######## iob_reg_wr_arbiter ########
## src/rtl/iob_reg_arb_pkg.sv

```systemverilog
`default_nettype none
// ============================================================================
// Module   : iob_reg_arb_pkg
// Brief    : Shared types and helpers for the iob_reg write arbiter.
// Revision : 1.0 - initial release
// ============================================================================
package iob_reg_arb_pkg;

  // Arbiter ownership state: free round-robin or held by a locking owner.
  typedef enum logic {
    IDLE   = 1'b0,
    LOCKED = 1'b1
  } arb_state_t;

  // Widest register bank the decode helper can address (8-bit index).
  localparam int ONEHOT_MAX_W = 256;

  // Index to one-hot; callers size-cast the result down to their bank width.
  function automatic logic [ONEHOT_MAX_W-1:0] onehot_decode(input logic [7:0] idx);
    logic [ONEHOT_MAX_W-1:0] v;
    v      = '0;
    v[idx] = 1'b1;
    return v;
  endfunction

endpackage
`default_nettype wire

```

## src/rtl/iob_rr_arbiter.sv

```systemverilog
`default_nettype none
// ============================================================================
// Module   : iob_rr_arbiter
// Brief    : Combinational N-way round-robin picker. Search starts at i_ptr
//            and wraps; returns one-hot grant and its index.
// Revision : 1.0 - initial release
// ============================================================================
module iob_rr_arbiter #(
  parameter int N = 4
) (
  input  logic [N-1:0]         i_req,
  input  logic [$clog2(N)-1:0] i_ptr,
  output logic [N-1:0]         o_grant,
  output logic [$clog2(N)-1:0] o_idx
);

  localparam int IDX_W = $clog2(N);

  logic [IDX_W:0]   w_sum;
  logic [IDX_W-1:0] w_pos;
  logic             w_found;

  // Walk the requesters starting at the pointer; the first active one wins.
  always_comb begin
    o_grant = '0;
    o_idx   = '0;
    w_found = 1'b0;
    w_sum   = '0;
    w_pos   = '0;
    for (int k = 0; k < N; k++) begin
      w_sum = {1'b0, i_ptr} + (IDX_W+1)'(k);
      if (w_sum >= (IDX_W+1)'(N)) begin
        w_sum = w_sum - (IDX_W+1)'(N);
      end
      w_pos = w_sum[IDX_W-1:0];
      if (!w_found && i_req[w_pos]) begin
        w_found        = 1'b1;
        o_grant[w_pos] = 1'b1;
        o_idx          = w_pos;
      end
    end
  end

endmodule
`default_nettype wire

```

## src/rtl/iob_reg_wr_arbiter.sv

```systemverilog
`default_nettype none
// ============================================================================
// Module   : iob_reg_wr_arbiter
// Brief    : Round-robin arbiter sharing one iob_reg write bank among N_REQ
//            requesters, with a registered write stage and an optional lock
//            for back-to-back atomic writes (up to LOCK_MAX beats).
// Revision : 1.0 - initial release
// ============================================================================
module iob_reg_wr_arbiter
  import iob_reg_arb_pkg::*;
#(
  parameter int N_REQ    = 4,
  parameter int DATA_W   = 32,
  parameter int ADDR_W   = 3,
  parameter int LOCK_MAX = 8
) (
  input  logic                      clk,
  input  logic                      arst,
  input  logic                      rst,
  input  logic [N_REQ-1:0]          i_req_valid,
  input  logic [N_REQ-1:0]          i_req_lock,
  input  logic [N_REQ*ADDR_W-1:0]   i_req_addr,
  input  logic [N_REQ*DATA_W-1:0]   i_req_data,
  output logic [N_REQ-1:0]          o_req_ready,
  output logic [(2**ADDR_W)-1:0]    o_reg_en,
  output logic [DATA_W-1:0]         o_reg_data_in,
  output logic                      o_reg_rst,
  output logic [$clog2(N_REQ)-1:0]  o_grant_id,
  output logic                      o_locked
);

  localparam int N_REG = 2**ADDR_W;
  localparam int IDX_W = $clog2(N_REQ);
  localparam int CNT_W = $clog2(LOCK_MAX+1);

  arb_state_t       r_state;
  logic [IDX_W-1:0] r_ptr;
  logic [IDX_W-1:0] r_owner;
  logic [CNT_W-1:0] r_cnt;

  logic [N_REG-1:0]  r_reg_en;
  logic [DATA_W-1:0] r_reg_data;
  logic              r_reg_rst;
  logic [IDX_W-1:0]  r_grant_id;

  logic [N_REQ-1:0]  w_rr_grant;
  logic [IDX_W-1:0]  w_rr_idx;
  logic [N_REQ-1:0]  w_owner_oh;
  logic [IDX_W-1:0]  w_sel_idx;
  logic [ADDR_W-1:0] w_sel_addr;
  logic [DATA_W-1:0] w_sel_data;
  logic [N_REG-1:0]  w_dec;
  logic [IDX_W-1:0]  w_ptr_next;
  logic              w_accept;

  iob_rr_arbiter #(
    .N (N_REQ)
  ) u_rr (
    .i_req   (i_req_valid),
    .i_ptr   (r_ptr),
    .o_grant (w_rr_grant),
    .o_idx   (w_rr_idx)
  );

  assign w_owner_oh = N_REQ'(1) << r_owner;
  assign w_sel_idx  = (r_state == LOCKED) ? r_owner : w_rr_idx;
  assign w_accept   = |o_req_ready;
  assign w_ptr_next = (w_sel_idx == IDX_W'(N_REQ-1)) ? '0 : w_sel_idx + 1'b1;
  assign w_dec      = N_REG'(onehot_decode(8'(w_sel_addr)));

  // Ready fan-out: rr winner when free, owner only when locked, nothing in reset.
  always_comb begin
    o_req_ready = '0;
    if (arst && !rst) begin
      if (r_state == IDLE) begin
        o_req_ready = w_rr_grant;
      end else if (i_req_valid[r_owner]) begin
        o_req_ready = w_owner_oh;
      end
    end
  end

  // Route the selected requester's address and data to the write stage.
  always_comb begin
    w_sel_addr = '0;
    w_sel_data = '0;
    for (int i = 0; i < N_REQ; i++) begin
      if (w_sel_idx == IDX_W'(i)) begin
        w_sel_addr = i_req_addr[i*ADDR_W +: ADDR_W];
        w_sel_data = i_req_data[i*DATA_W +: DATA_W];
      end
    end
  end

  // Ownership FSM, rr pointer and lock beat counter. r_cnt counts beats taken
  // in the current tenure; the beat that brings it to LOCK_MAX is the last one.
  always_ff @(posedge clk or negedge arst) begin
    if (!arst) begin
      r_state <= IDLE;
      r_ptr   <= '0;
      r_owner <= '0;
      r_cnt   <= '0;
    end else if (rst) begin
      r_state <= IDLE;
      r_ptr   <= '0;
      r_owner <= '0;
      r_cnt   <= '0;
    end else begin
      if (w_accept) begin
        r_ptr <= w_ptr_next;
      end
      case (r_state)
        IDLE: begin
          if (w_accept && i_req_lock[w_sel_idx] && (LOCK_MAX > 1)) begin
            r_state <= LOCKED;
            r_owner <= w_sel_idx;
            r_cnt   <= CNT_W'(1);
          end
        end
        LOCKED: begin
          if (w_accept) begin
            if (!i_req_lock[r_owner] || (r_cnt >= CNT_W'(LOCK_MAX-1))) begin
              r_state <= IDLE;
              r_cnt   <= '0;
            end else begin
              r_cnt <= r_cnt + 1'b1;
            end
          end else if (!i_req_lock[r_owner]) begin
            r_state <= IDLE;
            r_cnt   <= '0;
          end
        end
        default: begin
          r_state <= IDLE;
          r_cnt   <= '0;
        end
      endcase
    end
  end

  // Write stage: one registered beat per cycle toward the bank; reg_rst is rst delayed.
  always_ff @(posedge clk or negedge arst) begin
    if (!arst) begin
      r_reg_en   <= '0;
      r_reg_data <= '0;
      r_reg_rst  <= 1'b0;
      r_grant_id <= '0;
    end else if (rst) begin
      r_reg_en   <= '0;
      r_reg_rst  <= 1'b1;
      r_grant_id <= '0;
    end else begin
      r_reg_rst <= 1'b0;
      r_reg_en  <= '0;
      if (w_accept) begin
        r_reg_en   <= w_dec;
        r_reg_data <= w_sel_data;
        r_grant_id <= w_sel_idx;
      end
    end
  end

  assign o_reg_en      = r_reg_en;
  assign o_reg_data_in = r_reg_data;
  assign o_reg_rst     = r_reg_rst;
  assign o_grant_id    = r_grant_id;
  assign o_locked      = (r_state == LOCKED);

endmodule
`default_nettype wire

```

## config.mk

```make
export PLATFORM = sky130hd
export DESIGN_NAME = iob_reg_wr_arbiter
export DESIGN_NICKNAME = d
export VERILOG_FILES = /design/src/rtl/iob_reg_arb_pkg.sv /design/src/rtl/iob_rr_arbiter.sv /design/src/rtl/iob_reg_wr_arbiter.sv
export SDC_FILE = /design/constraint.sdc
export NUM_CORES = 1
export LEC_CHECK = 0
export CORE_ASPECT_RATIO = 1.2
export CORE_MARGIN = 2
export CORE_UTILIZATION = 42
export CTS_CLUSTER_SIZE = 16
export DETAILED_ROUTE_END_ITERATION = 10
export PLACE_DENSITY_LB_ADDON = 0.12
export RECOVER_POWER = 25
export SLEW_MARGIN = 20
export SYNTH_ARGS = -nofsm -noshare
export SYNTH_HDL_FRONTEND = slang
export SYNTH_SLANG_ARGS = --single-unit
```

## constraint.sdc

```tcl
create_clock -name clk -period 4.05 [get_ports clk]
set_input_delay 0.81 -clock clk [delete_from_list [all_inputs] [get_ports clk]]
set_output_delay 0.81 -clock clk [all_outputs]
set_load 0.01 [all_outputs]
```

######## timer_iv_flat ########
File: config.mk
export PLATFORM = sky130hd
export DESIGN_NAME = timer_iv_flat
export DESIGN_NICKNAME = d
export VERILOG_FILES = /design/src/rtl/timer_iv_pkg.sv /design/src/rtl/timer_iv_if.sv /design/src/rtl/timer_iv_prio.sv /design/src/rtl/timer_iv.sv /design/src/flat_wrapper.sv
export SDC_FILE = /design/constraint.sdc
export NUM_CORES = 1
export LEC_CHECK = 0
export ABC_AREA = 1
export ABC_CLOCK_PERIOD_IN_PS = 2700
export CAP_MARGIN = 5
export CELL_PAD_IN_SITES_DETAIL_PLACEMENT = 0
export CELL_PAD_IN_SITES_GLOBAL_PLACEMENT = 1
export CORE_ASPECT_RATIO = 0.8
export CORE_MARGIN = 10
export CORE_UTILIZATION = 12
export DETAILED_ROUTE_END_ITERATION = 8
export GPL_TIMING_DRIVEN = 0
export PLACE_DENSITY = 0.89
export SYNTH_ARGS = -nofsm -noshare
export SYNTH_HDL_FRONTEND = slang
export SYNTH_SLANG_ARGS = --single-unit
File: constraint.sdc
create_clock -name MCLK -period 2.7 [get_ports MCLK]
set_clock_uncertainty 0.15 [all_clocks]
set_input_delay 0.81 -clock MCLK [delete_from_list [all_inputs] [get_ports MCLK]]
set_output_delay 0.81 -clock MCLK [all_outputs]
set_load 0.01 [all_outputs]
File: src/rtl/timer_iv_pkg.sv
`default_nettype none
// ============================================================================
// timer_iv_pkg : TAxIV bus addresses, vector codes and slot-to-code helper
// Rev 1.0
// ============================================================================
package timer_iv_pkg;

  localparam logic [15:0] TA0IV = 16'h012E;
  localparam logic [15:0] TA1IV = 16'h011E;

  localparam logic [15:0] TAIV_NONE  = 16'h0000;
  localparam logic [15:0] TAIV_CCR1  = 16'h0002;
  localparam logic [15:0] TAIV_CCR2  = 16'h0004;
  localparam logic [15:0] TAIV_CCR3  = 16'h0006;
  localparam logic [15:0] TAIV_CCR4  = 16'h0008;
  localparam logic [15:0] TAIV_CCR5  = 16'h000A;
  localparam logic [15:0] TAIV_CCR6  = 16'h000C;
  localparam logic [15:0] TAIV_TAIFG = 16'h000E;

  typedef enum logic {
    SLOT_IDLE     = 1'b0,
    SLOT_INFLIGHT = 1'b1
  } slot_state_e;

  // Slots 0..num_slots-2 are CCR1.., the last slot is always TAIFG.
  function automatic logic [15:0] slot_code(input int slot, input int num_slots);
    if (slot == num_slots - 1) return TAIV_TAIFG;
    case (slot)
      0:       return TAIV_CCR1;
      1:       return TAIV_CCR2;
      2:       return TAIV_CCR3;
      3:       return TAIV_CCR4;
      4:       return TAIV_CCR5;
      5:       return TAIV_CCR6;
      default: return TAIV_NONE;
    endcase
  endfunction

endpackage
`default_nettype wire

File: src/rtl/timer_iv_if.sv
`default_nettype none
// ============================================================================
// timer_iv_if : peripheral bus plus CCM/counter flag wiring of the TAxIV block
// Rev 1.0
// ============================================================================
interface timer_iv_if #(
  parameter int NUM_CC = 3
);
  logic [15:0]       MAB;
  logic [15:0]       MDBwrite;
  logic              MW;
  logic              BW;
  logic              MR;
  logic [15:0]       MDBread;
  logic [NUM_CC-2:0] CCIFG;
  logic [NUM_CC-2:0] CCIE;
  logic              TAIFG;
  logic              TAIE;
  logic [NUM_CC-2:0] CCIFGclr;
  logic              TAIFGclr;
  logic              IRQ;

  modport master (
    output MAB, MDBwrite, MW, BW, MR, CCIFG, CCIE, TAIFG, TAIE,
    input  MDBread, CCIFGclr, TAIFGclr, IRQ
  );

  modport slave (
    input  MAB, MDBwrite, MW, BW, MR, CCIFG, CCIE, TAIFG, TAIE,
    output MDBread, CCIFGclr, TAIFGclr, IRQ
  );
endinterface
`default_nettype wire

File: src/rtl/timer_iv_prio.sv
`default_nettype none
// ============================================================================
// timer_iv_prio : fixed-priority encoder, lowest pending slot wins
// Rev 1.0
// ============================================================================
module timer_iv_prio
  import timer_iv_pkg::*;
#(
  parameter int NS = 3
) (
  input  logic [NS-1:0] pend,
  output logic [NS-1:0] winner,
  output logic [15:0]   iv
);

  // Scan from the top down so the lowest index is the last one written.
  always_comb begin
    winner = '0;
    iv     = TAIV_NONE;
    for (int k = NS - 1; k >= 0; k--) begin
      if (pend[k]) begin
        winner    = '0;
        winner[k] = 1'b1;
        iv        = slot_code(k, NS);
      end
    end
  end

endmodule
`default_nettype wire

File: src/rtl/timer_iv.sv
`default_nettype none
// ============================================================================
// timer_iv : Timer_A interrupt vector (TAxIV) with read/write-to-clear flags
// Rev 1.0
// ============================================================================
module timer_iv
  import timer_iv_pkg::*;
#(
  parameter logic [15:0] IVX    = TA0IV,
  parameter int          NUM_CC = 3
) (
  input  logic         MCLK,
  input  logic         reset,
  timer_iv_if.slave    bus
);

  localparam int NS = NUM_CC;

  logic [NS-1:0] pend;
  logic [NS-1:0] winner;
  logic [NS-1:0] take;
  logic [NS-1:0] inflight;
  logic [15:0]   iv;
  logic          addr_hit;
  logic          access;

  assign pend = {bus.TAIFG & bus.TAIE, bus.CCIFG & bus.CCIE} & ~inflight;

  timer_iv_prio #(
    .NS(NS)
  ) u_prio (
    .pend  (pend),
    .winner(winner),
    .iv    (iv)
  );

  assign addr_hit = (bus.MAB[15:1] == IVX[15:1]);
  assign access   = (bus.MR | bus.MW) & addr_hit;
  // winner is all-zero when iv is NONE, so an empty access takes nothing.
  assign take     = winner & {NS{access}};

  for (genvar k = 0; k < NS; k++) begin : g_slot
    slot_state_e state_q;
    slot_state_e state_d;

    always_comb begin
      state_d = SLOT_IDLE;
      if (take[k]) state_d = SLOT_INFLIGHT;
    end

    always_ff @(posedge MCLK) begin
      if (reset) state_q <= SLOT_IDLE;
      else       state_q <= state_d;
    end

    assign inflight[k] = (state_q == SLOT_INFLIGHT);
  end

  // The inflight flop doubles as the clear pulse; gating with reset squashes
  // a pulse whose access was taken just before reset rose.
  assign bus.CCIFGclr = inflight[NS-2:0] & ~{(NS-1){reset}};
  assign bus.TAIFGclr = inflight[NS-1] & ~reset;
  assign bus.IRQ      = (|pend) & ~reset;
  assign bus.MDBread  = (addr_hit && !reset) ? iv : TAIV_NONE;

  logic unused_ok;
  assign unused_ok = ^{bus.MDBwrite, bus.BW, bus.MAB[0]};

endmodule
`default_nettype wire

File: src/flat_wrapper.sv
// flat-port wrapper written by rule: the top's interface ports become plain ports
module timer_iv_flat import timer_iv_pkg::*;
#(
  parameter logic [15:0] IVX    = TA0IV,
  parameter int          NUM_CC = 3
)
  (MCLK, reset, bus_MAB, bus_MDBwrite, bus_MW, bus_BW, bus_MR, bus_CCIFG, bus_CCIE, bus_TAIFG, bus_TAIE, bus_MDBread, bus_CCIFGclr, bus_TAIFGclr, bus_IRQ);
  timer_iv_if #(.NUM_CC(NUM_CC)) bus_i ();
  input  logic MCLK;
  input  logic reset;
  input wire logic [$bits(bus_i.MAB)-1:0] bus_MAB;
  input wire logic [$bits(bus_i.MDBwrite)-1:0] bus_MDBwrite;
  input wire logic [$bits(bus_i.MW)-1:0] bus_MW;
  input wire logic [$bits(bus_i.BW)-1:0] bus_BW;
  input wire logic [$bits(bus_i.MR)-1:0] bus_MR;
  input wire logic [$bits(bus_i.CCIFG)-1:0] bus_CCIFG;
  input wire logic [$bits(bus_i.CCIE)-1:0] bus_CCIE;
  input wire logic [$bits(bus_i.TAIFG)-1:0] bus_TAIFG;
  input wire logic [$bits(bus_i.TAIE)-1:0] bus_TAIE;
  output wire logic [$bits(bus_i.MDBread)-1:0] bus_MDBread;
  output wire logic [$bits(bus_i.CCIFGclr)-1:0] bus_CCIFGclr;
  output wire logic [$bits(bus_i.TAIFGclr)-1:0] bus_TAIFGclr;
  output wire logic [$bits(bus_i.IRQ)-1:0] bus_IRQ;
  assign bus_i.MAB = bus_MAB;
  assign bus_i.MDBwrite = bus_MDBwrite;
  assign bus_i.MW = bus_MW;
  assign bus_i.BW = bus_BW;
  assign bus_i.MR = bus_MR;
  assign bus_i.CCIFG = bus_CCIFG;
  assign bus_i.CCIE = bus_CCIE;
  assign bus_i.TAIFG = bus_TAIFG;
  assign bus_i.TAIE = bus_TAIE;
  assign bus_MDBread = bus_i.MDBread;
  assign bus_CCIFGclr = bus_i.CCIFGclr;
  assign bus_TAIFGclr = bus_i.TAIFGclr;
  assign bus_IRQ = bus_i.IRQ;
  timer_iv #(.IVX(IVX), .NUM_CC(NUM_CC)) u_core (.MCLK(MCLK), .reset(reset), .bus(bus_i));
endmodule
######## seg7_scan_mux ########
==> src/rtl/seg7_scan_mux.sv <==
// Four-digit scan controller for a common-anode seven-segment display.
// Double-buffers the hex value so updates only land at frame boundaries.
module seg7_scan_mux #(
  parameter int unsigned REFRESH_DIV = 100000,
  parameter int unsigned BLANK_CYC   = 2
) (
  input  logic        i_clk,
  input  logic        i_rst_n,
  input  logic [15:0] i_data,
  input  logic        i_load,
  input  logic [3:0]  i_dig_en,
  input  logic [3:0]  i_dp_in,
  input  logic        i_blank_lz,
  output logic [3:0]  o_hex,
  output logic [3:0]  o_an,
  output logic        o_dp,
  output logic        o_pending,
  output logic        o_frame_done
);

  localparam int unsigned CNT_W = (REFRESH_DIV > 1) ? $clog2(REFRESH_DIV) : 1;
  localparam logic [CNT_W-1:0] CNT_LAST  = CNT_W'(REFRESH_DIV - 1);
  localparam logic [CNT_W-1:0] CNT_BLANK = CNT_W'(BLANK_CYC);

  logic [CNT_W-1:0] r_cnt;
  logic [1:0]       r_idx;
  logic [15:0]      r_shadow;
  logic [15:0]      r_active;
  logic             r_pending;
  logic             r_wrapped;

  logic [CNT_W-1:0] w_cnt_nxt;
  logic [1:0]       w_idx_nxt;
  logic [15:0]      w_shadow_nxt;
  logic [15:0]      w_active_nxt;
  logic             w_pending_nxt;
  logic             w_slot_end;
  logic             w_wrap;

  logic [3:0]       w_nib;
  logic             w_lz;
  logic             w_lit;
  logic [3:0]       w_an_nxt;
  logic             w_dp_nxt;

  // Slot counter, digit index and shadow/active buffering.
  always_comb begin
    w_cnt_nxt     = r_cnt + CNT_W'(1);
    w_idx_nxt     = r_idx;
    w_shadow_nxt  = r_shadow;
    w_active_nxt  = r_active;
    w_pending_nxt = r_pending;
    w_slot_end    = (r_cnt == CNT_LAST);
    w_wrap        = w_slot_end && (r_idx == 2'd3);

    if (w_slot_end) begin
      w_cnt_nxt = '0;
      w_idx_nxt = r_idx + 2'd1;
    end

    if (i_load) begin
      w_shadow_nxt  = i_data;
      w_pending_nxt = 1'b1;
    end

    // A load landing on the wrap goes straight to the active buffer.
    if (w_wrap) begin
      if (i_load) begin
        w_active_nxt  = i_data;
        w_pending_nxt = 1'b0;
      end else if (r_pending) begin
        w_active_nxt  = r_shadow;
        w_pending_nxt = 1'b0;
      end
    end
  end

  // Digit selection from the current slot and live enables.
  always_comb begin
    w_nib = r_active[3:0];
    w_lz  = 1'b0;
    case (r_idx)
      2'd0: begin
        w_nib = r_active[3:0];
        w_lz  = 1'b0;
      end
      2'd1: begin
        w_nib = r_active[7:4];
        w_lz  = (r_active[15:4] == 12'h000);
      end
      2'd2: begin
        w_nib = r_active[11:8];
        w_lz  = (r_active[15:8] == 8'h00);
      end
      default: begin
        w_nib = r_active[15:12];
        w_lz  = (r_active[15:12] == 4'h0);
      end
    endcase

    w_lit    = i_dig_en[r_idx] && (r_cnt >= CNT_BLANK) && !(i_blank_lz && w_lz);
    w_an_nxt = 4'b1111;
    w_dp_nxt = 1'b1;
    if (w_lit) begin
      w_an_nxt = ~(4'b0001 << r_idx);
      w_dp_nxt = ~i_dp_in[r_idx];
    end
  end

  always_ff @(posedge i_clk) begin
    if (!i_rst_n) begin
      r_cnt        <= '0;
      r_idx        <= 2'd0;
      r_shadow     <= 16'h0000;
      r_active     <= 16'h0000;
      r_pending    <= 1'b0;
      r_wrapped    <= 1'b0;
      o_hex        <= 4'h0;
      o_an         <= 4'b1111;
      o_dp         <= 1'b1;
      o_frame_done <= 1'b0;
    end else begin
      r_cnt        <= w_cnt_nxt;
      r_idx        <= w_idx_nxt;
      r_shadow     <= w_shadow_nxt;
      r_active     <= w_active_nxt;
      r_pending    <= w_pending_nxt;
      r_wrapped    <= w_wrap;
      o_hex        <= w_nib;
      o_an         <= w_an_nxt;
      o_dp         <= w_dp_nxt;
      // Pulses alongside the first (blanked) output of digit 0.
      o_frame_done <= r_wrapped;
    end
  end

  assign o_pending = r_pending;

endmodule

==> config.mk <==
export PLATFORM = sky130hd
export DESIGN_NAME = seg7_scan_mux
export DESIGN_NICKNAME = d
export VERILOG_FILES = /design/src/rtl/seg7_scan_mux.sv
export SDC_FILE = /design/constraint.sdc
export NUM_CORES = 1
export LEC_CHECK = 0
export CAP_MARGIN = 20
export CORE_AREA = 2 2 96 89
export CTS_CLUSTER_DIAMETER = 80
export DETAILED_ROUTE_END_ITERATION = 7
export DIE_AREA = 0 0 98 91
export GPL_ROUTABILITY_DRIVEN = 0
export SLEW_MARGIN = 20
export SYNTH_ARGS = -nofsm -noshare
export SYNTH_HDL_FRONTEND = slang
export SYNTH_SLANG_ARGS = --single-unit
==> constraint.sdc <==
create_clock -name i_clk -period 4.95 [get_ports i_clk]
set_input_delay 0.495 -clock i_clk [delete_from_list [all_inputs] [get_ports i_clk]]
set_output_delay 0.495 -clock i_clk [all_outputs]
set_load 0.005 [all_outputs]
Figure 1. Congestion heat map (timer_iv_flat).
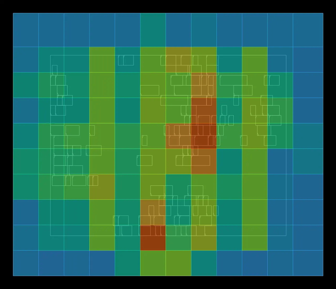
drt wl/cell: 8.80 um
Final Util: 27.7%
gr busiest metal: met2
GRT met1 Usage: 5.29%
Total GRT Usage: 5.33%

==> impl_metrics.toml, timer_iv_flat <==
# synthesis and place-and-route metrics
[critical_path]
r2r_cells = 5
critPathRequiredTime_ns = 1.74
cp_data_arrival_time_ns = 1.66
cp.depth = 6
worstSetupPathType = "in2out"

[finish]
area_growth_pct = 120
fin_area_um2 = 866
drive_above_1_share_pct = 30.3
largest_register_ffs = 3
regMostFlops = "u_core.g_slot.state_q"
final_nets = 163
most-common-layout-cells = "dlygate4sd2_1, nor2_1, buf_4"

[run]
maxCapViolations = 0

[power]
maxPowerGroup = "clock"
pwr-share-comb_pct = 28.8
pwr-share-seq_pct = 18.1
power_density_nw_per_um2 = 286
pg_seq_mw = 0.0447

[synth]
ys_seq_elements = 3
top_cell_area_share_pct = 24.8

[grt]
grt_max_degree = 5
grt_pass1_wl_mm = 2.50
grt_overflow = 0

[worst_hold_path]
hp-start = "u_core.g_slot[0].state_q"
holdPathStages = 5
holdPathEnd = "u_core.g_slot[0].state_q"

[sta]
timing.final.ws_setup_ns = 0.0799
hold_slack_ns = 0.491
finalMaxSlewViolations = 0
tns_ns = 0
finalClockPeriodUsage_pct = 97.0
setup_viol = 0
rsz0062_at_grt = "true"

[cts]
ctsResizeCount = 46
cts_num_sinks = 3

[run_status]
status = "finished clean"

[floorplanning]
die_y_um = 71.3
ios = 63
coreArea_um2 = 3130

[detailed_routing]
drt_iter0_drc = 20
drc = 0
drt-total-wl_mm = 1.40
drtPass1Iterations = 3

[placed_design]
dpl_cell_area_um2 = 800
place_inst = 153
hpwlAfterDp_mm = 1.26
routabilityCongestion = 0.684
[timer_iv_flat: worst reg2reg max path: cells and delay by family, from the launching register on]
family / cells / cell delay (ns)
flops: 1 / 0.32
simple gates: 5 / 0.51
[timer_iv_flat: cell type report]
cell class	instances	area, um2	area share, %
clock buffer	4	45.0	5.20
sequential	3	60.1	6.94
timing repair buffer	33	293	33.8
multi-input combinational	52	268	30.9
inverter	14	52.6	6.07
buffer	13	97.6	11.3
tap	40	50.0	5.78
[timer_iv_flat: cells by family after synthesis]
logic type / share of synthesized area, %
other cells: 0.951
flops: 15.2
simple gates: 43.2
buf+inv: 38.1
compound gates: 2.54
[timer_iv_flat: metal layers]
| metal | global-route usage, % | wire (um) | vias to the layer above |
|---|---|---|---|
| met5 | 0 | 0 | - |
| met4 | 4.45 | 55 | 0 |
| met3 | 2.82 | 139 | 4 |
| met2 | 8.18 | 680 | 25 |
| met1 | 5.29 | 523 | 187 |
| li1 | - | - | 274 |
[timer_iv_flat: Yosys cell counts, drive strengths merged]
master,n
nand2,12
nor2,20
nand3b,1
buf,13
inv,14
nand3,4
dfxtp,3
conb,1
o21ai,2
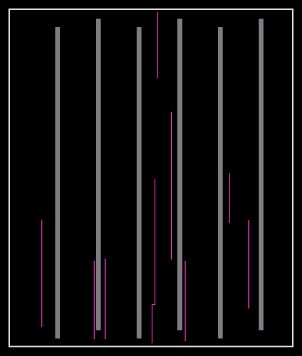
Figure 2: iob_reg_wr_arbiter, met4 routing.
(3 px per um) Supply wires on this layer in grey.
share of all routed wire: 2.2%
main direction: vertical
nets with wire on the layer: 9
longest straight run: 49.0 um
via count: 4480
DRT Wirelength: 13.3 mm

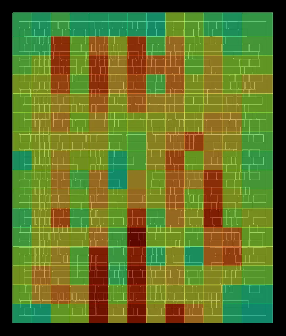
Figure 3: iob_reg_wr_arbiter, congestion heat map.
Final Util: 69.3%
met2 GRT Util: 47.8%
GRT met1 Usage: 27.6%
Total GRT Usage: 25.3%
gr busiest metal: met2

==> impl_metrics.toml, iob_reg_wr_arbiter <==
# synthesis and place-and-route metrics
[cts]
ctsHoldBuffers = 0
htreeDepth = 2
cts_max_path_buffers = 2
cts_tree = "yes"
root_buffer = "clkbuf_16"

[placed_design]
pre_cts_slack_ns = -0.0406
hpwlAfterDp_mm = 10.6

[critical_path]
timing.rr.start = "r_ptr[0]"
cp_data_arrival_time_ns = 4.01
cp_slowest_cell = "mux4_2"
path_cells = "clkdlybuf4s50_1 > buf_4 > mux4_2 > buf_4 > o21ai_1 > a211o_1 > nand2_1 > ha_2 > nand3b_1 > a21oi_1 > a21oi_1 > nor2_1 > a21oi_1 > or2_1 > nor3b_1"
crit_start = "i_req_valid[2]"

[run]
maxCapViolations = 1
warnings = 35

[detailed_routing]
drtPass1Iterations = 4
antenna_left = 0
drc = 0
wire_per_inst_um = 15.5
drt_iter0_drc = 182

[synth]
yosys.cell_count.top_type = "nand2_1"
syn_nets = 692
yosys_most_used_dff = "dfrtp_1"
synth.cellmix.xorXnorShare_pct = 0
ys_sh_mux_pct = 12.4
synthArstFlopShare_pct = 100
simple_gate_share_pct = 23.4
largest_area_cell = "dfrtp_1"
ys_cells = 529
ys_sh_aoi_pct = 22.7

[sta]
skew_ns = 0.0114
maxSlewHeadroom_pct = -90.2
fmax_mhz = 263
hold_violations = 0
hold_slack_ns = 0.479
finalMaxSlewViolations = 53

[grt]
grt_overflow = 0
grt_pass1_vias = 4537

[finish]
layout_top_cell = "clkdlybuf4s50_1"
bufAreaShareNonClock_pct = 36.0

[power]
finalPower_mw = 4.68

[worst_hold_path]
hp-start = "o_reg_data_in[7]"

[run_status]
status = "finished with violations"
violations = "capacitance limit, slew limit"
==> iob_reg_wr_arbiter: where the power goes <==
group / switching (mW) / internal, mW
Combinational: 1.78 / 1.64
Sequential: 0.117 / 0.709
Clock: 0.201 / 0.231
==> iob_reg_wr_arbiter: flip-flops by register name, summed over array words and instances, names as in the netlist <==
name / count
r_owner: 2
r_cnt: 4
o_reg_en: 8
o_reg_rst: 1
r_ptr: 2
o_grant_id: 2
o_reg_data_in: 32
o_locked: 1
==> iob_reg_wr_arbiter: repair_timing <==
item,4_1_cts,5_1_grt
setup endpoints to repair,1,15
endpoints found under the hold margin,0,0
resized,1,7
pin swaps,0,3
gates cloned,0,0
==> iob_reg_wr_arbiter: layer usage <==
metal	vias to the layer above	track usage (%)	wire length, um
met2	146	47.8	7070
met3	21	5.68	831
met4	0	7.44	285
met1	2056	27.6	5130
li1	2257	-	-
met5	-	0	0
==> iob_reg_wr_arbiter: worst max-delay path: cells and delay by family <==
kind	cells	cell delay, ns
and+or+nand+nor	5	0.91
adders and majority gates	1	0.25
muxes	1	0.52
AOI/OAI and AO/OA	5	0.61
buffers and inverters	3	0.90
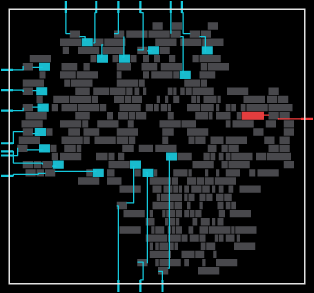
Figure 4: seg7_scan_mux, I/O nets highlighted.
(3 px per um)
legend:
  cyan:
    port: i_data
    direction: input
    edge: 7 left, 6 top, 3 bottom
    end_cells: 16
    wire: 308 um
  red:
    port: o_dp
    direction: output
    edge: right
    end_cells: 1
    wire: 10.8 um

==> impl_metrics.toml, seg7_scan_mux <==
# synthesis and place-and-route metrics
[cts]
root_buffer = "clkbuf_8"
ctsHoldBuffers = 0
cts_tree = "yes"

[detailed_routing]
drt_iter0_drc = 141
drtPass1Iterations = 6
vias_per_cell = 4.76

[sta]
finalClockPeriodUsage_pct = 53.8
skew_ns = 0.0130
worst_slew_pin_slew_ns = 0.918
setup_viol = 0
fmax_mhz = 375
hold_slack_ns = 0.434

[synth]
adder_share_pct = 3.23
edf_count = 0
ys_top_logic_family = "simple AND/OR/NAND/NOR gates"
ys_sh_mux_pct = 16.0
ys_seq_elements = 63
synth.cellmix.xorXnorShare_pct = 4.52
common_cells = "dfxtp_1, and2_1, nor2_1, mux2i_1, nor2b_1"
syn_nets = 300
largest_area_cell = "dfxtp_1"
avgSynthCellArea_um2 = 10.2

[floorplanning]
die_y_um = 91
ios = 39

[critical_path]
worstSetupPathType = "reg2reg"
crit_start = "r_cnt[11]"
timing.rr.start = "r_cnt[11]"
critPathMaxFanout = 16
rrSetupSlack_ns = 2.28
crit_end = "r_active[9]"
cp_data_arrival_time_ns = 2.88

[finish]
fillCellCount = 763
logic_gate_count = 183
most-common-layout-cells = "dfxtp_1, clkdlybuf4s50_1, and2_1"
utilization_pct = 42.2
largest_cell_class = "combinational gates"
inv_count = 5
bufAreaShareNonClock_pct = 11.9
seq-cell-share_pct = 37.9

[grt]
grt_max_degree = 44
grt_overflow = 0
grt_usage_pct = 11.5

[power]
switching_share_pct = 22.3
leakagePower_nw = 1.31

[worst_hold_path]
hp-start = "r_wrapped"

[run_status]
status = "finished clean"

[placed_design]
hpwlAfterDp_mm = 3.49
==> seg7_scan_mux: state kept, by name, summed over array words and instances (netlist names) <==
signal	flops
o_pending	1
o_hex	4
o_an	4
r_shadow	16
r_idx	2
r_active	16
o_frame_done	1
r_wrapped	1
r_cnt	17
o_dp	1
==> seg7_scan_mux: power by group through the flow <==
stage	Sequential, mW	Clock, mW	Combinational (mW)
6_report	0.524	0.374	0.0605
5_1_grt	0.525	0.409	0.0675
4_1_cts	0.524	0.388	0.0620
3_5_place_dp	0.535	0	0.0620
3_3_place_gp	0.535	0	0.0617
2_1_floorplan	0.533	0	0.0313
==> seg7_scan_mux: per-stage QoR <==
step	cell area [um2]	instances
finish	3330	405
global route	3330	405
CTS	3330	405
detailed placement	3160	390
global placement	3160	390
floorplan	2710	265
==> seg7_scan_mux: layer usage <==
layer / vias up / global-route usage, % / part of all wire, %
met4: 0 / 6.02 / 2.1
met1: 870 / 15.1 / 49
met3: 8 / 4.00 / 6.2
li1: 999 / - / -
met5: - / 0 / 0
met2: 52 / 16.5 / 43
==> seg7_scan_mux: worst max-delay path, cell delays in order, from the launching register on <==
cell,delay (ns)
dfxtp_1,0.35
or4_1,0.55
or4_1,0.61
or2_1,0.60
mux2_4,0.43

==> screenshots <==
Cell density map.
(a)
(4 px per um) The die is cut into 8 by 7 equal tiles; dark blue is low, red is high, 0 to 100% covered.
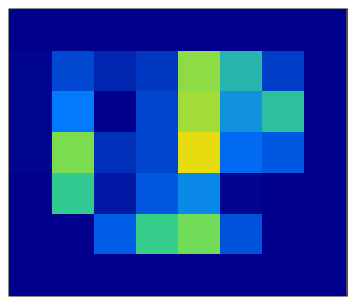
(b)
(4 px per um) The die is cut into 10 by 9 equal tiles; dark blue is low, red is high, 0 to 100% covered.
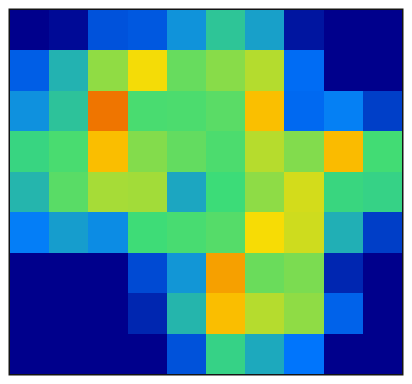
(c)
(3 px per um) The die is cut into 9 by 11 equal tiles; dark blue is low, red is high, 0 to 100% covered.
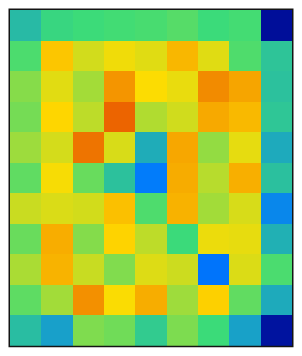
(b): seg7_scan_mux
(c): iob_reg_wr_arbiter
(a): timer_iv_flat
Of these, smallest die: (a)

Key to (b):
tiles over 75% full: 6.7%
mean over tiles: 36%
emptiest ninth of the die: lower left
nearly empty tiles: 21%
fullest tile: 87%


######## seg7_time_display ########
File: config.mk
export PLATFORM = sky130hd
export DESIGN_NAME = seg7_time_display
export DESIGN_NICKNAME = d
export VERILOG_FILES = /design/src/rtl/seg7_time_display.sv
export SDC_FILE = /design/constraint.sdc
export NUM_CORES = 1
export LEC_CHECK = 0
export ABC_CLOCK_PERIOD_IN_PS = 3500
export CAP_MARGIN = 0
export CORE_MARGIN = 2
export CORE_UTILIZATION = 58
export DETAILED_ROUTE_END_ITERATION = 10
export PLACE_DENSITY_LB_ADDON = 0.15
export SLEW_MARGIN = 10
export SYNTH_ARGS = -nofsm -noshare
export SYNTH_HDL_FRONTEND = slang
export SYNTH_SLANG_ARGS = --single-unit
File: constraint.sdc
create_clock -name clk -period 3.5 [get_ports clk]
set_input_delay 0.875 -clock clk [delete_from_list [all_inputs] [get_ports clk]]
set_output_delay 0.875 -clock clk [all_outputs]
set_load 0.005 [all_outputs]
File: src/rtl/seg7_time_display.sv
// MM.SS time display for a 4-digit common-anode 7-segment panel.
// Samples sec/min once per scan frame, converts them to BCD serially, and multiplexes the digits.
//
// state    | meaning
// ---------+--------------------------------------------------------------
// IDLE     | waiting for a frame boundary to snapshot sec/min
// CONV_SEC | repeated-subtract-10 on the seconds snapshot
// CONV_MIN | repeated-subtract-10 on the minutes snapshot
// COMMIT   | copy all four BCD nibbles into the display registers at once
module seg7_time_display #(
   parameter int REFRESH_DIV = 100000,
   parameter bit DP_SEP      = 1'b1
) (
   input  logic       clk,
   input  logic       reset,
   input  logic [5:0] sec,
   input  logic [5:0] min,
   output logic [3:0] an,
   output logic [6:0] seg,
   output logic       dp
);

   localparam int PW = (REFRESH_DIV > 1) ? $clog2(REFRESH_DIV) : 1;

   typedef enum logic [1:0] {
      S_IDLE     = 2'd0,
      S_CONV_SEC = 2'd1,
      S_CONV_MIN = 2'd2,
      S_COMMIT   = 2'd3
   } state_t;

   state_t          r_state;
   state_t          w_state_nxt;
   logic [PW-1:0]   r_presc;
   logic [1:0]      r_digit;
   logic            w_tick;
   logic            w_frame;
   logic [5:0]      r_sec_snap;
   logic [5:0]      r_min_snap;
   logic [2:0]      r_tens;
   logic [3:0]      r_sec_ones;
   logic [3:0]      r_sec_tens;
   logic [3:0]      r_min_ones;
   logic [3:0]      r_min_tens;
   logic [15:0]     r_disp;
   logic [3:0]      w_nib;
   logic [6:0]      w_seg;
   logic [3:0]      w_an;
   logic            w_dp;

   assign w_tick  = (r_presc == PW'(REFRESH_DIV - 1));
   assign w_frame = w_tick && (r_digit == 2'd3);

   always_ff @(posedge clk or negedge reset) begin
      if (!reset) begin
         r_presc <= '0;
         r_digit <= 2'd0;
      end else if (w_tick) begin
         r_presc <= '0;
         r_digit <= r_digit + 2'd1;
      end else begin
         r_presc <= r_presc + PW'(1);
      end
   end

   always_ff @(posedge clk or negedge reset) begin
      if (!reset) begin
         r_state <= S_IDLE;
      end else begin
         r_state <= w_state_nxt;
      end
   end

   always_comb begin
      w_state_nxt = r_state;
      case (r_state)
         S_IDLE:     if (w_frame) w_state_nxt = S_CONV_SEC;
         S_CONV_SEC: if (r_sec_snap < 6'd10) w_state_nxt = S_CONV_MIN;
         S_CONV_MIN: if (r_min_snap < 6'd10) w_state_nxt = S_COMMIT;
         S_COMMIT:   w_state_nxt = S_IDLE;
         default:    w_state_nxt = S_IDLE;
      endcase
   end

   // The snapshot registers double as the working values during conversion.
   always_ff @(posedge clk or negedge reset) begin
      if (!reset) begin
         r_sec_snap <= 6'd0;
         r_min_snap <= 6'd0;
         r_tens     <= 3'd0;
         r_sec_ones <= 4'd0;
         r_sec_tens <= 4'd0;
         r_min_ones <= 4'd0;
         r_min_tens <= 4'd0;
         r_disp     <= 16'd0;
      end else begin
         case (r_state)
            S_IDLE: begin
               if (w_frame) begin
                  r_sec_snap <= sec;
                  r_min_snap <= min;
                  r_tens     <= 3'd0;
               end
            end
            S_CONV_SEC: begin
               if (r_sec_snap >= 6'd10) begin
                  r_sec_snap <= r_sec_snap - 6'd10;
                  r_tens     <= r_tens + 3'd1;
               end else begin
                  r_sec_tens <= {1'b0, r_tens};
                  r_sec_ones <= r_sec_snap[3:0];
                  r_tens     <= 3'd0;
               end
            end
            S_CONV_MIN: begin
               if (r_min_snap >= 6'd10) begin
                  r_min_snap <= r_min_snap - 6'd10;
                  r_tens     <= r_tens + 3'd1;
               end else begin
                  r_min_tens <= {1'b0, r_tens};
                  r_min_ones <= r_min_snap[3:0];
                  r_tens     <= 3'd0;
               end
            end
            S_COMMIT: begin
               r_disp <= {r_min_tens, r_min_ones, r_sec_tens, r_sec_ones};
            end
            default: ;
         endcase
      end
   end

   always_comb begin
      w_nib = 4'd0;
      case (r_digit)
         2'd0: w_nib = r_disp[3:0];
         2'd1: w_nib = r_disp[7:4];
         2'd2: w_nib = r_disp[11:8];
         2'd3: w_nib = r_disp[15:12];
         default: w_nib = 4'd0;
      endcase
   end

   // Active-low {g,f,e,d,c,b,a}; non-decimal nibbles blank the digit.
   always_comb begin
      w_seg = 7'b1111111;
      case (w_nib)
         4'd0: w_seg = 7'b1000000;
         4'd1: w_seg = 7'b1111001;
         4'd2: w_seg = 7'b0100100;
         4'd3: w_seg = 7'b0110000;
         4'd4: w_seg = 7'b0011001;
         4'd5: w_seg = 7'b0010010;
         4'd6: w_seg = 7'b0000010;
         4'd7: w_seg = 7'b1111000;
         4'd8: w_seg = 7'b0000000;
         4'd9: w_seg = 7'b0010000;
         default: w_seg = 7'b1111111;
      endcase
   end

   assign w_an = ~(4'b0001 << r_digit);
   assign w_dp = !(DP_SEP && (r_digit == 2'd2));

   always_ff @(posedge clk or negedge reset) begin
      if (!reset) begin
         an  <= 4'b1111;
         seg <= 7'b1111111;
         dp  <= 1'b1;
      end else begin
         an  <= w_an;
         seg <= w_seg;
         dp  <= w_dp;
      end
   end

endmodule

######## mem_port_arbiter ########
==> src/rtl/mem_port_arbiter.sv <==
// Shares one single-ported memory between instruction fetch and load/store; data has priority.
// Optional MEMARB_STARVE_GUARD_EN lets a waiting fetch win after STARVE_LIMIT consecutive data grants.
module mem_port_arbiter #(
  parameter int ADDR_WIDTH   = 32,
  parameter int DATA_WIDTH   = 32,
  parameter int STARVE_LIMIT = 4
) (
  input  logic                               clock,
  input  logic                               reset,
  input  logic                               IF_Req,
  input  logic [ADDR_WIDTH-1:0]              IF_Addr,
  output logic [DATA_WIDTH-1:0]              IF_RData,
  output logic                               IF_Ready,
  input  logic                               D_Read,
  input  logic                               D_Write,
  input  logic [ADDR_WIDTH-1:0]              D_Addr,
  input  logic [DATA_WIDTH-1:0]              D_WData,
  output logic [DATA_WIDTH-1:0]              D_RData,
  output logic                               D_Ready,
  output logic                               Mem_Req,
  output logic                               Mem_We,
  output logic [ADDR_WIDTH-1:0]              Mem_Addr,
  output logic [DATA_WIDTH-1:0]              Mem_WData,
  input  logic [DATA_WIDTH-1:0]              Mem_RData,
  input  logic                               Mem_Ack,
  output logic [1:0]                         Grant,
  output logic                               Busy,
  output logic [1:0]                         o_dbg_state,
  output logic [$clog2(STARVE_LIMIT+1)-1:0]  o_dbg_starve
);

  // Handshake: a requester holds its request until its one-cycle Ready pulse;
  // Mem_Req is held with stable address/data until Mem_Ack is sampled high.
  typedef enum logic [1:0] {
    ST_IDLE  = 2'd0,
    ST_SERVE = 2'd1,
    ST_RESP  = 2'd2
  } state_t;

  localparam logic [1:0] GRANT_NONE = 2'b00;
  localparam logic [1:0] GRANT_IF   = 2'b01;
  localparam logic [1:0] GRANT_D    = 2'b10;

  state_t r_state;
  logic   w_d_pend;
  logic   w_pick_if;

  assign w_d_pend = D_Read | D_Write;

`ifdef MEMARB_STARVE_GUARD_EN
  localparam int CNT_W = $clog2(STARVE_LIMIT + 1);

  logic [CNT_W-1:0] r_starve_cnt;
  logic             w_starved;

  assign w_starved = (r_starve_cnt == CNT_W'(STARVE_LIMIT));
  assign w_pick_if = IF_Req & (~w_d_pend | w_starved);

  // Counts data grants that overtook a pending fetch; only updated at arbitration.
  always_ff @(posedge clock) begin
    if (reset) begin
      r_starve_cnt <= '0;
    end else if (r_state == ST_IDLE) begin
      if (!IF_Req || w_pick_if) begin
        r_starve_cnt <= '0;
      end else if (w_d_pend) begin
        r_starve_cnt <= r_starve_cnt + CNT_W'(1);
      end
    end
  end

  assign o_dbg_starve = r_starve_cnt;
`else
  assign w_pick_if    = IF_Req & ~w_d_pend;
  assign o_dbg_starve = '0;
`endif

  assign o_dbg_state = r_state;

  always_ff @(posedge clock) begin
    if (reset) begin
      r_state   <= ST_IDLE;
      Mem_Req   <= 1'b0;
      Mem_We    <= 1'b0;
      Mem_Addr  <= '0;
      Mem_WData <= '0;
      Grant     <= GRANT_NONE;
      Busy      <= 1'b0;
      IF_Ready  <= 1'b0;
      D_Ready   <= 1'b0;
      IF_RData  <= '0;
      D_RData   <= '0;
    end else begin
      case (r_state)
        ST_IDLE: begin
          if (w_pick_if) begin
            Mem_Req  <= 1'b1;
            Mem_We   <= 1'b0;
            Mem_Addr <= IF_Addr;
            Grant    <= GRANT_IF;
            Busy     <= 1'b1;
            r_state  <= ST_SERVE;
          end else if (w_d_pend) begin
            // A simultaneous read and write is performed as a write.
            Mem_Req   <= 1'b1;
            Mem_We    <= D_Write;
            Mem_Addr  <= D_Addr;
            Mem_WData <= D_WData;
            Grant     <= GRANT_D;
            Busy      <= 1'b1;
            r_state   <= ST_SERVE;
          end
        end
        ST_SERVE: begin
          if (Mem_Ack) begin
            Mem_Req <= 1'b0;
            if (!Mem_We) begin
              if (Grant == GRANT_IF) begin
                IF_RData <= Mem_RData;
              end else begin
                D_RData <= Mem_RData;
              end
            end
            IF_Ready <= (Grant == GRANT_IF);
            D_Ready  <= (Grant == GRANT_D);
            r_state  <= ST_RESP;
          end
        end
        ST_RESP: begin
          IF_Ready <= 1'b0;
          D_Ready  <= 1'b0;
          Grant    <= GRANT_NONE;
          Busy     <= 1'b0;
          r_state  <= ST_IDLE;
        end
        default: begin
          Mem_Req  <= 1'b0;
          IF_Ready <= 1'b0;
          D_Ready  <= 1'b0;
          Grant    <= GRANT_NONE;
          Busy     <= 1'b0;
          r_state  <= ST_IDLE;
        end
      endcase
    end
  end

endmodule

==> config.mk <==
export PLATFORM = sky130hd
export DESIGN_NAME = mem_port_arbiter
export DESIGN_NICKNAME = d
export VERILOG_FILES = /design/src/rtl/mem_port_arbiter.sv
export SDC_FILE = /design/constraint.sdc
export NUM_CORES = 1
export LEC_CHECK = 0
export CAP_MARGIN = 20
export CELL_PAD_IN_SITES_DETAIL_PLACEMENT = 2
export CELL_PAD_IN_SITES_GLOBAL_PLACEMENT = 2
export CORE_UTILIZATION = 24
export CTS_CLUSTER_SIZE = 20
export DETAILED_ROUTE_END_ITERATION = 10
export HOLD_SLACK_MARGIN = 0.02
export PLACE_DENSITY = 0.85
export SYNTH_ARGS = -nofsm -noshare
export SYNTH_HDL_FRONTEND = slang
export SYNTH_SLANG_ARGS = --single-unit
export TNS_END_PERCENT = 20
==> constraint.sdc <==
create_clock -name clock -period 2.15 [get_ports clock]
set_input_delay 0.215 -clock clock [delete_from_list [all_inputs] [get_ports clock]]
set_output_delay 0.215 -clock clock [all_outputs]
set_load 0.01 [all_outputs]
Figure 5. Clock distribution (seg7_time_display).
(4 px per um)
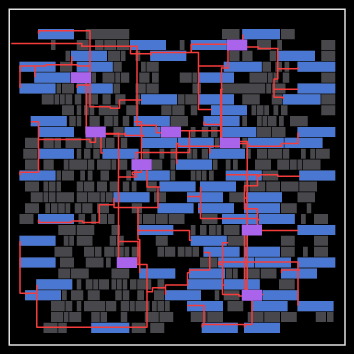
legend:
  red:
    item: clock wires
    length: 940 um
  blue:
    item: flip-flops
    count: 75
  purple:
    item: clock drivers
    count: 9
routed clock nets: 10
flops lie: all over the die

==> impl_metrics.toml, seg7_time_display <==
# synthesis and place-and-route metrics
[run_status]
status = "finished clean"

[critical_path]
end_kind = "register"
timing.rr.start = "r_presc[5]"
crit_start = "r_presc[5]"
critPathMaxFanout = 7
worstSetupPathType = "reg2reg"
cp_data_arrival_time_ns = 2.94
critPathRequiredTime_ns = 3.77

[finish]
clock_area_share_pct = 5.21
utilization_pct = 69.7
drive_above_1_share_pct = 14.7
area_growth_pct = 14.5
bufAreaShareNonClock_pct = 6.37
logic_gate_count = 238

[detailed_routing]
drc = 0
drt-total-wl_mm = 6.92
wl_met2_mm = 3.15
antenna_left = 0
vias = 2588
wire_per_inst_um = 15.1

[synth]
ys_seq_share_pct = 51.5
simple_gate_share_pct = 15.6
synthArstFlopShare_pct = 100
yosys_area_um2 = 3670
syn_nets = 380
syn_inst = 349
ys_sh_mux_pct = 7.47
yosys_most_used_dff = "dfrtp_1"
avgSynthCellArea_um2 = 10.5

[power]
p_int_mw = 1.30
clock_power_share_pct = 45.0
maxPowerGroup = "registers"
powerComb_mw = 0.0378
pwr-share-comb_pct = 2.3
p_sw_mw = 0.344
power_density_nw_per_um2 = 392

[cts]
cts_tree = "yes"
cts_buffers = 9
cts_num_sinks = 75
clk_pin_slew_ns = 0.07
ctsResizeCount = 0

[sta]
rsz0062_at_grt = "false"
hold_violations = 0
worst_slew_pin_slew_ns = 0.928
finalMaxSlewViolations = 0
fmax_mhz = 375
timing.final.ws_setup_ns = 0.833
hold_slack_ns = 0.477

[placed_design]
port_buffers = 25
pre_cts_slack_ns = 0.878
routabilityCongestion = 0.798

[run]
maxCapViolations = 0

[grt]
grt_max_degree = 76
grt_use_met3_pct = 3.26

[worst_hold_path]
hp-start = "r_sec_snap[0]"

[floorplanning]
fp_util_pct = 60.9
die_w_um = 83.5
ios = 26
seg7_time_display: flip-flops by register name, summed over array words and instances (netlist names):
| register | count |
|---|---|
| seg | 7 |
| r_presc | 17 |
| r_state | 2 |
| r_disp | 14 |
| an | 4 |
| r_digit | 2 |
| r_tens | 3 |
| r_sec_snap | 6 |
| r_min_snap | 6 |
| r_min_ones | 4 |
| r_min_tens | 3 |
| r_sec_ones | 4 |
| r_sec_tens | 3 |
seg7_time_display: synth_stat cells (5+ instances only):
| cell | instances |
|---|---|
| nand2_1 | 36 |
| nor2_1 | 26 |
| xnor2_1 | 9 |
| clkbuf_1 | 8 |
| mux2i_1 | 6 |
| nand3_1 | 10 |
| a21oi_1 | 14 |
| a21o_1 | 5 |
| inv_1 | 24 |
| mux2_2 | 19 |
| xor2_1 | 7 |
| dfrtp_1 | 64 |
| ha_1 | 17 |
| o21ai_0 | 22 |
| nor3_1 | 8 |
| dfstp_2 | 11 |
seg7_time_display: worst max-delay path, stage by stage, from the launching register on:
cell     delay, ns
dfrtp_1       0.43
or4b_4        0.55
or4_1         0.64
o22ai_1       0.48
o31a_1        0.30
mux2i_1       0.19
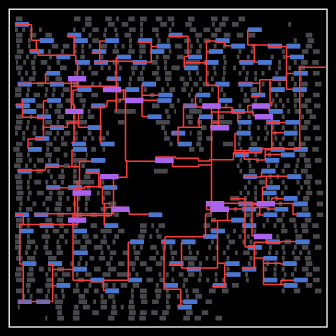
Figure 6: mem_port_arbiter, clock distribution.
(2 px per um)
legend:
  red:
    item: clock wires
    length: 2210 um
  purple:
    item: clock drivers
    count: 17
  blue:
    item: flip-flops
    count: 137
flops lie: all over the die
routed clock nets: 18
Clk pwr share: 43.9%
skew final: 0.0119 ns
clk latency late pin: 0.42 ns
Clk. pwr: 3.22 mW

==> impl_metrics.toml, mem_port_arbiter <==
# synthesis and place-and-route metrics
[critical_path]
end_kind = "output port"
r2r-end = "Mem_WData[17]"
critPathMaxFanout = 14
cp_slowest_cell = "clkdlybuf4s50_1"
path_cells = "clkdlybuf4s50_1"
start_kind = "register"

[power]
leakagePower_nw = 3.21
maxPowerGroup = "clock"
p_sw_mw = 1.97

[run]
warnings = 26
maxCapViolations = 0

[synth]
ys_cells = 701
area_leaders = "dfxtp_1, o21ai_0, a21oi_1, nand3_1, o21a_1"
synth_cell_types = 39
synthArstFlopShare_pct = 0

[floorplanning]
tap_cells = 319

[run_status]
status = "finished clean"

[detailed_routing]
drc = 0

[placed_design]
pre_cts_slack_ns = 0.262

[cts]
ctsResizeCount = 0
post_cts_buffers = 0

[sta]
tns_ns = 0

[finish]
utilization_pct = 40.0
## mem_port_arbiter: flip-flops by register name, summed over array words and instances, names as in the netlist
signal / flops
Grant: 2
Busy: 1
o_dbg_state: 2
Mem_WData: 32
D_RData: 32
IF_RData: 32
D_Ready: 1
Mem_Req: 1
Mem_Addr: 32
IF_Ready: 1
Mem_We: 1
## mem_port_arbiter: routing by layer
layer  up-vias  global-route usage (%)  share of wire, %
met1      3174                    22.7                40
met4         0                    4.99               1.2
met3        23                    8.10               9.0
met2       218                    35.7                50
li1       3019                       -                 -
met5         -                       0                 0
## mem_port_arbiter: cell families after synthesis
| group | synth area share, % |
|---|---|
| other | 0.0641 |
| multiplexers | 0.171 |
| AND-OR/OR-AND | 28.1 |
| flip-flops | 46.9 |
| buffers and inverters | 7.21 |
| AND/OR/NAND/NOR | 17.5 |
## mem_port_arbiter: worst min path at each step
stage	from	to	slack, ns	depth (start not counted)
floorplan	Mem_RData[0]	D_RData[0]	0.36	2
finish	D_Write	Mem_We	0.16	3
CTS	D_Write	Mem_We	0.14	3
global route	D_Write	Mem_We	0.16	3
detailed placement	IF_RData[4]	IF_RData[4]	0.47	2
global placement	Mem_Req	Mem_Req	0.45	2

######## mem_access_unit ########
Figure 7. Congestion heat map (mem_access_unit).
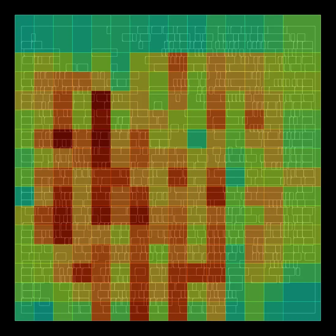

**config.mk**
```make
export PLATFORM = sky130hd
export DESIGN_NAME = mem_access_unit
export DESIGN_NICKNAME = d
export VERILOG_FILES = /design/src/rtl/mem_access_pkg.sv /design/src/rtl/mem_access_unit_lane_merge.sv /design/src/rtl/mem_access_unit.sv
export SDC_FILE = /design/constraint.sdc
export NUM_CORES = 1
export LEC_CHECK = 0
export ABC_CLOCK_PERIOD_IN_PS = 4600
export CAP_MARGIN = 20
export CORE_MARGIN = 2
export CORE_UTILIZATION = 45
export CTS_BUF_LIST = sky130_fd_sc_hd__clkbuf_16
export DETAILED_ROUTE_END_ITERATION = 10
export PLACE_DENSITY = 0.91
export SLEW_MARGIN = 0
export SYNTH_ARGS = -nofsm -noshare
export SYNTH_HDL_FRONTEND = slang
export SYNTH_SLANG_ARGS = --single-unit
```
**constraint.sdc**
```tcl
create_clock -name Clk -period 4.6 [get_ports Clk]
set_input_delay 0.69 -clock Clk [delete_from_list [all_inputs] [get_ports Clk]]
set_output_delay 0.69 -clock Clk [all_outputs]
set_load 0.02 [all_outputs]
```
**src/rtl/mem_access_pkg.sv**
```systemverilog
// mem_access_pkg: shared encodings for the MEM-stage access unit.
//   Size encodings (SZ_*), FSM state encodings (ST_*), lane masks.
//   Optional build macro used by the top: MEM_ACCESS_STATS_EN.
package mem_access_pkg;

    localparam logic [1:0] SZ_WORD = 2'b00;
    localparam logic [1:0] SZ_HALF = 2'b01;
    localparam logic [1:0] SZ_BYTE = 2'b10;   // 2'b11 decodes as word

    localparam logic [0:0] ST_IDLE   = 1'b0;
    localparam logic [0:0] ST_RMW_WR = 1'b1;

    localparam logic [31:0] BYTE_MASK = 32'h0000_00FF;
    localparam logic [31:0] HALF_MASK = 32'h0000_FFFF;
    localparam logic [31:0] WORD_MASK = 32'hFFFF_FFFF;

endpackage

```
**src/rtl/mem_access_unit_lane_merge.sv**
```systemverilog
// lane_merge: combinational little-endian lane logic shared by the load
// and read-modify-write paths.
//   old_word  : word read from memory
//   new_data  : right-justified store data
//   offset    : byte address bits 1:0
//   size      : access size (SZ_*)
//   sign_ext  : loads only, 1 = sign-extend
//   merged    : old_word with the store lane(s) replaced
//   extracted : addressed lane(s) of old_word, extended to 32 bits
module lane_merge
    import mem_access_pkg::*;
(
    input  logic [31:0] old_word,
    input  logic [31:0] new_data,
    input  logic [1:0]  offset,
    input  logic [1:0]  size,
    input  logic        sign_ext,
    output logic [31:0] merged,
    output logic [31:0] extracted
);

    logic [4:0]  shamt;
    logic [31:0] mask;
    logic [31:0] lane;

    always_comb begin
        shamt = 5'd0;
        mask  = WORD_MASK;
        case (size)
            SZ_BYTE: begin
                shamt = {offset, 3'b000};
                mask  = BYTE_MASK << shamt;
            end
            SZ_HALF: begin
                // a half always starts on lane {A1,0}
                shamt = {offset[1], 4'b0000};
                mask  = HALF_MASK << shamt;
            end
            default: ;
        endcase

        merged = (old_word & ~mask) | ((new_data << shamt) & mask);
        lane   = old_word >> shamt;

        case (size)
            SZ_BYTE: extracted = {{24{sign_ext & lane[7]}}, lane[7:0]};
            SZ_HALF: extracted = {{16{sign_ext & lane[15]}}, lane[15:0]};
            default: extracted = lane;
        endcase
    end

endmodule

```
**src/rtl/mem_access_unit.sv**
```systemverilog
// mem_access_unit: adapts MEM-stage lw/lh/lhu/lb/lbu/sw/sh/sb requests to a
// word-only data memory. Loads extract combinationally; sub-word stores run
// as a 2-cycle read-modify-write with a 1-cycle Stall.
//   Pipeline side : Address, WriteData, MemWrite, MemRead, Size, SignExt in;
//                   LoadData, Stall, MisalignErr (registered pulse) out.
//   Memory side   : MemAddress (word-aligned), MemWriteData, MemWriteEn,
//                   MemReadEn out; MemReadData in (combinational read).
//   Optional      : define MEM_ACCESS_STATS_EN to add RmwCount and
//                   MisalignCount 32-bit wrapping counters.
module mem_access_unit
    import mem_access_pkg::*;
#(
    parameter int ADDR_W = 32,
    parameter int DATA_W = 32
) (
    input  logic              Clk,
    input  logic              Rst,
    input  logic [ADDR_W-1:0] Address,
    input  logic [DATA_W-1:0] WriteData,
    input  logic              MemWrite,
    input  logic              MemRead,
    input  logic [1:0]        Size,
    input  logic              SignExt,
    output logic [DATA_W-1:0] LoadData,
    output logic              Stall,
    output logic              MisalignErr,
    output logic [ADDR_W-1:0] MemAddress,
    output logic [DATA_W-1:0] MemWriteData,
    output logic              MemWriteEn,
    output logic              MemReadEn,
    input  logic [DATA_W-1:0] MemReadData
`ifdef MEM_ACCESS_STATS_EN
    ,
    output logic [31:0]       RmwCount,
    output logic [31:0]       MisalignCount
`endif
);

    logic [0:0]        state;
    logic [ADDR_W-1:0] rmw_addr;
    logic [DATA_W-1:0] rmw_data;

    logic              is_word, is_half, misaligned, req, rmw_start;
    logic [ADDR_W-1:0] word_addr;
    logic [DATA_W-1:0] merged, extracted;

    assign is_word    = (Size != SZ_HALF) && (Size != SZ_BYTE);
    assign is_half    = (Size == SZ_HALF);
    assign misaligned = (is_half && Address[0]) || (is_word && (Address[1:0] != 2'b00));
    assign req        = MemRead || MemWrite;
    assign word_addr  = {Address[ADDR_W-1:2], 2'b00};
    assign rmw_start  = (state == ST_IDLE) && MemWrite && !misaligned && !is_word;

    lane_merge u_lane_merge (
        .old_word  (MemReadData),
        .new_data  (WriteData),
        .offset    (Address[1:0]),
        .size      (Size),
        .sign_ext  (SignExt),
        .merged    (merged),
        .extracted (extracted)
    );

    // Outputs are forced to 0 while Rst is held, including the
    // combinational ones.
    always_comb begin
        LoadData     = '0;
        Stall        = 1'b0;
        MemAddress   = '0;
        MemWriteData = '0;
        MemWriteEn   = 1'b0;
        MemReadEn    = 1'b0;
        if (!Rst) begin
            if (state == ST_RMW_WR) begin
                MemAddress   = rmw_addr;
                MemWriteData = rmw_data;
                MemWriteEn   = 1'b1;
            end else if (req && !misaligned) begin
                MemAddress = word_addr;
                if (MemWrite) begin
                    // store wins over a simultaneous load
                    if (is_word) begin
                        MemWriteData = WriteData;
                        MemWriteEn   = 1'b1;
                    end else begin
                        MemReadEn = 1'b1;
                        Stall     = 1'b1;
                    end
                end else begin
                    MemReadEn = 1'b1;
                    LoadData  = extracted;
                end
            end
        end
    end

    always_ff @(posedge Clk or posedge Rst) begin
        if (Rst) begin
            state         <= ST_IDLE;
            rmw_addr      <= '0;
            rmw_data      <= '0;
            MisalignErr   <= 1'b0;
`ifdef MEM_ACCESS_STATS_EN
            RmwCount      <= '0;
            MisalignCount <= '0;
`endif
        end else begin
            MisalignErr <= (state == ST_IDLE) && req && misaligned;
            if (rmw_start) begin
                state    <= ST_RMW_WR;
                rmw_addr <= word_addr;
                rmw_data <= merged;
            end else begin
                state <= ST_IDLE;
            end
`ifdef MEM_ACCESS_STATS_EN
            if (rmw_start)
                RmwCount <= RmwCount + 32'd1;
            if ((state == ST_IDLE) && req && misaligned)
                MisalignCount <= MisalignCount + 32'd1;
`endif
        end
    end

endmodule

```
######## ringnode_fifo ########
## src/rtl/ring_pkg.sv

```systemverilog
// Shared slot-format helpers for the slotted packet ring node and its FIFOs.
// Slot layout: {occupied, dest[ABITS], payload[PBITS]}; helpers work on a 64-bit carrier.
package ring_pkg;

    localparam int STAT_W   = 16;
    localparam int SLOT_MAX = 64;

    typedef logic [SLOT_MAX-1:0] slot_wide_t;

    function automatic int clog2(input int n);
        int r;
        r = 0;
        for (int i = 0; i < 31; i++) begin
            if ((1 << i) < n) r = i + 1;
        end
        return r;
    endfunction

    function automatic slot_wide_t field_mask(input int n);
        return (slot_wide_t'(1) << n) - slot_wide_t'(1);
    endfunction

    function automatic logic slot_occ(input slot_wide_t s, input int width);
        return s[width-1];
    endfunction

    function automatic slot_wide_t slot_dest(input slot_wide_t s, input int width, input int abits);
        return (s >> (width - 1 - abits)) & field_mask(abits);
    endfunction

    function automatic slot_wide_t slot_payload(input slot_wide_t s, input int width, input int abits);
        return s & field_mask(width - 1 - abits);
    endfunction

    // The returned slot always has the occupied bit set.
    function automatic slot_wide_t slot_build(input slot_wide_t dest, input slot_wide_t payload,
                                              input int width, input int abits);
        return (slot_wide_t'(1) << (width - 1))
             | ((dest & field_mask(abits)) << (width - 1 - abits))
             | (payload & field_mask(width - 1 - abits));
    endfunction

endpackage

```

## src/rtl/ringfifo.sv

```systemverilog
// Synchronous show-ahead FIFO with wrap-bit pointers; rdata reads zero while empty.
// Pushes while full and pops while empty are ignored.
module ringfifo
    import ring_pkg::*;
#(
    parameter int DW    = 8,
    parameter int DEPTH = 4
) (
    input  logic          clk,
    input  logic          rst,
    input  logic          push,
    input  logic          pop,
    input  logic [DW-1:0] wdata,
    output logic [DW-1:0] rdata,
    output logic          full,
    output logic          empty
);

    localparam int AW = clog2(DEPTH);
    localparam int PW = AW + 1;

    logic [PW-1:0] wr_ptr_q, wr_ptr_d;
    logic [PW-1:0] rd_ptr_q, rd_ptr_d;
    logic [DW-1:0] mem_q [DEPTH];
    logic [DW-1:0] mem_d [DEPTH];
    logic          do_push;
    logic          do_pop;

    assign empty = (wr_ptr_q == rd_ptr_q);
    assign full  = (wr_ptr_q[AW] != rd_ptr_q[AW]) && (wr_ptr_q[AW-1:0] == rd_ptr_q[AW-1:0]);
    assign rdata = empty ? '0 : mem_q[rd_ptr_q[AW-1:0]];

    always_comb begin
        do_push  = push && !full;
        do_pop   = pop && !empty;
        mem_d    = mem_q;
        wr_ptr_d = wr_ptr_q + {{AW{1'b0}}, do_push};
        rd_ptr_d = rd_ptr_q + {{AW{1'b0}}, do_pop};
        if (do_push) mem_d[wr_ptr_q[AW-1:0]] = wdata;
    end

    always_ff @(posedge clk or posedge rst) begin
        if (rst) begin
            wr_ptr_q <= '0;
            rd_ptr_q <= '0;
            mem_q    <= '{default: '0};
        end else begin
            wr_ptr_q <= wr_ptr_d;
            rd_ptr_q <= rd_ptr_d;
            mem_q    <= mem_d;
        end
    end

endmodule

```

## src/rtl/ringnode_fifo.sv

```systemverilog
// One stop on a unidirectional slotted ring with TX/RX FIFOs between client and ring.
// Optional RINGNODE_STATS_EN adds saturating stat_deflect / stat_rx event counters.
module ringnode_fifo
    import ring_pkg::*;
#(
    parameter int WIDTH   = 16,
    parameter int ABITS   = 3,
    parameter int ADDRESS = 0,
    parameter int TXDEPTH = 4,
    parameter int RXDEPTH = 4,
    parameter int PBITS   = WIDTH - 1 - ABITS
) (
    input  logic              clk,
    input  logic              rst,
    input  logic [WIDTH-1:0]  fromring,
    output logic [WIDTH-1:0]  toring,
    input  logic [ABITS-1:0]  tx_dest,
    input  logic [PBITS-1:0]  tx_payload,
    input  logic              tx_valid,
    output logic              tx_ready,
    output logic [PBITS-1:0]  rx_payload,
    output logic              rx_valid,
    input  logic              rx_ready
`ifdef RINGNODE_STATS_EN
    ,
    output logic [STAT_W-1:0] stat_deflect,
    output logic [STAT_W-1:0] stat_rx
`endif
);

    localparam int TXW = ABITS + PBITS;

    slot_wide_t       in_wide, dest_wide, pay_wide, out_wide;
    logic             in_occ;
    logic [ABITS-1:0] in_dest;
    logic [PBITS-1:0] in_payload;
    logic             for_me, rx_push, deflect, tx_pop, rx_pop;
    logic             tx_full, tx_empty, rx_full, rx_empty;
    logic [TXW-1:0]   tx_head;
    logic [WIDTH-1:0] toring_q, toring_d;

    ringfifo #(.DW(TXW), .DEPTH(TXDEPTH)) u_txfifo (
        .clk   (clk),
        .rst   (rst),
        .push  (tx_valid),
        .pop   (tx_pop),
        .wdata ({tx_dest, tx_payload}),
        .rdata (tx_head),
        .full  (tx_full),
        .empty (tx_empty)
    );

    ringfifo #(.DW(PBITS), .DEPTH(RXDEPTH)) u_rxfifo (
        .clk   (clk),
        .rst   (rst),
        .push  (rx_push),
        .pop   (rx_pop),
        .wdata (in_payload),
        .rdata (rx_payload),
        .full  (rx_full),
        .empty (rx_empty)
    );

    assign tx_ready = !tx_full;
    assign rx_valid = !rx_empty;
    assign rx_pop   = rx_valid && rx_ready;
    assign toring   = toring_q;

    // rx_full is the registered flag, so a same-cycle client pop never makes room.
    always_comb begin
        in_wide    = slot_wide_t'(fromring);
        in_occ     = slot_occ(in_wide, WIDTH);
        dest_wide  = slot_dest(in_wide, WIDTH, ABITS);
        pay_wide   = slot_payload(in_wide, WIDTH, ABITS);
        in_dest    = dest_wide[ABITS-1:0];
        in_payload = pay_wide[PBITS-1:0];
        out_wide   = slot_build(slot_wide_t'(tx_head[TXW-1 -: ABITS]),
                                slot_wide_t'(tx_head[PBITS-1:0]), WIDTH, ABITS);

        for_me  = in_occ && (in_dest == ABITS'(ADDRESS));
        rx_push = for_me && !rx_full;
        deflect = for_me && rx_full;
        tx_pop  = (!in_occ || rx_push) && !tx_empty;

        toring_d = '0;
        if (in_occ && !rx_push) toring_d = fromring;
        else if (tx_pop)        toring_d = out_wide[WIDTH-1:0];
    end

    always_ff @(posedge clk or posedge rst) begin
        if (rst) toring_q <= '0;
        else     toring_q <= toring_d;
    end

    logic unused_bits;
    assign unused_bits = ^{dest_wide[SLOT_MAX-1:ABITS], pay_wide[SLOT_MAX-1:PBITS],
                           out_wide[SLOT_MAX-1:WIDTH]};

`ifdef RINGNODE_STATS_EN
    logic [STAT_W-1:0] stat_deflect_q, stat_deflect_d;
    logic [STAT_W-1:0] stat_rx_q, stat_rx_d;

    always_comb begin
        stat_deflect_d = stat_deflect_q;
        stat_rx_d      = stat_rx_q;
        if (deflect && (stat_deflect_q != '1)) stat_deflect_d = stat_deflect_q + STAT_W'(1);
        if (rx_push && (stat_rx_q != '1))      stat_rx_d      = stat_rx_q + STAT_W'(1);
    end

    always_ff @(posedge clk or posedge rst) begin
        if (rst) begin
            stat_deflect_q <= '0;
            stat_rx_q      <= '0;
        end else begin
            stat_deflect_q <= stat_deflect_d;
            stat_rx_q      <= stat_rx_d;
        end
    end

    assign stat_deflect = stat_deflect_q;
    assign stat_rx      = stat_rx_q;
`else
    logic unused_deflect;
    assign unused_deflect = deflect;
`endif

endmodule

```

## config.mk

```make
export PLATFORM = sky130hd
export DESIGN_NAME = ringnode_fifo
export DESIGN_NICKNAME = d
export VERILOG_FILES = /design/src/rtl/ring_pkg.sv /design/src/rtl/ringfifo.sv /design/src/rtl/ringnode_fifo.sv
export SDC_FILE = /design/constraint.sdc
export NUM_CORES = 1
export LEC_CHECK = 0
export ABC_CLOCK_PERIOD_IN_PS = 8600
export CAP_MARGIN = 20
export CORE_MARGIN = 4
export CORE_UTILIZATION = 30
export CTS_CLUSTER_SIZE = 20
export DETAILED_ROUTE_END_ITERATION = 10
export PLACE_DENSITY = 0.52
export SYNTH_ARGS = -nofsm -noshare
export SYNTH_HDL_FRONTEND = slang
export SYNTH_SLANG_ARGS = --single-unit
```

## constraint.sdc

```tcl
create_clock -name clk -period 8.6 [get_ports clk]
set_clock_uncertainty 0.15 [all_clocks]
set_input_delay 1.29 -clock clk [delete_from_list [all_inputs] [get_ports clk]]
set_output_delay 1.29 -clock clk [all_outputs]
set_load 0.02 [all_outputs]
```

######## row_config_loader_flat ########
$ cat src/rtl/row_config_loader_if.sv
// Config-memory read port and row init bus between the row loader and its fabric.
// The loader drives the read request, the config word and the init strobes; the memory returns read data.
`ifndef PE_inst
`define PE_inst [31:0]
`endif

interface row_config_loader_if #(
  parameter int CFG_AW = 8
);
  logic              cfg_rd_en;
  logic [CFG_AW-1:0] cfg_rd_addr;
  logic `PE_inst     cfg_rd_data;
  logic `PE_inst     PE_config;
  logic              init_en;
  logic [4:0]        init_sel;

  modport master (
    output cfg_rd_en, cfg_rd_addr, PE_config, init_en, init_sel,
    input  cfg_rd_data
  );

  modport slave (
    input  cfg_rd_en, cfg_rd_addr, PE_config, init_en, init_sel,
    output cfg_rd_data
  );
endinterface

$ cat src/rtl/row_config_loader.sv
// Row configuration loader: fetches one config word per target (LSU, PE_0..PE_3),
// broadcasts each with a one-hot init strobe, then enables the row for a bounded or open-ended run.
`ifndef PE_inst
`define PE_inst [31:0]
`endif

module row_config_loader #(
  parameter int CFG_AW  = 8,
  parameter int NUM_TGT = 5
) (
  input  logic                   clk,
  input  logic                   rst,
  input  logic                   start,
  input  logic                   stop,
  input  logic [CFG_AW-1:0]      base_addr,
  input  logic [15:0]            run_len,
  row_config_loader_if.master    cfg,
  output logic                   run,
  output logic                   busy,
  output logic                   done,
  output logic                   abort
);

  typedef enum logic [2:0] {IDLE, FETCH, CAPT, LOAD, RUN, DONE} state_t;

  localparam logic [2:0] K_LAST = 3'(NUM_TGT - 1);

  state_t            state_q, state_d;
  logic [2:0]        k_q, k_d;
  logic [CFG_AW-1:0] base_q, base_d;
  logic [CFG_AW-1:0] addr_q, addr_d;
  logic [15:0]       len_q, len_d;
  logic [15:0]       rem_q, rem_d;
  logic `PE_inst     pe_q, pe_d;
  logic              rd_en_q, rd_en_d;
  logic              init_en_q, init_en_d;
  logic [4:0]        init_sel_q, init_sel_d;
  logic              run_q, run_d;
  logic              busy_q, busy_d;
  logic              done_q, done_d;
  logic              abort_q, abort_d;

  always_comb begin
    state_d = state_q;
    k_d     = k_q;
    base_d  = base_q;
    len_d   = len_q;
    rem_d   = rem_q;
    addr_d  = addr_q;
    pe_d    = pe_q;

    case (state_q)
      IDLE: begin
        if (start) begin
          state_d = FETCH;
          base_d  = base_addr;
          len_d   = run_len;
          k_d     = '0;
        end
      end
      FETCH: state_d = stop ? IDLE : CAPT;
      CAPT: begin
        pe_d    = cfg.cfg_rd_data;
        state_d = stop ? IDLE : LOAD;
      end
      LOAD: begin
        if (stop) begin
          state_d = IDLE;
        end else if (k_q == K_LAST) begin
          state_d = RUN;
          rem_d   = len_q;
        end else begin
          state_d = FETCH;
          k_d     = k_q + 3'd1;
        end
      end
      RUN: begin
        // A stop landing on the final counted cycle still yields a single DONE.
        if (stop || (len_q != '0 && rem_q == 16'd1)) begin
          state_d = DONE;
        end else if (len_q != '0) begin
          rem_d = rem_q - 16'd1;
        end
      end
      DONE:    state_d = IDLE;
      default: state_d = IDLE;
    endcase

    // Outputs are registered: derive them from the state being entered.
    if (state_d == FETCH) begin
      addr_d = base_d + CFG_AW'(k_d);
    end
    rd_en_d    = (state_d == FETCH);
    init_en_d  = (state_d == LOAD);
    init_sel_d = (state_d == LOAD) ? (5'b10000 >> k_d) : '0;
    run_d      = (state_d == RUN);
    busy_d     = (state_d != IDLE);
    done_d     = (state_d == DONE);
    abort_d    = stop && (state_q == FETCH || state_q == CAPT || state_q == LOAD);
  end

  always_ff @(posedge clk or posedge rst) begin
    if (rst) begin
      state_q    <= IDLE;
      k_q        <= '0;
      base_q     <= '0;
      addr_q     <= '0;
      len_q      <= '0;
      rem_q      <= '0;
      pe_q       <= '0;
      rd_en_q    <= 1'b0;
      init_en_q  <= 1'b0;
      init_sel_q <= '0;
      run_q      <= 1'b0;
      busy_q     <= 1'b0;
      done_q     <= 1'b0;
      abort_q    <= 1'b0;
    end else begin
      state_q    <= state_d;
      k_q        <= k_d;
      base_q     <= base_d;
      addr_q     <= addr_d;
      len_q      <= len_d;
      rem_q      <= rem_d;
      pe_q       <= pe_d;
      rd_en_q    <= rd_en_d;
      init_en_q  <= init_en_d;
      init_sel_q <= init_sel_d;
      run_q      <= run_d;
      busy_q     <= busy_d;
      done_q     <= done_d;
      abort_q    <= abort_d;
    end
  end

  assign cfg.cfg_rd_en   = rd_en_q;
  assign cfg.cfg_rd_addr = addr_q;
  assign cfg.PE_config   = pe_q;
  assign cfg.init_en     = init_en_q;
  assign cfg.init_sel    = init_sel_q;
  assign run             = run_q;
  assign busy            = busy_q;
  assign done            = done_q;
  assign abort           = abort_q;

endmodule
$ cat src/flat_wrapper.sv
// flat-port wrapper written by rule: the top's interface ports become plain ports
module row_config_loader_flat 
#(
  parameter int CFG_AW  = 8,
  parameter int NUM_TGT = 5
)
  (clk, rst, start, stop, base_addr, run_len, run, busy, done, abort, cfg_cfg_rd_en, cfg_cfg_rd_addr, cfg_PE_config, cfg_init_en, cfg_init_sel, cfg_cfg_rd_data);
  row_config_loader_if #(.CFG_AW(CFG_AW)) cfg_i ();
  input  logic clk;
  input  logic rst;
  input  logic start;
  input  logic stop;
  input  logic [CFG_AW-1:0] base_addr;
  input  logic [15:0] run_len;
  output logic run;
  output logic busy;
  output logic done;
  output logic abort;
  output wire logic [$bits(cfg_i.cfg_rd_en)-1:0] cfg_cfg_rd_en;
  output wire logic [$bits(cfg_i.cfg_rd_addr)-1:0] cfg_cfg_rd_addr;
  output wire logic [$bits(cfg_i.PE_config)-1:0] cfg_PE_config;
  output wire logic [$bits(cfg_i.init_en)-1:0] cfg_init_en;
  output wire logic [$bits(cfg_i.init_sel)-1:0] cfg_init_sel;
  input wire logic [$bits(cfg_i.cfg_rd_data)-1:0] cfg_cfg_rd_data;
  assign cfg_cfg_rd_en = cfg_i.cfg_rd_en;
  assign cfg_cfg_rd_addr = cfg_i.cfg_rd_addr;
  assign cfg_PE_config = cfg_i.PE_config;
  assign cfg_init_en = cfg_i.init_en;
  assign cfg_init_sel = cfg_i.init_sel;
  assign cfg_i.cfg_rd_data = cfg_cfg_rd_data;
  row_config_loader #(.CFG_AW(CFG_AW), .NUM_TGT(NUM_TGT)) u_core (.clk(clk), .rst(rst), .start(start), .stop(stop), .base_addr(base_addr), .run_len(run_len), .cfg(cfg_i), .run(run), .busy(busy), .done(done), .abort(abort));
endmodule
$ cat config.mk
export PLATFORM = sky130hd
export DESIGN_NAME = row_config_loader_flat
export DESIGN_NICKNAME = d
export VERILOG_FILES = /design/src/rtl/row_config_loader_if.sv /design/src/rtl/row_config_loader.sv /design/src/flat_wrapper.sv
export SDC_FILE = /design/constraint.sdc
export NUM_CORES = 1
export LEC_CHECK = 0
export CAP_MARGIN = 15
export CORE_ASPECT_RATIO = 2
export CORE_MARGIN = 4
export CORE_UTILIZATION = 53
export DETAILED_ROUTE_END_ITERATION = 7
export GPL_TIMING_DRIVEN = 0
export MAX_ROUTING_LAYER = met4
export PLACE_DENSITY = 0.85
export REMOVE_ABC_BUFFERS = 1
export SLEW_MARGIN = 20
export SYNTH_ARGS = -nofsm -noshare
export SYNTH_HDL_FRONTEND = slang
export SYNTH_SLANG_ARGS = --single-unit
$ cat constraint.sdc
create_clock -name clk -period 5.9 [get_ports clk]
set_clock_uncertainty 0.15 [all_clocks]
set_input_delay 1.77 -clock clk [delete_from_list [all_inputs] [get_ports clk]]
set_output_delay 1.77 -clock clk [all_outputs]
set_load 0.05 [all_outputs]
######## branch_resolver ########
<file path="config.mk">
export PLATFORM = sky130hd
export DESIGN_NAME = branch_resolver
export DESIGN_NICKNAME = d
export VERILOG_FILES = /design/src/rtl/branch_resolver_pkg.sv /design/src/rtl/branch_target_adder.sv /design/src/rtl/branch_resolver.sv
export SDC_FILE = /design/constraint.sdc
export NUM_CORES = 1
export LEC_CHECK = 0
export ABC_AREA = 1
export CORE_MARGIN = 5
export CORE_UTILIZATION = 40
export CTS_CLUSTER_DIAMETER = 100
export DETAILED_ROUTE_END_ITERATION = 10
export PLACE_DENSITY_LB_ADDON = 0.08
export SYNTH_ARGS = -nofsm -noshare
export SYNTH_HDL_FRONTEND = slang
export SYNTH_SLANG_ARGS = --single-unit
</file>
<file path="constraint.sdc">
create_clock -name Clock -period 2.05 [get_ports Clock]
set_input_delay 0.5125 -clock Clock [delete_from_list [all_inputs] [get_ports Clock]]
set_output_delay 0.5125 -clock Clock [all_outputs]
set_load 0.02 [all_outputs]
</file>
<file path="src/rtl/branch_resolver_pkg.sv">
// ============================================================================
// Module  : branch_resolver_pkg
// Brief   : Shared LC-3 types and constants for the BR resolution slice.
// Revision: 1.0 - initial release
// ============================================================================
`default_nettype none

package branch_resolver_pkg;

    typedef logic [15:0] word_t;

    typedef enum logic [1:0] {
        ST_IDLE     = 2'd0,
        ST_EVAL     = 2'd1,
        ST_REDIRECT = 2'd2,
        ST_DONE     = 2'd3
    } state_t;

    localparam logic [3:0] OPCODE_BR  = 4'b0000;

    localparam int         OPCODE_MSB = 15;
    localparam int         OPCODE_LSB = 12;
    localparam int         NZP_MSB    = 11;
    localparam int         NZP_LSB    = 9;
    localparam int         OFFSET_MSB = 8;
    localparam int         OFFSET_LSB = 0;

    localparam word_t      COUNT_MAX  = 16'hFFFF;

endpackage

`default_nettype wire

</file>
<file path="src/rtl/branch_target_adder.sv">
// ============================================================================
// Module  : branch_target_adder
// Brief   : Combinational PC + SEXT16(offset9), wrapping modulo 2^16.
// Revision: 1.0 - initial release
// ============================================================================
`default_nettype none

module branch_target_adder
    import branch_resolver_pkg::*;
(
    input  logic [8:0] offset9,
    input  word_t      pc,
    output word_t      target
);

    word_t offset_sext;

    assign offset_sext = {{7{offset9[8]}}, offset9};
    assign target      = pc + offset_sext;

endmodule

`default_nettype wire

</file>
<file path="src/rtl/branch_resolver.sv">
// ============================================================================
// Module  : branch_resolver
// Brief   : LC-3 BR resolver: evaluates nzp against N/Z/P, computes target,
//           strobes a PC load when taken and counts taken branches.
// Revision: 1.0 - initial release
// ============================================================================
`default_nettype none

module branch_resolver
    import branch_resolver_pkg::*;
(
    input  logic        Clock,
    input  logic        Reset,
    input  logic [15:0] Bus_In,
    input  logic        Start,
    input  logic        N,
    input  logic        Z,
    input  logic        P,
    input  logic [15:0] PC,
    output logic        Busy,
    output logic        BEN,
    output logic [15:0] Target,
    output logic        Load_PC,
    output logic        Done,
    output logic [15:0] Taken_Count
);

    state_t      state;
    state_t      next_state;

    logic [3:0]  opcode;
    logic [2:0]  mask;
    logic [8:0]  offset9;
    logic        ben_next;
    word_t       target_sum;
    word_t       target_q;
    word_t       taken_count;
    logic        ben_q;

    branch_target_adder u_adder (
        .offset9 (offset9),
        .pc      (PC),
        .target  (target_sum)
    );

    assign ben_next = (opcode == OPCODE_BR) && (|(mask & {N, Z, P}));

    always_ff @(posedge Clock) begin
        if (!Reset) begin
            state <= ST_IDLE;
        end else begin
            state <= next_state;
        end
    end

    always_comb begin
        next_state = state;
        case (state)
            ST_IDLE:     if (Start) next_state = ST_EVAL;
            ST_EVAL:     next_state = ben_next ? ST_REDIRECT : ST_DONE;
            ST_REDIRECT: next_state = ST_DONE;
            ST_DONE:     next_state = ST_IDLE;
            default:     next_state = ST_IDLE;
        endcase
    end

    always_comb begin
        Busy    = (state != ST_IDLE);
        Load_PC = (state == ST_REDIRECT);
        Done    = (state == ST_DONE);
    end

    // Instruction fields are latched once so Bus_In may change during EVAL.
    always_ff @(posedge Clock) begin
        if (!Reset) begin
            opcode      <= '0;
            mask        <= '0;
            offset9     <= '0;
            ben_q       <= 1'b0;
            target_q    <= '0;
            taken_count <= '0;
        end else begin
            if (state == ST_IDLE && Start) begin
                opcode  <= Bus_In[OPCODE_MSB:OPCODE_LSB];
                mask    <= Bus_In[NZP_MSB:NZP_LSB];
                offset9 <= Bus_In[OFFSET_MSB:OFFSET_LSB];
            end
            if (state == ST_EVAL) begin
                ben_q    <= ben_next;
                target_q <= target_sum;
            end
            if (state == ST_REDIRECT && taken_count != COUNT_MAX) begin
                taken_count <= taken_count + 16'd1;
            end
        end
    end

    assign BEN         = ben_q;
    assign Target      = target_q;
    assign Taken_Count = taken_count;

endmodule

`default_nettype wire
</file>
Figure 8. Cell density map (ringnode_fifo).
(2 px per um) The die is cut into 15 by 15 equal tiles; dark blue is low, red is high, 0 to 100% covered.
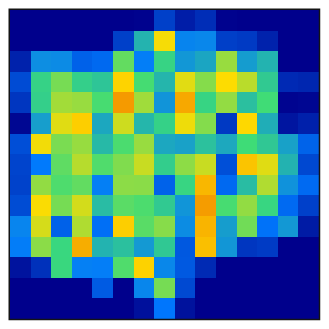
densest ninth of the die: centre
nearly empty tiles: 24%
fullest tile: 83%
mean over tiles: 32%
Core Area: 21000 um2
Final Util: 37.8%

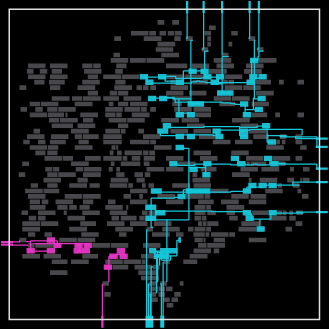
Figure 9: ringnode_fifo, I/O nets highlighted.
(2 px per um)
legend:
  cyan:
    port: fromring
    direction: input
    edge: 6 bottom, 5 right, 5 top
    end_cells: 66
    wire: 1320 um
  magenta:
    port: tx_dest
    direction: input
    edge: 2 left, 1 bottom
    end_cells: 12
    wire: 122 um
Port Buffer Count: 64
I/O Pins: 65

==> impl_metrics.toml, ringnode_fifo <==
# synthesis and place-and-route metrics
[sta]
worst_slew_pin_slew_ns = 1.06
hold_violations = 0
tns_ns = 0
maxSlewHeadroom_pct = 29.5

[worst_hold_path]
holdPathEnd = "u_txfifo.mem_q[1]"
hp-start = "u_txfifo.mem_q[1]"
hold_path.class = "reg2reg"

[run]
maxCapViolations = 0

[synth]
syn_nets = 424
edf_count = 0
largest_area_cell = "dfrtp_1"
top_cell_area_share_pct = 52.9
ys_top_logic_family = "multiplexers"
yosys_area_um2 = 6430
adder_share_pct = 1.56
ys_cells = 381
synth_cell_types = 33
ys_sh_mux_pct = 32.5

[power]
powerComb_mw = 1.50
switching_share_pct = 34.0
pg_seq_mw = 1.19
pwr-share-seq_pct = 35.1
leakagePower_nw = 3.42
pwr-share-comb_pct = 44.1

[critical_path]
rrSetupSlack_ns = 5.48
critPathRequiredTime_ns = 7.16
r2r-end = "u_rxfifo.rd_ptr_q[2]"
timing.rr.start = "u_rxfifo.rd_ptr_q[0]"
crit_start = "u_rxfifo.rd_ptr_q[0]"

[detailed_routing]
vias = 3479
drt-total-wl_mm = 13.8
vias_per_cell = 4.70
drt_iter0_drc = 178

[run_status]
status = "finished clean"

[finish]
num-nonclk-buffers = 73
largest_register_ffs = 60
clock_buffers = 20
area_growth_pct = 23.4
logic_gate_count = 222
fillCellCount = 1945
combGateArea_um2 = 2880
regMostFlops = "u_txfifo.mem_q"
comb_area_share_pct = 36.3
bufAreaShareNonClock_pct = 9.08

[cts]
ctsHoldBuffers = 0

[placed_design]
hpwlAfterDp_mm = 9.20

[floorplanning]
fp_util_pct = 30.6
tap_cells = 275
rows = 53

[grt]
grt_pass1_wl_mm = 22.3
==> ringnode_fifo: worst max-delay path, stage by stage, from the launching register on <==
cell and delay (ns):
dfrtp_1 0.96, xor2_2 0.31, nor3b_2 0.81, and2b_1 0.27, clkdlybuf4s50_1 0.53
==> ringnode_fifo: through the flow <==
step / cells / power [mW] / cell area, um2 / setup WS [ns]
after detailed placement: 708 / 2.72 / 7350 / 4.17
after CTS: 739 / 3.45 / 7920 / 3.72
after floorplan: 381 / 2.26 / 6430 / 3.52
final: 740 / 3.40 / 7940 / 3.86
after global routing: 740 / 3.60 / 7940 / 3.52
after global placement: 708 / 2.67 / 7350 / 4.23
==> ringnode_fifo: cell families (layout without fill, tap and decap cells) <==
kind of cell / Yosys count / in the layout
and+or+nand+nor: 30 / 30
buffers and inverters: 23 / 107
xor gates and xnor gates: 11 / 11
adders and majority gates: 8 / 8
muxes: 147 / 147
DFF: 136 / 136
AOI/OAI and AO/OA: 26 / 26
==> ringnode_fifo: routing by layer <==
metal  track usage (%)  wire length (um)  up-vias
met4              3.53               147        0
met2              20.2              6840       49
met1              15.8              6340     1831
li1                  -                 -     1585
met3              3.30               435       14
met5                 0                 0        -
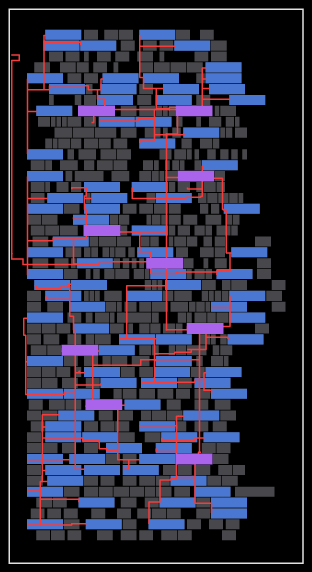
Figure 10: row_config_loader_flat, clock distribution.
(4 px per um)
legend:
  blue:
    item: flip-flops
    count: 97
  red:
    item: clock wires
    length: 1090 um
  purple:
    item: clock drivers
    count: 9
flops lie: all over the die

==> impl_metrics.toml, row_config_loader_flat <==
# synthesis and place-and-route metrics
[power]
power_density_nw_per_um2 = 535
clock_power_share_pct = 17.2
p_int_mw = 1.85

[run_status]
status = "finished clean"

[finish]
fillCellCount = 541
inv_count = 17
clock_area_share_pct = 4.71
fin_area_um2 = 5970

[synth]
edf_count = 0
yosys_most_used_dff = "dfrtp_1"
syn_area_um2 = 4490
avgSynthCellArea_um2 = 12.1
largest_area_cell = "dfrtp_1"

[cts]
ctsHoldBuffers = 0
htreeDepth = 3

[detailed_routing]
route.met3.wl_um = 484
drc = 0

[grt]
grt_overflow = 0
top_usage_layer = "met2"

[placed_design]
routabilityCongestion = 0.864
port_buffers = 110

[critical_path]
cp_data_arrival_time_ns = 5.11
cp_slowest_cell = "nor2_1"

[floorplanning]
rows = 47
die_area_um2 = 10100

[sta]
finalMaxSlewViolations = 0
tns_ns = 0
row_config_loader_flat: worst max-delay path, delay by kind of cell:
family / cells / cell delay [ns]
and+or+nand+nor: 2 / 1.31
buffers and inverters: 2 / 0.74
AOI/OAI and AO/OA: 3 / 0.59
adders and majority gates: 1 / 0.27
muxes: 1 / 0.27
xor gates and xnor gates: 1 / 0.14
row_config_loader_flat: worst min-delay path by stage:
| stage | from | endpoint | slack, ns | cells past startpoint |
|---|---|---|---|---|
| 6_report | u_core.base_q[0] | u_core.base_q[0] | 0.36 | 1 |
| 5_1_grt | u_core.base_q[0] | u_core.base_q[0] | 0.37 | 1 |
| 4_1_cts | u_core.cfg.PE_config[5] | u_core.cfg.PE_config[5] | 0.36 | 1 |
| 3_5_place_dp | u_core.cfg.PE_config[5] | u_core.cfg.PE_config[5] | 0.34 | 1 |
| 3_3_place_gp | u_core.base_q[2] | u_core.base_q[2] | 0.34 | 1 |
| 2_1_floorplan | u_core.len_q[15] | u_core.rem_q[15] | 0.32 | 2 |
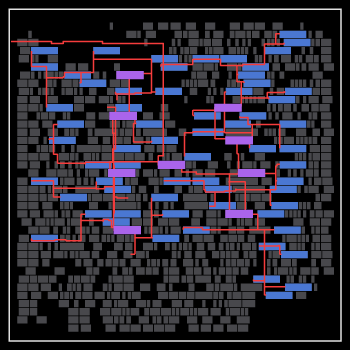
Figure 11: mem_access_unit, clock distribution.
(3 px per um)
legend:
  red:
    item: clock wires
    length: 932 um
  blue:
    item: flip-flops
    count: 64
  purple:
    item: clock drivers
    count: 9
routed clock nets: 10
Clk. pwr: 0.790 mW
skew final: 0.00680 ns
Clk pwr share: 34.0%
clk latency late pin: 0.33 ns

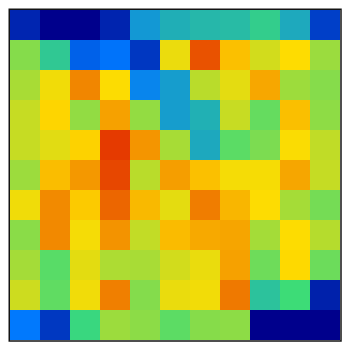
Figure 12: mem_access_unit, cell density map.
(3 px per um) The die is cut into 11 by 11 equal tiles; dark blue is low, red is high, 0 to 100% covered.
mean over tiles: 60%
tiles over 75% full: 26%
fullest tile: 93%
nearly empty tiles: 4.1%
Final Util: 68.2%
floorplan core density: 46.3%
Core Area: 10900 um2

Notes on Figure 7 above:
GRT met1 Usage: 39.5%
met2 GRT Util: 48.8%

==> impl_metrics.toml, mem_access_unit <==
# synthesis and place-and-route metrics
[run_status]
status = "finished clean"

[critical_path]
critPathRequiredTime_ns = 3.91
cp_slowest_cell = "clkdlybuf4s50_1"
critPathMaxFanout = 16
critical-path-top-delay-family = "buffers and inverters"
cpPeakStageDelay_ns = 0.65

[placed_design]
hpwlAfterDp_mm = 13.0
port_buffers = 200
routabilityCongestion = 0.954

[detailed_routing]
wl_met2_mm = 8.32
vias = 5649
wire_per_inst_um = 18.3
antenna_left = 0
drt-total-wl_mm = 18.0
wl_met1_mm = 7.26
drtPass1Iterations = 6

[synth]
simple_gate_share_pct = 28.4
syn_inst = 665
common_cells = "nand2_1, dfrtp_1, a21oi_1, nor2_1, mux2i_1"
ys_sh_mux_pct = 12.8
syn_area_um2 = 5070
synthArstFlopShare_pct = 100

[sta]
rsz0062_at_grt = "false"

[power]
pwr-share-seq_pct = 34.2
switching_share_pct = 31.9
p_sw_mw = 0.741
pg_seq_mw = 0.794

[cts]
cts_buffers = 9
cts_num_sinks = 64
clk_pin_slew_ns = 0.05

[finish]
comb_area_share_pct = 41.9
combGateArea_um2 = 3120
clock_area_share_pct = 4.63

[grt]
grt_overflow = 0
top_usage_layer = "met2"
antenna_found_initial = 1
grt_pass1_wl_mm = 27.7

[floorplanning]
tap_cells = 140

[worst_hold_path]
holdPathStages = 2
==> mem_access_unit: worst max-delay path by stage <==
stage | start | end | slack, ns | cells past startpoint
after floorplan | Rst | MemWriteData[10] | 0.71 | 5
after global placement | Size[0] | LoadData[8] | 0.38 | 9
after detailed placement | Size[0] | LoadData[16] | 0.30 | 10
after CTS | Size[0] | LoadData[16] | 0.29 | 10
after global routing | Size[0] | LoadData[16] | 0.10 | 10
final | Size[0] | LoadData[16] | 0.27 | 10
==> mem_access_unit: metrics by stage <==
step	worst slack [ns]	instances	cell area (um2)
after floorplan	0.713	666	5070
after global placement	0.381	963	7110
after detailed placement	0.305	963	7110
after CTS	0.289	979	7450
after global routing	0.105	980	7460
final	0.274	980	7460
==> mem_access_unit: worst reg2reg max path: cells and delay by family, from the launching register on <==
kind,cells,cell delay [ns]
AND/OR/NAND/NOR,2,0.59
flip-flops,1,0.82
AND-OR/OR-AND,1,0.39
buffers and inverters,3,0.81
==> mem_access_unit: registers in the layout (all words and copies together) (netlist names) <==
| name | count |
|---|---|
| rmw_data | 32 |
| rmw_addr | 30 |
| MisalignErr | 1 |
| state | 1 |
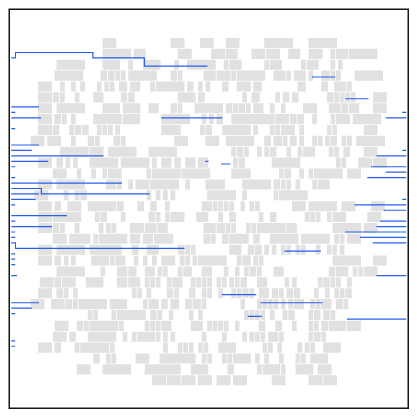
Figure 13: branch_resolver, the metal 3 layer.
(4 px per um)
wire length on this layer: 464 um
longest straight run: 42.1 um
nets with wire on the layer: 55
main direction: horizontal
share of all routed wire: 6.1%

==> impl_metrics.toml, branch_resolver <==
# synthesis and place-and-route metrics
[sta]
hold_slack_ns = 0.490
finalClockPeriodUsage_pct = 93.9
setup_viol = 0
hold_violations = 0
timing.final.ws_setup_ns = 0.126

[power]
maxPowerGroup = "combinational logic"
pwr-share-seq_pct = 31.3
p_sw_mw = 1.85
pwr-share-comb_pct = 52.8
clk-power_mw = 0.718

[worst_hold_path]
hold_path.class = "reg2reg"

[grt]
grt_max_degree = 30

[cts]
ctsResizeCount = 3
cts_buffers = 5

[detailed_routing]
antenna_left = 0
wire_per_inst_um = 11.1
vias_per_cell = 4.65

[placed_design]
pre_cts_slack_ns = -0.287
hpwlAfterDp_mm = 6.19
dpl_cell_area_um2 = 4150
place_inst = 684

[synth]
yosys.cell_count.top_type = "nand2_1"
common_cells = "nand2_1, nor2_1, inv_1, dfxtp_1"
synth_cell_types = 27

[critical_path]
cp.depth = 1
cpPeakStageDelay_ns = 0.65
crit_end = "Taken_Count[8]"

[run_status]
status = "finished clean"

[finish]
n_antenna_cell = 0
area_growth_pct = 35.2

[floorplanning]
fp_util_pct = 41.1
## branch_resolver: through the flow
stage               total power, mW  TNS (ns)
floorplan                      2.92         0
global placement               3.76     -2.66
detailed placement             3.79     -2.66
CTS                            4.51         0
global route                   4.92         0
finish                         4.49         0
## branch_resolver: logic make-up (layout without fill, tap and decap cells)
logic type / count (synthesis) / in the layout / share of synthesized area [%]
XOR/XNOR: 11 / 11 / 3.02
AND/OR/NAND/NOR: 273 / 273 / 35.6
AND-OR/OR-AND: 57 / 57 / 9.83
adder cells (fa/ha/maj): 22 / 22 / 8.85
flip-flops: 51 / 51 / 32.0
buffers and inverters: 85 / 176 / 10.8
## branch_resolver: layer usage
metal | wire length, um | up-vias
li1 | - | 1742
met1 | 3640 | 1411
met2 | 3530 | 63
met3 | 463 | 4
met4 | 35 | 0
met5 | 0 | -
## branch_resolver: cell type report
type                    count  area (um2)
clock inverters             3        46.3
fillers                   829        3450
well taps                 102         128
multi-input cells         363        1880
clock buffers               5        68.8
repair buffers             96         901
inverters                  72         270
flip-flops and latches     51        1020

######## pipeline_ctrl_flat ########
Figure 14. Clock distribution (pipeline_ctrl_flat).
(4 px per um)
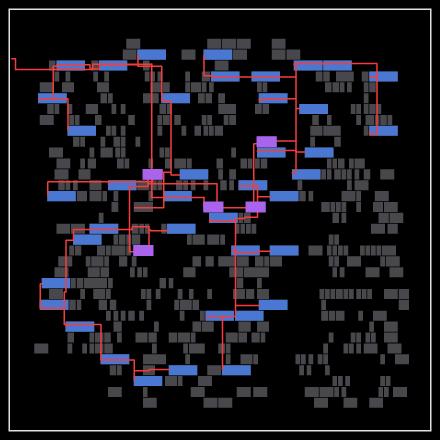

===== config.mk =====
export PLATFORM = sky130hd
export DESIGN_NAME = pipeline_ctrl_flat
export DESIGN_NICKNAME = d
export VERILOG_FILES = /design/src/rtl/pipeline_ctrl_if.sv /design/src/rtl/pipeline_ctrl.sv /design/src/flat_wrapper.sv
export SDC_FILE = /design/constraint.sdc
export NUM_CORES = 1
export LEC_CHECK = 0
export ABC_AREA = 1
export CAP_MARGIN = 0
export CELL_PAD_IN_SITES_DETAIL_PLACEMENT = 0
export CELL_PAD_IN_SITES_GLOBAL_PLACEMENT = 2
export CORE_MARGIN = 5
export CORE_UTILIZATION = 28
export CTS_CLUSTER_DIAMETER = 150
export CTS_CLUSTER_SIZE = 20
export DETAILED_ROUTE_END_ITERATION = 8
export PLACE_DENSITY_LB_ADDON = 0.1
export SETUP_SLACK_MARGIN = 0.05
export SLEW_MARGIN = 20
export SYNTH_ARGS = -nofsm -noshare
export SYNTH_HDL_FRONTEND = slang
export SYNTH_SLANG_ARGS = --single-unit
export TNS_END_PERCENT = 20

===== constraint.sdc =====
create_clock -name clk -period 3.98 [get_ports clk]
set_clock_uncertainty 0.15 [all_clocks]
set_input_delay 0.398 -clock clk [delete_from_list [all_inputs] [get_ports clk]]
set_output_delay 0.398 -clock clk [all_outputs]
set_load 0.05 [all_outputs]

===== src/rtl/pipeline_ctrl_if.sv =====
// Hazard inputs and pipeline-register controls exchanged with the stall/flush sequencer.
// master = datapath side, slave = pipeline_ctrl.
interface pipeline_ctrl_if #(
  parameter int CNT_W = 16
);
  logic [4:0]       id_rs1;
  logic [4:0]       id_rs2;
  logic             id_uses_rs1;
  logic             id_uses_rs2;
  logic             ex_memread;
  logic [4:0]       ex_rd;
  logic             ex_redirect;
  logic             dmem_req;
  logic             dmem_ready;
  logic             pc_en;
  logic             if_id_en;
  logic             id_ex_en;
  logic             ex_mem_en;
  logic             mem_wb_en;
  logic             if_id_flush;
  logic             id_ex_flush;
  logic             mem_wb_bubble;
  logic             mem_err;
  logic [CNT_W-1:0] stall_cycles;
  logic [CNT_W-1:0] redirect_count;

  modport master (
    output id_rs1, id_rs2, id_uses_rs1, id_uses_rs2, ex_memread, ex_rd,
           ex_redirect, dmem_req, dmem_ready,
    input  pc_en, if_id_en, id_ex_en, ex_mem_en, mem_wb_en, if_id_flush,
           id_ex_flush, mem_wb_bubble, mem_err, stall_cycles, redirect_count
  );

  modport slave (
    input  id_rs1, id_rs2, id_uses_rs1, id_uses_rs2, ex_memread, ex_rd,
           ex_redirect, dmem_req, dmem_ready,
    output pc_en, if_id_en, id_ex_en, ex_mem_en, mem_wb_en, if_id_flush,
           id_ex_flush, mem_wb_bubble, mem_err, stall_cycles, redirect_count
  );
endinterface


===== src/rtl/pipeline_ctrl.sv =====
// Stall/flush sequencer for the 5-stage core: freeze > redirect > load-use > run,
// with a data-memory wait timeout and saturating performance counters.
module pipeline_ctrl #(
  parameter int MEM_TIMEOUT = 16,
  parameter int CNT_W       = 16
) (
  input  logic           clk,
  input  logic           rst,
  pipeline_ctrl_if.slave bus
);
  localparam int WCW = $clog2(MEM_TIMEOUT + 1);
  localparam logic [WCW-1:0] WAIT_LAST = WCW'(MEM_TIMEOUT - 1);

  typedef enum logic [1:0] {RUN, MEM_WAIT, ERR} state_t;

  state_t           state;
  logic [WCW-1:0]   wait_cnt;
  logic             err_q;
  logic [CNT_W-1:0] stall_q;
  logic [CNT_W-1:0] redir_q;

  logic freeze, load_use, redirect_ok;
  logic pc_en, if_id_en, id_ex_en, ex_mem_en, mem_wb_en;
  logic if_id_flush, id_ex_flush, mem_wb_bubble;

  always_comb begin
    freeze = (state == RUN && bus.dmem_req && !bus.dmem_ready) ||
             (state == MEM_WAIT && !bus.dmem_ready) ||
             (state == ERR);
    load_use = bus.ex_memread && (bus.ex_rd != 5'd0) &&
               ((bus.id_uses_rs1 && bus.id_rs1 == bus.ex_rd) ||
                (bus.id_uses_rs2 && bus.id_rs2 == bus.ex_rd));
    redirect_ok = !rst && !freeze && bus.ex_redirect;
  end

  always_comb begin
    pc_en         = 1'b0;
    if_id_en      = 1'b0;
    id_ex_en      = 1'b0;
    ex_mem_en     = 1'b0;
    mem_wb_en     = 1'b0;
    if_id_flush   = 1'b0;
    id_ex_flush   = 1'b0;
    mem_wb_bubble = 1'b0;
    if (!rst) begin
      if (freeze) begin
        mem_wb_bubble = 1'b1;
      end else if (bus.ex_redirect) begin
        // the squashed ID instruction makes any concurrent load-use hazard moot
        {pc_en, if_id_en, id_ex_en, ex_mem_en, mem_wb_en} = '1;
        if_id_flush = 1'b1;
        id_ex_flush = 1'b1;
      end else if (load_use) begin
        id_ex_en    = 1'b1;
        id_ex_flush = 1'b1;
        ex_mem_en   = 1'b1;
        mem_wb_en   = 1'b1;
      end else begin
        {pc_en, if_id_en, id_ex_en, ex_mem_en, mem_wb_en} = '1;
      end
    end
  end

  always_ff @(posedge clk) begin
    if (rst) begin
      state    <= RUN;
      wait_cnt <= '0;
      err_q    <= 1'b0;
      stall_q  <= '0;
      redir_q  <= '0;
    end else begin
      unique case (state)
        RUN: begin
          if (bus.dmem_req && !bus.dmem_ready) begin
            state    <= MEM_WAIT;
            wait_cnt <= WCW'(1);
          end
        end
        MEM_WAIT: begin
          // dmem_req is not re-examined here; the frozen EX/MEM register holds the access
          if (bus.dmem_ready) begin
            state <= RUN;
          end else if (wait_cnt == WAIT_LAST) begin
            state <= ERR;
            err_q <= 1'b1;
          end else begin
            wait_cnt <= wait_cnt + WCW'(1);
          end
        end
        default: begin
          state <= ERR;
          err_q <= 1'b1;
        end
      endcase
      if (!pc_en && stall_q != '1) stall_q <= stall_q + CNT_W'(1);
      if (redirect_ok && redir_q != '1) redir_q <= redir_q + CNT_W'(1);
    end
  end

  assign bus.pc_en          = pc_en;
  assign bus.if_id_en       = if_id_en;
  assign bus.id_ex_en       = id_ex_en;
  assign bus.ex_mem_en      = ex_mem_en;
  assign bus.mem_wb_en      = mem_wb_en;
  assign bus.if_id_flush    = if_id_flush;
  assign bus.id_ex_flush    = id_ex_flush;
  assign bus.mem_wb_bubble  = mem_wb_bubble;
  assign bus.mem_err        = err_q && !rst;
  assign bus.stall_cycles   = stall_q;
  assign bus.redirect_count = redir_q;
endmodule


===== src/flat_wrapper.sv =====
// flat-port wrapper written by rule: the top's interface ports become plain ports
module pipeline_ctrl_flat 
#(
  parameter int MEM_TIMEOUT = 16,
  parameter int CNT_W       = 16
)
  (clk, rst, bus_id_rs1, bus_id_rs2, bus_id_uses_rs1, bus_id_uses_rs2, bus_ex_memread, bus_ex_rd, bus_ex_redirect, bus_dmem_req, bus_dmem_ready, bus_pc_en, bus_if_id_en, bus_id_ex_en, bus_ex_mem_en, bus_mem_wb_en, bus_if_id_flush, bus_id_ex_flush, bus_mem_wb_bubble, bus_mem_err, bus_stall_cycles, bus_redirect_count);
  pipeline_ctrl_if #(.CNT_W(CNT_W)) bus_i ();
  input  logic clk;
  input  logic rst;
  input wire logic [$bits(bus_i.id_rs1)-1:0] bus_id_rs1;
  input wire logic [$bits(bus_i.id_rs2)-1:0] bus_id_rs2;
  input wire logic [$bits(bus_i.id_uses_rs1)-1:0] bus_id_uses_rs1;
  input wire logic [$bits(bus_i.id_uses_rs2)-1:0] bus_id_uses_rs2;
  input wire logic [$bits(bus_i.ex_memread)-1:0] bus_ex_memread;
  input wire logic [$bits(bus_i.ex_rd)-1:0] bus_ex_rd;
  input wire logic [$bits(bus_i.ex_redirect)-1:0] bus_ex_redirect;
  input wire logic [$bits(bus_i.dmem_req)-1:0] bus_dmem_req;
  input wire logic [$bits(bus_i.dmem_ready)-1:0] bus_dmem_ready;
  output wire logic [$bits(bus_i.pc_en)-1:0] bus_pc_en;
  output wire logic [$bits(bus_i.if_id_en)-1:0] bus_if_id_en;
  output wire logic [$bits(bus_i.id_ex_en)-1:0] bus_id_ex_en;
  output wire logic [$bits(bus_i.ex_mem_en)-1:0] bus_ex_mem_en;
  output wire logic [$bits(bus_i.mem_wb_en)-1:0] bus_mem_wb_en;
  output wire logic [$bits(bus_i.if_id_flush)-1:0] bus_if_id_flush;
  output wire logic [$bits(bus_i.id_ex_flush)-1:0] bus_id_ex_flush;
  output wire logic [$bits(bus_i.mem_wb_bubble)-1:0] bus_mem_wb_bubble;
  output wire logic [$bits(bus_i.mem_err)-1:0] bus_mem_err;
  output wire logic [$bits(bus_i.stall_cycles)-1:0] bus_stall_cycles;
  output wire logic [$bits(bus_i.redirect_count)-1:0] bus_redirect_count;
  assign bus_i.id_rs1 = bus_id_rs1;
  assign bus_i.id_rs2 = bus_id_rs2;
  assign bus_i.id_uses_rs1 = bus_id_uses_rs1;
  assign bus_i.id_uses_rs2 = bus_id_uses_rs2;
  assign bus_i.ex_memread = bus_ex_memread;
  assign bus_i.ex_rd = bus_ex_rd;
  assign bus_i.ex_redirect = bus_ex_redirect;
  assign bus_i.dmem_req = bus_dmem_req;
  assign bus_i.dmem_ready = bus_dmem_ready;
  assign bus_pc_en = bus_i.pc_en;
  assign bus_if_id_en = bus_i.if_id_en;
  assign bus_id_ex_en = bus_i.id_ex_en;
  assign bus_ex_mem_en = bus_i.ex_mem_en;
  assign bus_mem_wb_en = bus_i.mem_wb_en;
  assign bus_if_id_flush = bus_i.if_id_flush;
  assign bus_id_ex_flush = bus_i.id_ex_flush;
  assign bus_mem_wb_bubble = bus_i.mem_wb_bubble;
  assign bus_mem_err = bus_i.mem_err;
  assign bus_stall_cycles = bus_i.stall_cycles;
  assign bus_redirect_count = bus_i.redirect_count;
  pipeline_ctrl #(.MEM_TIMEOUT(MEM_TIMEOUT), .CNT_W(CNT_W)) u_core (.clk(clk), .rst(rst), .bus(bus_i));
endmodule

######## load_use_scoreboard_flat ########
===== config.mk =====
export PLATFORM = sky130hd
export DESIGN_NAME = load_use_scoreboard_flat
export DESIGN_NICKNAME = d
export VERILOG_FILES = /design/src/rtl/hazard_pkg.sv /design/src/rtl/load_use_scoreboard_if.sv /design/src/rtl/load_use_scoreboard_sb_entry.sv /design/src/rtl/load_use_scoreboard.sv /design/src/flat_wrapper.sv
export SDC_FILE = /design/constraint.sdc
export NUM_CORES = 1
export LEC_CHECK = 0
export CAP_MARGIN = 20
export CORE_AREA = 2 2 39 41
export DETAILED_ROUTE_END_ITERATION = 10
export DIE_AREA = 0 0 41 43
export SLEW_MARGIN = 10
export SYNTH_ARGS = -nofsm -noshare
export SYNTH_HDL_FRONTEND = slang
export SYNTH_SLANG_ARGS = --single-unit
export TNS_END_PERCENT = 5

===== constraint.sdc =====
create_clock -name clk -period 1.7 [get_ports clk]
set_input_delay 0.17 -clock clk [delete_from_list [all_inputs] [get_ports clk]]
set_output_delay 0.17 -clock clk [all_outputs]
set_load 0.01 [all_outputs]

===== src/rtl/hazard_pkg.sv =====
// hazard_pkg: shared constants, control bundle and helpers for the load-use scoreboard.
package hazard_pkg;
    localparam int DEF_REG_ADDR_W = 5;
    localparam int REG_ZERO = 0;
    localparam int LOAD_LAT_MAX = 8;
    typedef struct packed {
        logic PCWrite;
        logic IFIDWrite;
        logic OP;
        logic IFIDFlush;
    } hazard_ctl_t;
    localparam hazard_ctl_t CTL_RUN    = '{PCWrite: 1'b1, IFIDWrite: 1'b1, OP: 1'b1, IFIDFlush: 1'b0};
    localparam hazard_ctl_t CTL_FREEZE = '{PCWrite: 1'b0, IFIDWrite: 1'b0, OP: 1'b1, IFIDFlush: 1'b0};
    localparam hazard_ctl_t CTL_FLUSH  = '{PCWrite: 1'b1, IFIDWrite: 1'b1, OP: 1'b0, IFIDFlush: 1'b1};
    localparam hazard_ctl_t CTL_STALL  = '{PCWrite: 1'b0, IFIDWrite: 1'b0, OP: 1'b0, IFIDFlush: 1'b0};
    function automatic int cnt_width(input int lat);
        return lat > 1 ? $clog2(lat) : 1;
    endfunction
endpackage


===== src/rtl/load_use_scoreboard_if.sv =====
// load_use_scoreboard_if: ID-stage hazard bus; StallCount present only with LOAD_USE_STALL_CNT_EN.
interface load_use_scoreboard_if #(parameter int REG_ADDR_W = hazard_pkg::DEF_REG_ADDR_W);
    logic                  IDEX_MemRead;
    logic [REG_ADDR_W-1:0] IDEX_RegisterRt;
    logic [REG_ADDR_W-1:0] IFID_RegisterRs;
    logic [REG_ADDR_W-1:0] IFID_RegisterRt;
    logic                  IFID_UsesRs;
    logic                  IFID_UsesRt;
    logic                  BranchTaken;
    logic                  MemStall;
    logic                  PCWrite;
    logic                  IFIDWrite;
    logic                  OP;
    logic                  IFIDFlush;
`ifdef LOAD_USE_STALL_CNT_EN
    logic [31:0]           StallCount;
    modport master (
        output IDEX_MemRead, IDEX_RegisterRt, IFID_RegisterRs, IFID_RegisterRt,
        output IFID_UsesRs, IFID_UsesRt, BranchTaken, MemStall,
        input  PCWrite, IFIDWrite, OP, IFIDFlush, StallCount
    );
    modport slave (
        input  IDEX_MemRead, IDEX_RegisterRt, IFID_RegisterRs, IFID_RegisterRt,
        input  IFID_UsesRs, IFID_UsesRt, BranchTaken, MemStall,
        output PCWrite, IFIDWrite, OP, IFIDFlush, StallCount
    );
`else
    modport master (
        output IDEX_MemRead, IDEX_RegisterRt, IFID_RegisterRs, IFID_RegisterRt,
        output IFID_UsesRs, IFID_UsesRt, BranchTaken, MemStall,
        input  PCWrite, IFIDWrite, OP, IFIDFlush
    );
    modport slave (
        input  IDEX_MemRead, IDEX_RegisterRt, IFID_RegisterRs, IFID_RegisterRt,
        input  IFID_UsesRs, IFID_UsesRt, BranchTaken, MemStall,
        output PCWrite, IFIDWrite, OP, IFIDFlush
    );
`endif
endinterface


===== src/rtl/load_use_scoreboard_sb_entry.sv =====
// sb_entry: one scoreboard countdown; hold freezes it, load restarts it, otherwise it counts to zero.
module sb_entry #(
    parameter int CNT_W = 1
) (
    input  logic             clk,
    input  logic             rst_n,
    input  logic             load,
    input  logic             dec,
    input  logic             hold,
    input  logic [CNT_W-1:0] load_val,
    output logic             busy
);
    logic [CNT_W-1:0] cnt;
    always_ff @(posedge clk or negedge rst_n)
        if (!rst_n) cnt <= '0;
        else if (!hold) begin
            if (load) cnt <= load_val;
            else if (dec && cnt != '0) cnt <= cnt - CNT_W'(1);
        end
    assign busy = cnt != '0;
endmodule


===== src/rtl/load_use_scoreboard.sv =====
// load_use_scoreboard: per-register countdown load-use detector driving PC/IFID enables, bubble and flush.
// Optional StallCount saturating counter enabled by LOAD_USE_STALL_CNT_EN.
module load_use_scoreboard
    import hazard_pkg::*;
#(
    parameter int REG_ADDR_W = DEF_REG_ADDR_W,
    parameter int LOAD_LAT   = 1,
    parameter int CNT_W      = cnt_width(LOAD_LAT)
) (
    input logic                  clk,
    input logic                  rst_n,
    load_use_scoreboard_if.slave bus
);
    localparam int NREG = 1 << REG_ADDR_W;
    localparam logic [REG_ADDR_W-1:0] RZ = REG_ADDR_W'(REG_ZERO);
    logic [NREG-1:0] busy;
    logic            capture, m_rs, m_rt, hazard;
    hazard_ctl_t     ctl;
    assign capture = !bus.MemStall && bus.IDEX_MemRead && bus.IDEX_RegisterRt != RZ;
    genvar i;
    generate
        for (i = 0; i < NREG; i++) begin : g_sb
            sb_entry #(.CNT_W(CNT_W)) u_entry (
                .clk      (clk),
                .rst_n    (rst_n),
                .load     (capture && bus.IDEX_RegisterRt == REG_ADDR_W'(i)),
                .dec      (1'b1),
                .hold     (bus.MemStall),
                .load_val (CNT_W'(LOAD_LAT - 1)),
                .busy     (busy[i])
            );
        end
    endgenerate
    // The EX-stage compare covers the cycle before the scoreboard entry is written.
    assign m_rs = bus.IFID_UsesRs && bus.IFID_RegisterRs != RZ &&
                  ((bus.IDEX_MemRead && bus.IFID_RegisterRs == bus.IDEX_RegisterRt) || busy[bus.IFID_RegisterRs]);
    assign m_rt = bus.IFID_UsesRt && bus.IFID_RegisterRt != RZ &&
                  ((bus.IDEX_MemRead && bus.IFID_RegisterRt == bus.IDEX_RegisterRt) || busy[bus.IFID_RegisterRt]);
    assign hazard = m_rs || m_rt;
    always_comb
        ctl = bus.MemStall ? CTL_FREEZE : bus.BranchTaken ? CTL_FLUSH : hazard ? CTL_STALL : CTL_RUN;
    assign bus.PCWrite   = ctl.PCWrite;
    assign bus.IFIDWrite = ctl.IFIDWrite;
    assign bus.OP        = ctl.OP;
    assign bus.IFIDFlush = ctl.IFIDFlush;
`ifdef LOAD_USE_STALL_CNT_EN
    always_ff @(posedge clk or negedge rst_n)
        if (!rst_n) bus.StallCount <= '0;
        else if (!bus.MemStall && !bus.BranchTaken && hazard && bus.StallCount != '1)
            bus.StallCount <= bus.StallCount + 32'd1;
`endif
endmodule


===== src/flat_wrapper.sv =====
// flat-port wrapper written by rule: the top's interface ports become plain ports
module load_use_scoreboard_flat import hazard_pkg::*;
#(
    parameter int REG_ADDR_W = DEF_REG_ADDR_W,
    parameter int LOAD_LAT   = 1,
    parameter int CNT_W      = cnt_width(LOAD_LAT)
)
  (clk, rst_n, bus_IDEX_MemRead, bus_IDEX_RegisterRt, bus_IFID_RegisterRs, bus_IFID_RegisterRt, bus_IFID_UsesRs, bus_IFID_UsesRt, bus_BranchTaken, bus_MemStall, bus_PCWrite, bus_IFIDWrite, bus_OP, bus_IFIDFlush);
  load_use_scoreboard_if #(.REG_ADDR_W(REG_ADDR_W)) bus_i ();
  input logic clk;
  input logic rst_n;
  input wire logic [$bits(bus_i.IDEX_MemRead)-1:0] bus_IDEX_MemRead;
  input wire logic [$bits(bus_i.IDEX_RegisterRt)-1:0] bus_IDEX_RegisterRt;
  input wire logic [$bits(bus_i.IFID_RegisterRs)-1:0] bus_IFID_RegisterRs;
  input wire logic [$bits(bus_i.IFID_RegisterRt)-1:0] bus_IFID_RegisterRt;
  input wire logic [$bits(bus_i.IFID_UsesRs)-1:0] bus_IFID_UsesRs;
  input wire logic [$bits(bus_i.IFID_UsesRt)-1:0] bus_IFID_UsesRt;
  input wire logic [$bits(bus_i.BranchTaken)-1:0] bus_BranchTaken;
  input wire logic [$bits(bus_i.MemStall)-1:0] bus_MemStall;
  output wire logic [$bits(bus_i.PCWrite)-1:0] bus_PCWrite;
  output wire logic [$bits(bus_i.IFIDWrite)-1:0] bus_IFIDWrite;
  output wire logic [$bits(bus_i.OP)-1:0] bus_OP;
  output wire logic [$bits(bus_i.IFIDFlush)-1:0] bus_IFIDFlush;
  assign bus_i.IDEX_MemRead = bus_IDEX_MemRead;
  assign bus_i.IDEX_RegisterRt = bus_IDEX_RegisterRt;
  assign bus_i.IFID_RegisterRs = bus_IFID_RegisterRs;
  assign bus_i.IFID_RegisterRt = bus_IFID_RegisterRt;
  assign bus_i.IFID_UsesRs = bus_IFID_UsesRs;
  assign bus_i.IFID_UsesRt = bus_IFID_UsesRt;
  assign bus_i.BranchTaken = bus_BranchTaken;
  assign bus_i.MemStall = bus_MemStall;
  assign bus_PCWrite = bus_i.PCWrite;
  assign bus_IFIDWrite = bus_i.IFIDWrite;
  assign bus_OP = bus_i.OP;
  assign bus_IFIDFlush = bus_i.IFIDFlush;
  load_use_scoreboard #(.REG_ADDR_W(REG_ADDR_W), .LOAD_LAT(LOAD_LAT), .CNT_W(CNT_W)) u_core (.clk(clk), .rst_n(rst_n), .bus(bus_i));
endmodule

Figure 15. I/O nets highlighted (load_use_scoreboard_flat).
(6 px per um)
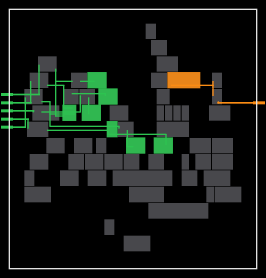
legend:
  orange:
    port: bus_PCWrite
    direction: output
    edge: right
    end_cells: 1
    wire: 15.3 um
  green:
    port: bus_IFID_RegisterRs
    direction: input
    edge: left
    end_cells: 7
    wire: 118 um
Port Buffer Count: 24
I/O Pins: 26

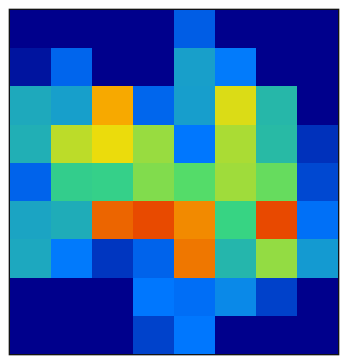
Figure 16: load_use_scoreboard_flat, cell density map.
(8 px per um) The die is cut into 8 by 9 equal tiles; dark blue is low, red is high, 0 to 100% covered.
emptiest ninth of the die: lower left
mean over tiles: 29%
densest ninth of the die: centre
floorplan core density: 14.0%
Final Util: 38.8%
Core Area: 1380 um2

==> impl_metrics.toml, load_use_scoreboard_flat <==
# synthesis and place-and-route metrics
[run_status]
status = "finished clean"

[placed_design]
dpl_cell_area_um2 = 514
pre_cts_slack_ns = -0.575
place_inst = 74

[sta]
maxSlewHeadroom_pct = 76.8
timing.final.ws_setup_ns = 0.109
finalClockPeriodUsage_pct = 93.6
worst_slew_pin_slew_ns = 0.348
finalMaxSlewViolations = 0
setup_viol = 0
timing.final.crit_period_ns = 1.59
rsz0062_at_grt = "false"
hold_slack_ns = 1.03

[finish]
drive_above_1_share_pct = 37.9
fin_area_um2 = 537
layout_top_cell = "buf_4"

[detailed_routing]
wire_per_inst_um = 10.1
drt-total-wl_um = 749
vias = 306
drc = 0

[critical_path]
worstSetupPathType = "in2out"
end_kind = "output port"
cpPeakStageDelay_ns = 0.38
cp_slowest_cell = "a2111oi_4"

[synth]
ys_seq_share_pct = 0
avgSynthCellArea_um2 = 7.46

[worst_hold_path]
hold_path.class = "in2out"
load_use_scoreboard_flat: routing by layer:
metal | up-vias | GRT usage [%] | share of wire [%]
li1 | 159 | - | -
met1 | 128 | 12.3 | 46
met4 | 0 | 0 | 0
met3 | 0 | 0 | 11
met5 | - | 0 | 0
met2 | 19 | 14.4 | 43
load_use_scoreboard_flat: power groups by stage:
stage	logic, mW	clock network, mW	registers (mW)
floorplan	0.0351	0	0
global placement	0.118	0	0
detailed placement	0.119	0	0
CTS	0.120	0	0
global route	0.124	0	0
finish	0.116	0	0
load_use_scoreboard_flat: area by class of cell:
| type | count | area share (%) |
|---|---|---|
| well taps | 16 | 3.73 |
| multi-input cells | 21 | 40.6 |
| repair buffers | 33 | 52.9 |
| inverters | 4 | 2.80 |
load_use_scoreboard_flat: worst paths after layout:
| path | end | slack [ns] | cells past startpoint |
|---|---|---|---|
| worst max-delay path | bus_IFIDWrite | 0.11 | 6 |
| worst min-delay path | bus_OP | 1.03 | 6 |
load_use_scoreboard_flat: cell families (layout without fill, tap and decap cells):
family	count (synthesis)	after routing	synth area share (%)
xor+xnor	8	8	36.1
simple gates	6	6	16.1
compound gates	7	7	36.1
buf+inv	5	37	11.6
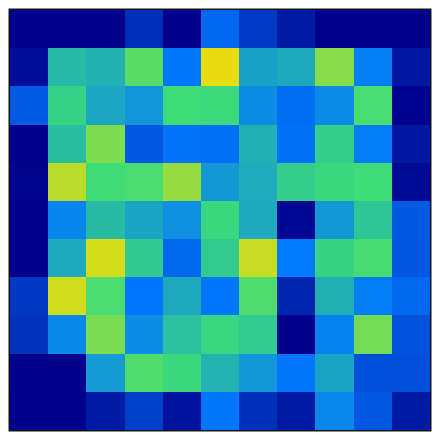
Figure 17: pipeline_ctrl_flat, cell density map.
(4 px per um) The die is cut into 11 by 11 equal tiles; dark blue is low, red is high, 0 to 100% covered.
densest ninth of the die: centre
nearly empty tiles: 15%
fullest tile: 72%
mean over tiles: 29%

Notes on Figure 14 above:
legend:
  red:
    item: clock wires
    length: 637 um
  blue:
    item: flip-flops
    count: 40
  purple:
    item: clock drivers
    count: 5
routed clock nets: 6

==> impl_metrics.toml, pipeline_ctrl_flat <==
# synthesis and place-and-route metrics
[run_status]
status = "finished clean"

[grt]
grt_max_degree = 31
grt_pass1_wl_mm = 11.9

[power]
clk-power_mw = 0.288
p_sw_mw = 0.262
pg_seq_mw = 0.414
powerComb_mw = 0.159

[synth]
yosysWarnings = 0
synth_cell_types = 32
yosys_most_used_dff = "dfxtp_1"
adder_share_pct = 1.98
synthArstFlopShare_pct = 0
ys_sh_aoi_pct = 10.4
ys_seq_share_pct = 31.7
area_leaders = "dfxtp_1, nand2_1, nor2_1, inv_1, nand4_1"

[finish]
drive_above_1_share_pct = 9.42
n_antenna_cell = 0
fillCellCount = 970
finalNonFillerCells = 554
utilization_pct = 37.6

[sta]
rsz0062_at_grt = "false"
tns_ns = 0
finalClockPeriodUsage_pct = 73.7
timing.final.ws_setup_ns = 1.05
hold_violations = 0

[cts]
post_cts_buffers = 0
cts_buffers = 5
cts_tree = "yes"

[floorplanning]
die_w_um = 105

[critical_path]
cp.depth = 7
start_kind = "primary input"
timing.rr.start = "u_core.state[1]"
-- pipeline_ctrl_flat: final cells by class --
type / count / area (um2) / area share (%)
flip-flops and latches: 40 / 801 / 24.3
well taps: 108 / 135 / 4.10
clock buffers: 6 / 82.6 / 2.50
inverters: 50 / 188 / 5.69
clock inverters: 2 / 10.0 / 0.303
multi-input cells: 284 / 1460 / 44.3
repair buffers: 64 / 623 / 18.9
-- pipeline_ctrl_flat: worst register-to-register path, cell delays in order (launching register included) --
cell and delay, ns:
dfxtp_1 0.32, o21ai_0 0.16, nand2_1 0.09, nand2_1 0.09
inv_2 0.07, nand2_1 0.55, inv_2 0.10, o21ai_2 0.29
inv_2 0.32, a21oi_1 0.22, nor3_1 0.06
-- pipeline_ctrl_flat: sequential cells by signal (all words and copies together) (netlist names) --
signal and count:
u_core.bus.redirect_count 16, u_core.bus.stall_cycles 16, u_core.state 2, u_core.err_q 1, u_core.wait_cnt 5
-- pipeline_ctrl_flat: routing by layer --
layer / GRT usage [%] / part of all wire, % / wire (um)
met5: 0 / 0 / 0
met3: 3.76 / 5.3 / 372
met1: 17.9 / 52 / 3610
met2: 19.4 / 42 / 2940
met4: 2.74 / 0.70 / 49


==> layout pictures side by side <==
Cell density map.
picture 1
(4 px per um) The die is cut into 10 by 10 equal tiles; dark blue is low, red is high, 0 to 100% covered.
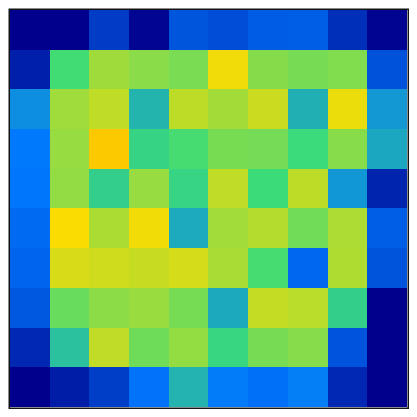
picture 2
(2 px per um) The die is cut into 16 by 16 equal tiles; dark blue is low, red is high, 0 to 100% covered.
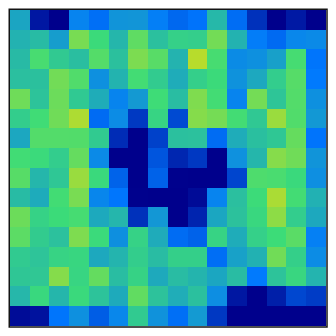
picture 3
(4 px per um) The die is cut into 8 by 8 equal tiles; dark blue is low, red is high, 0 to 100% covered.
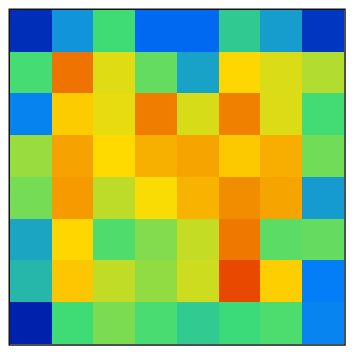
picture 4
(4 px per um) The die is cut into 7 by 14 equal tiles; dark blue is low, red is high, 0 to 100% covered.
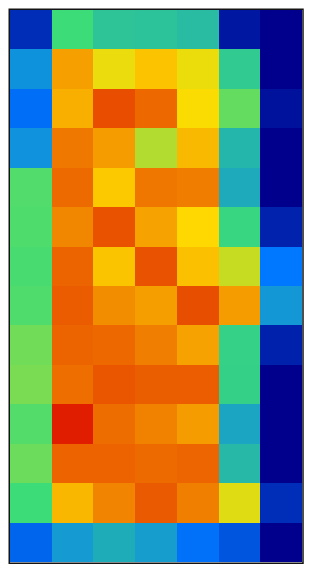
branch_resolver: picture 1
seg7_time_display: picture 3
mem_port_arbiter: picture 2
row_config_loader_flat: picture 4
Of these, smallest die: picture 3

Key to picture 3:
densest ninth of the die: centre
tiles over 75% full: 31%
mean over tiles: 59%
fullest tile: 92%


==> layout pictures side by side <==
Clock distribution.
panel A
(3 px per um)
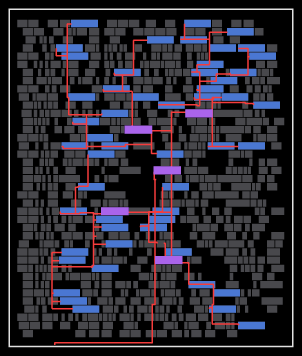
panel B
(4 px per um)
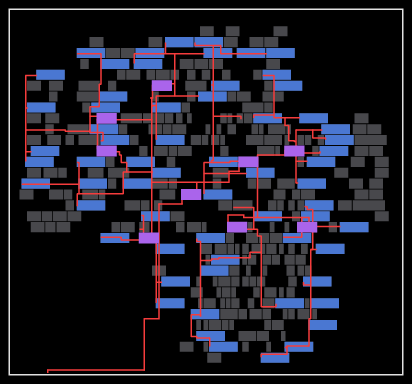
panel C
(2 px per um)
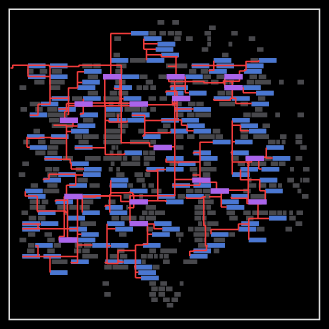
panel D
(4 px per um)
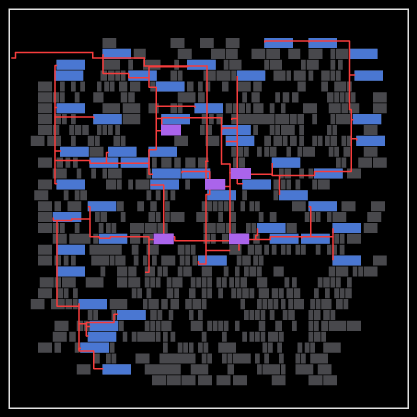
panel E
(4 px per um)
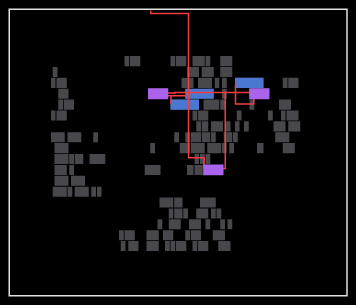
ringnode_fifo -> panel C
branch_resolver -> panel D
seg7_scan_mux -> panel B
timer_iv_flat -> panel E
iob_reg_wr_arbiter -> panel A
The one with the most sequential cells is panel C.
The one with the largest die is panel C.

Power is estimated from default activity; no workload was simulated.
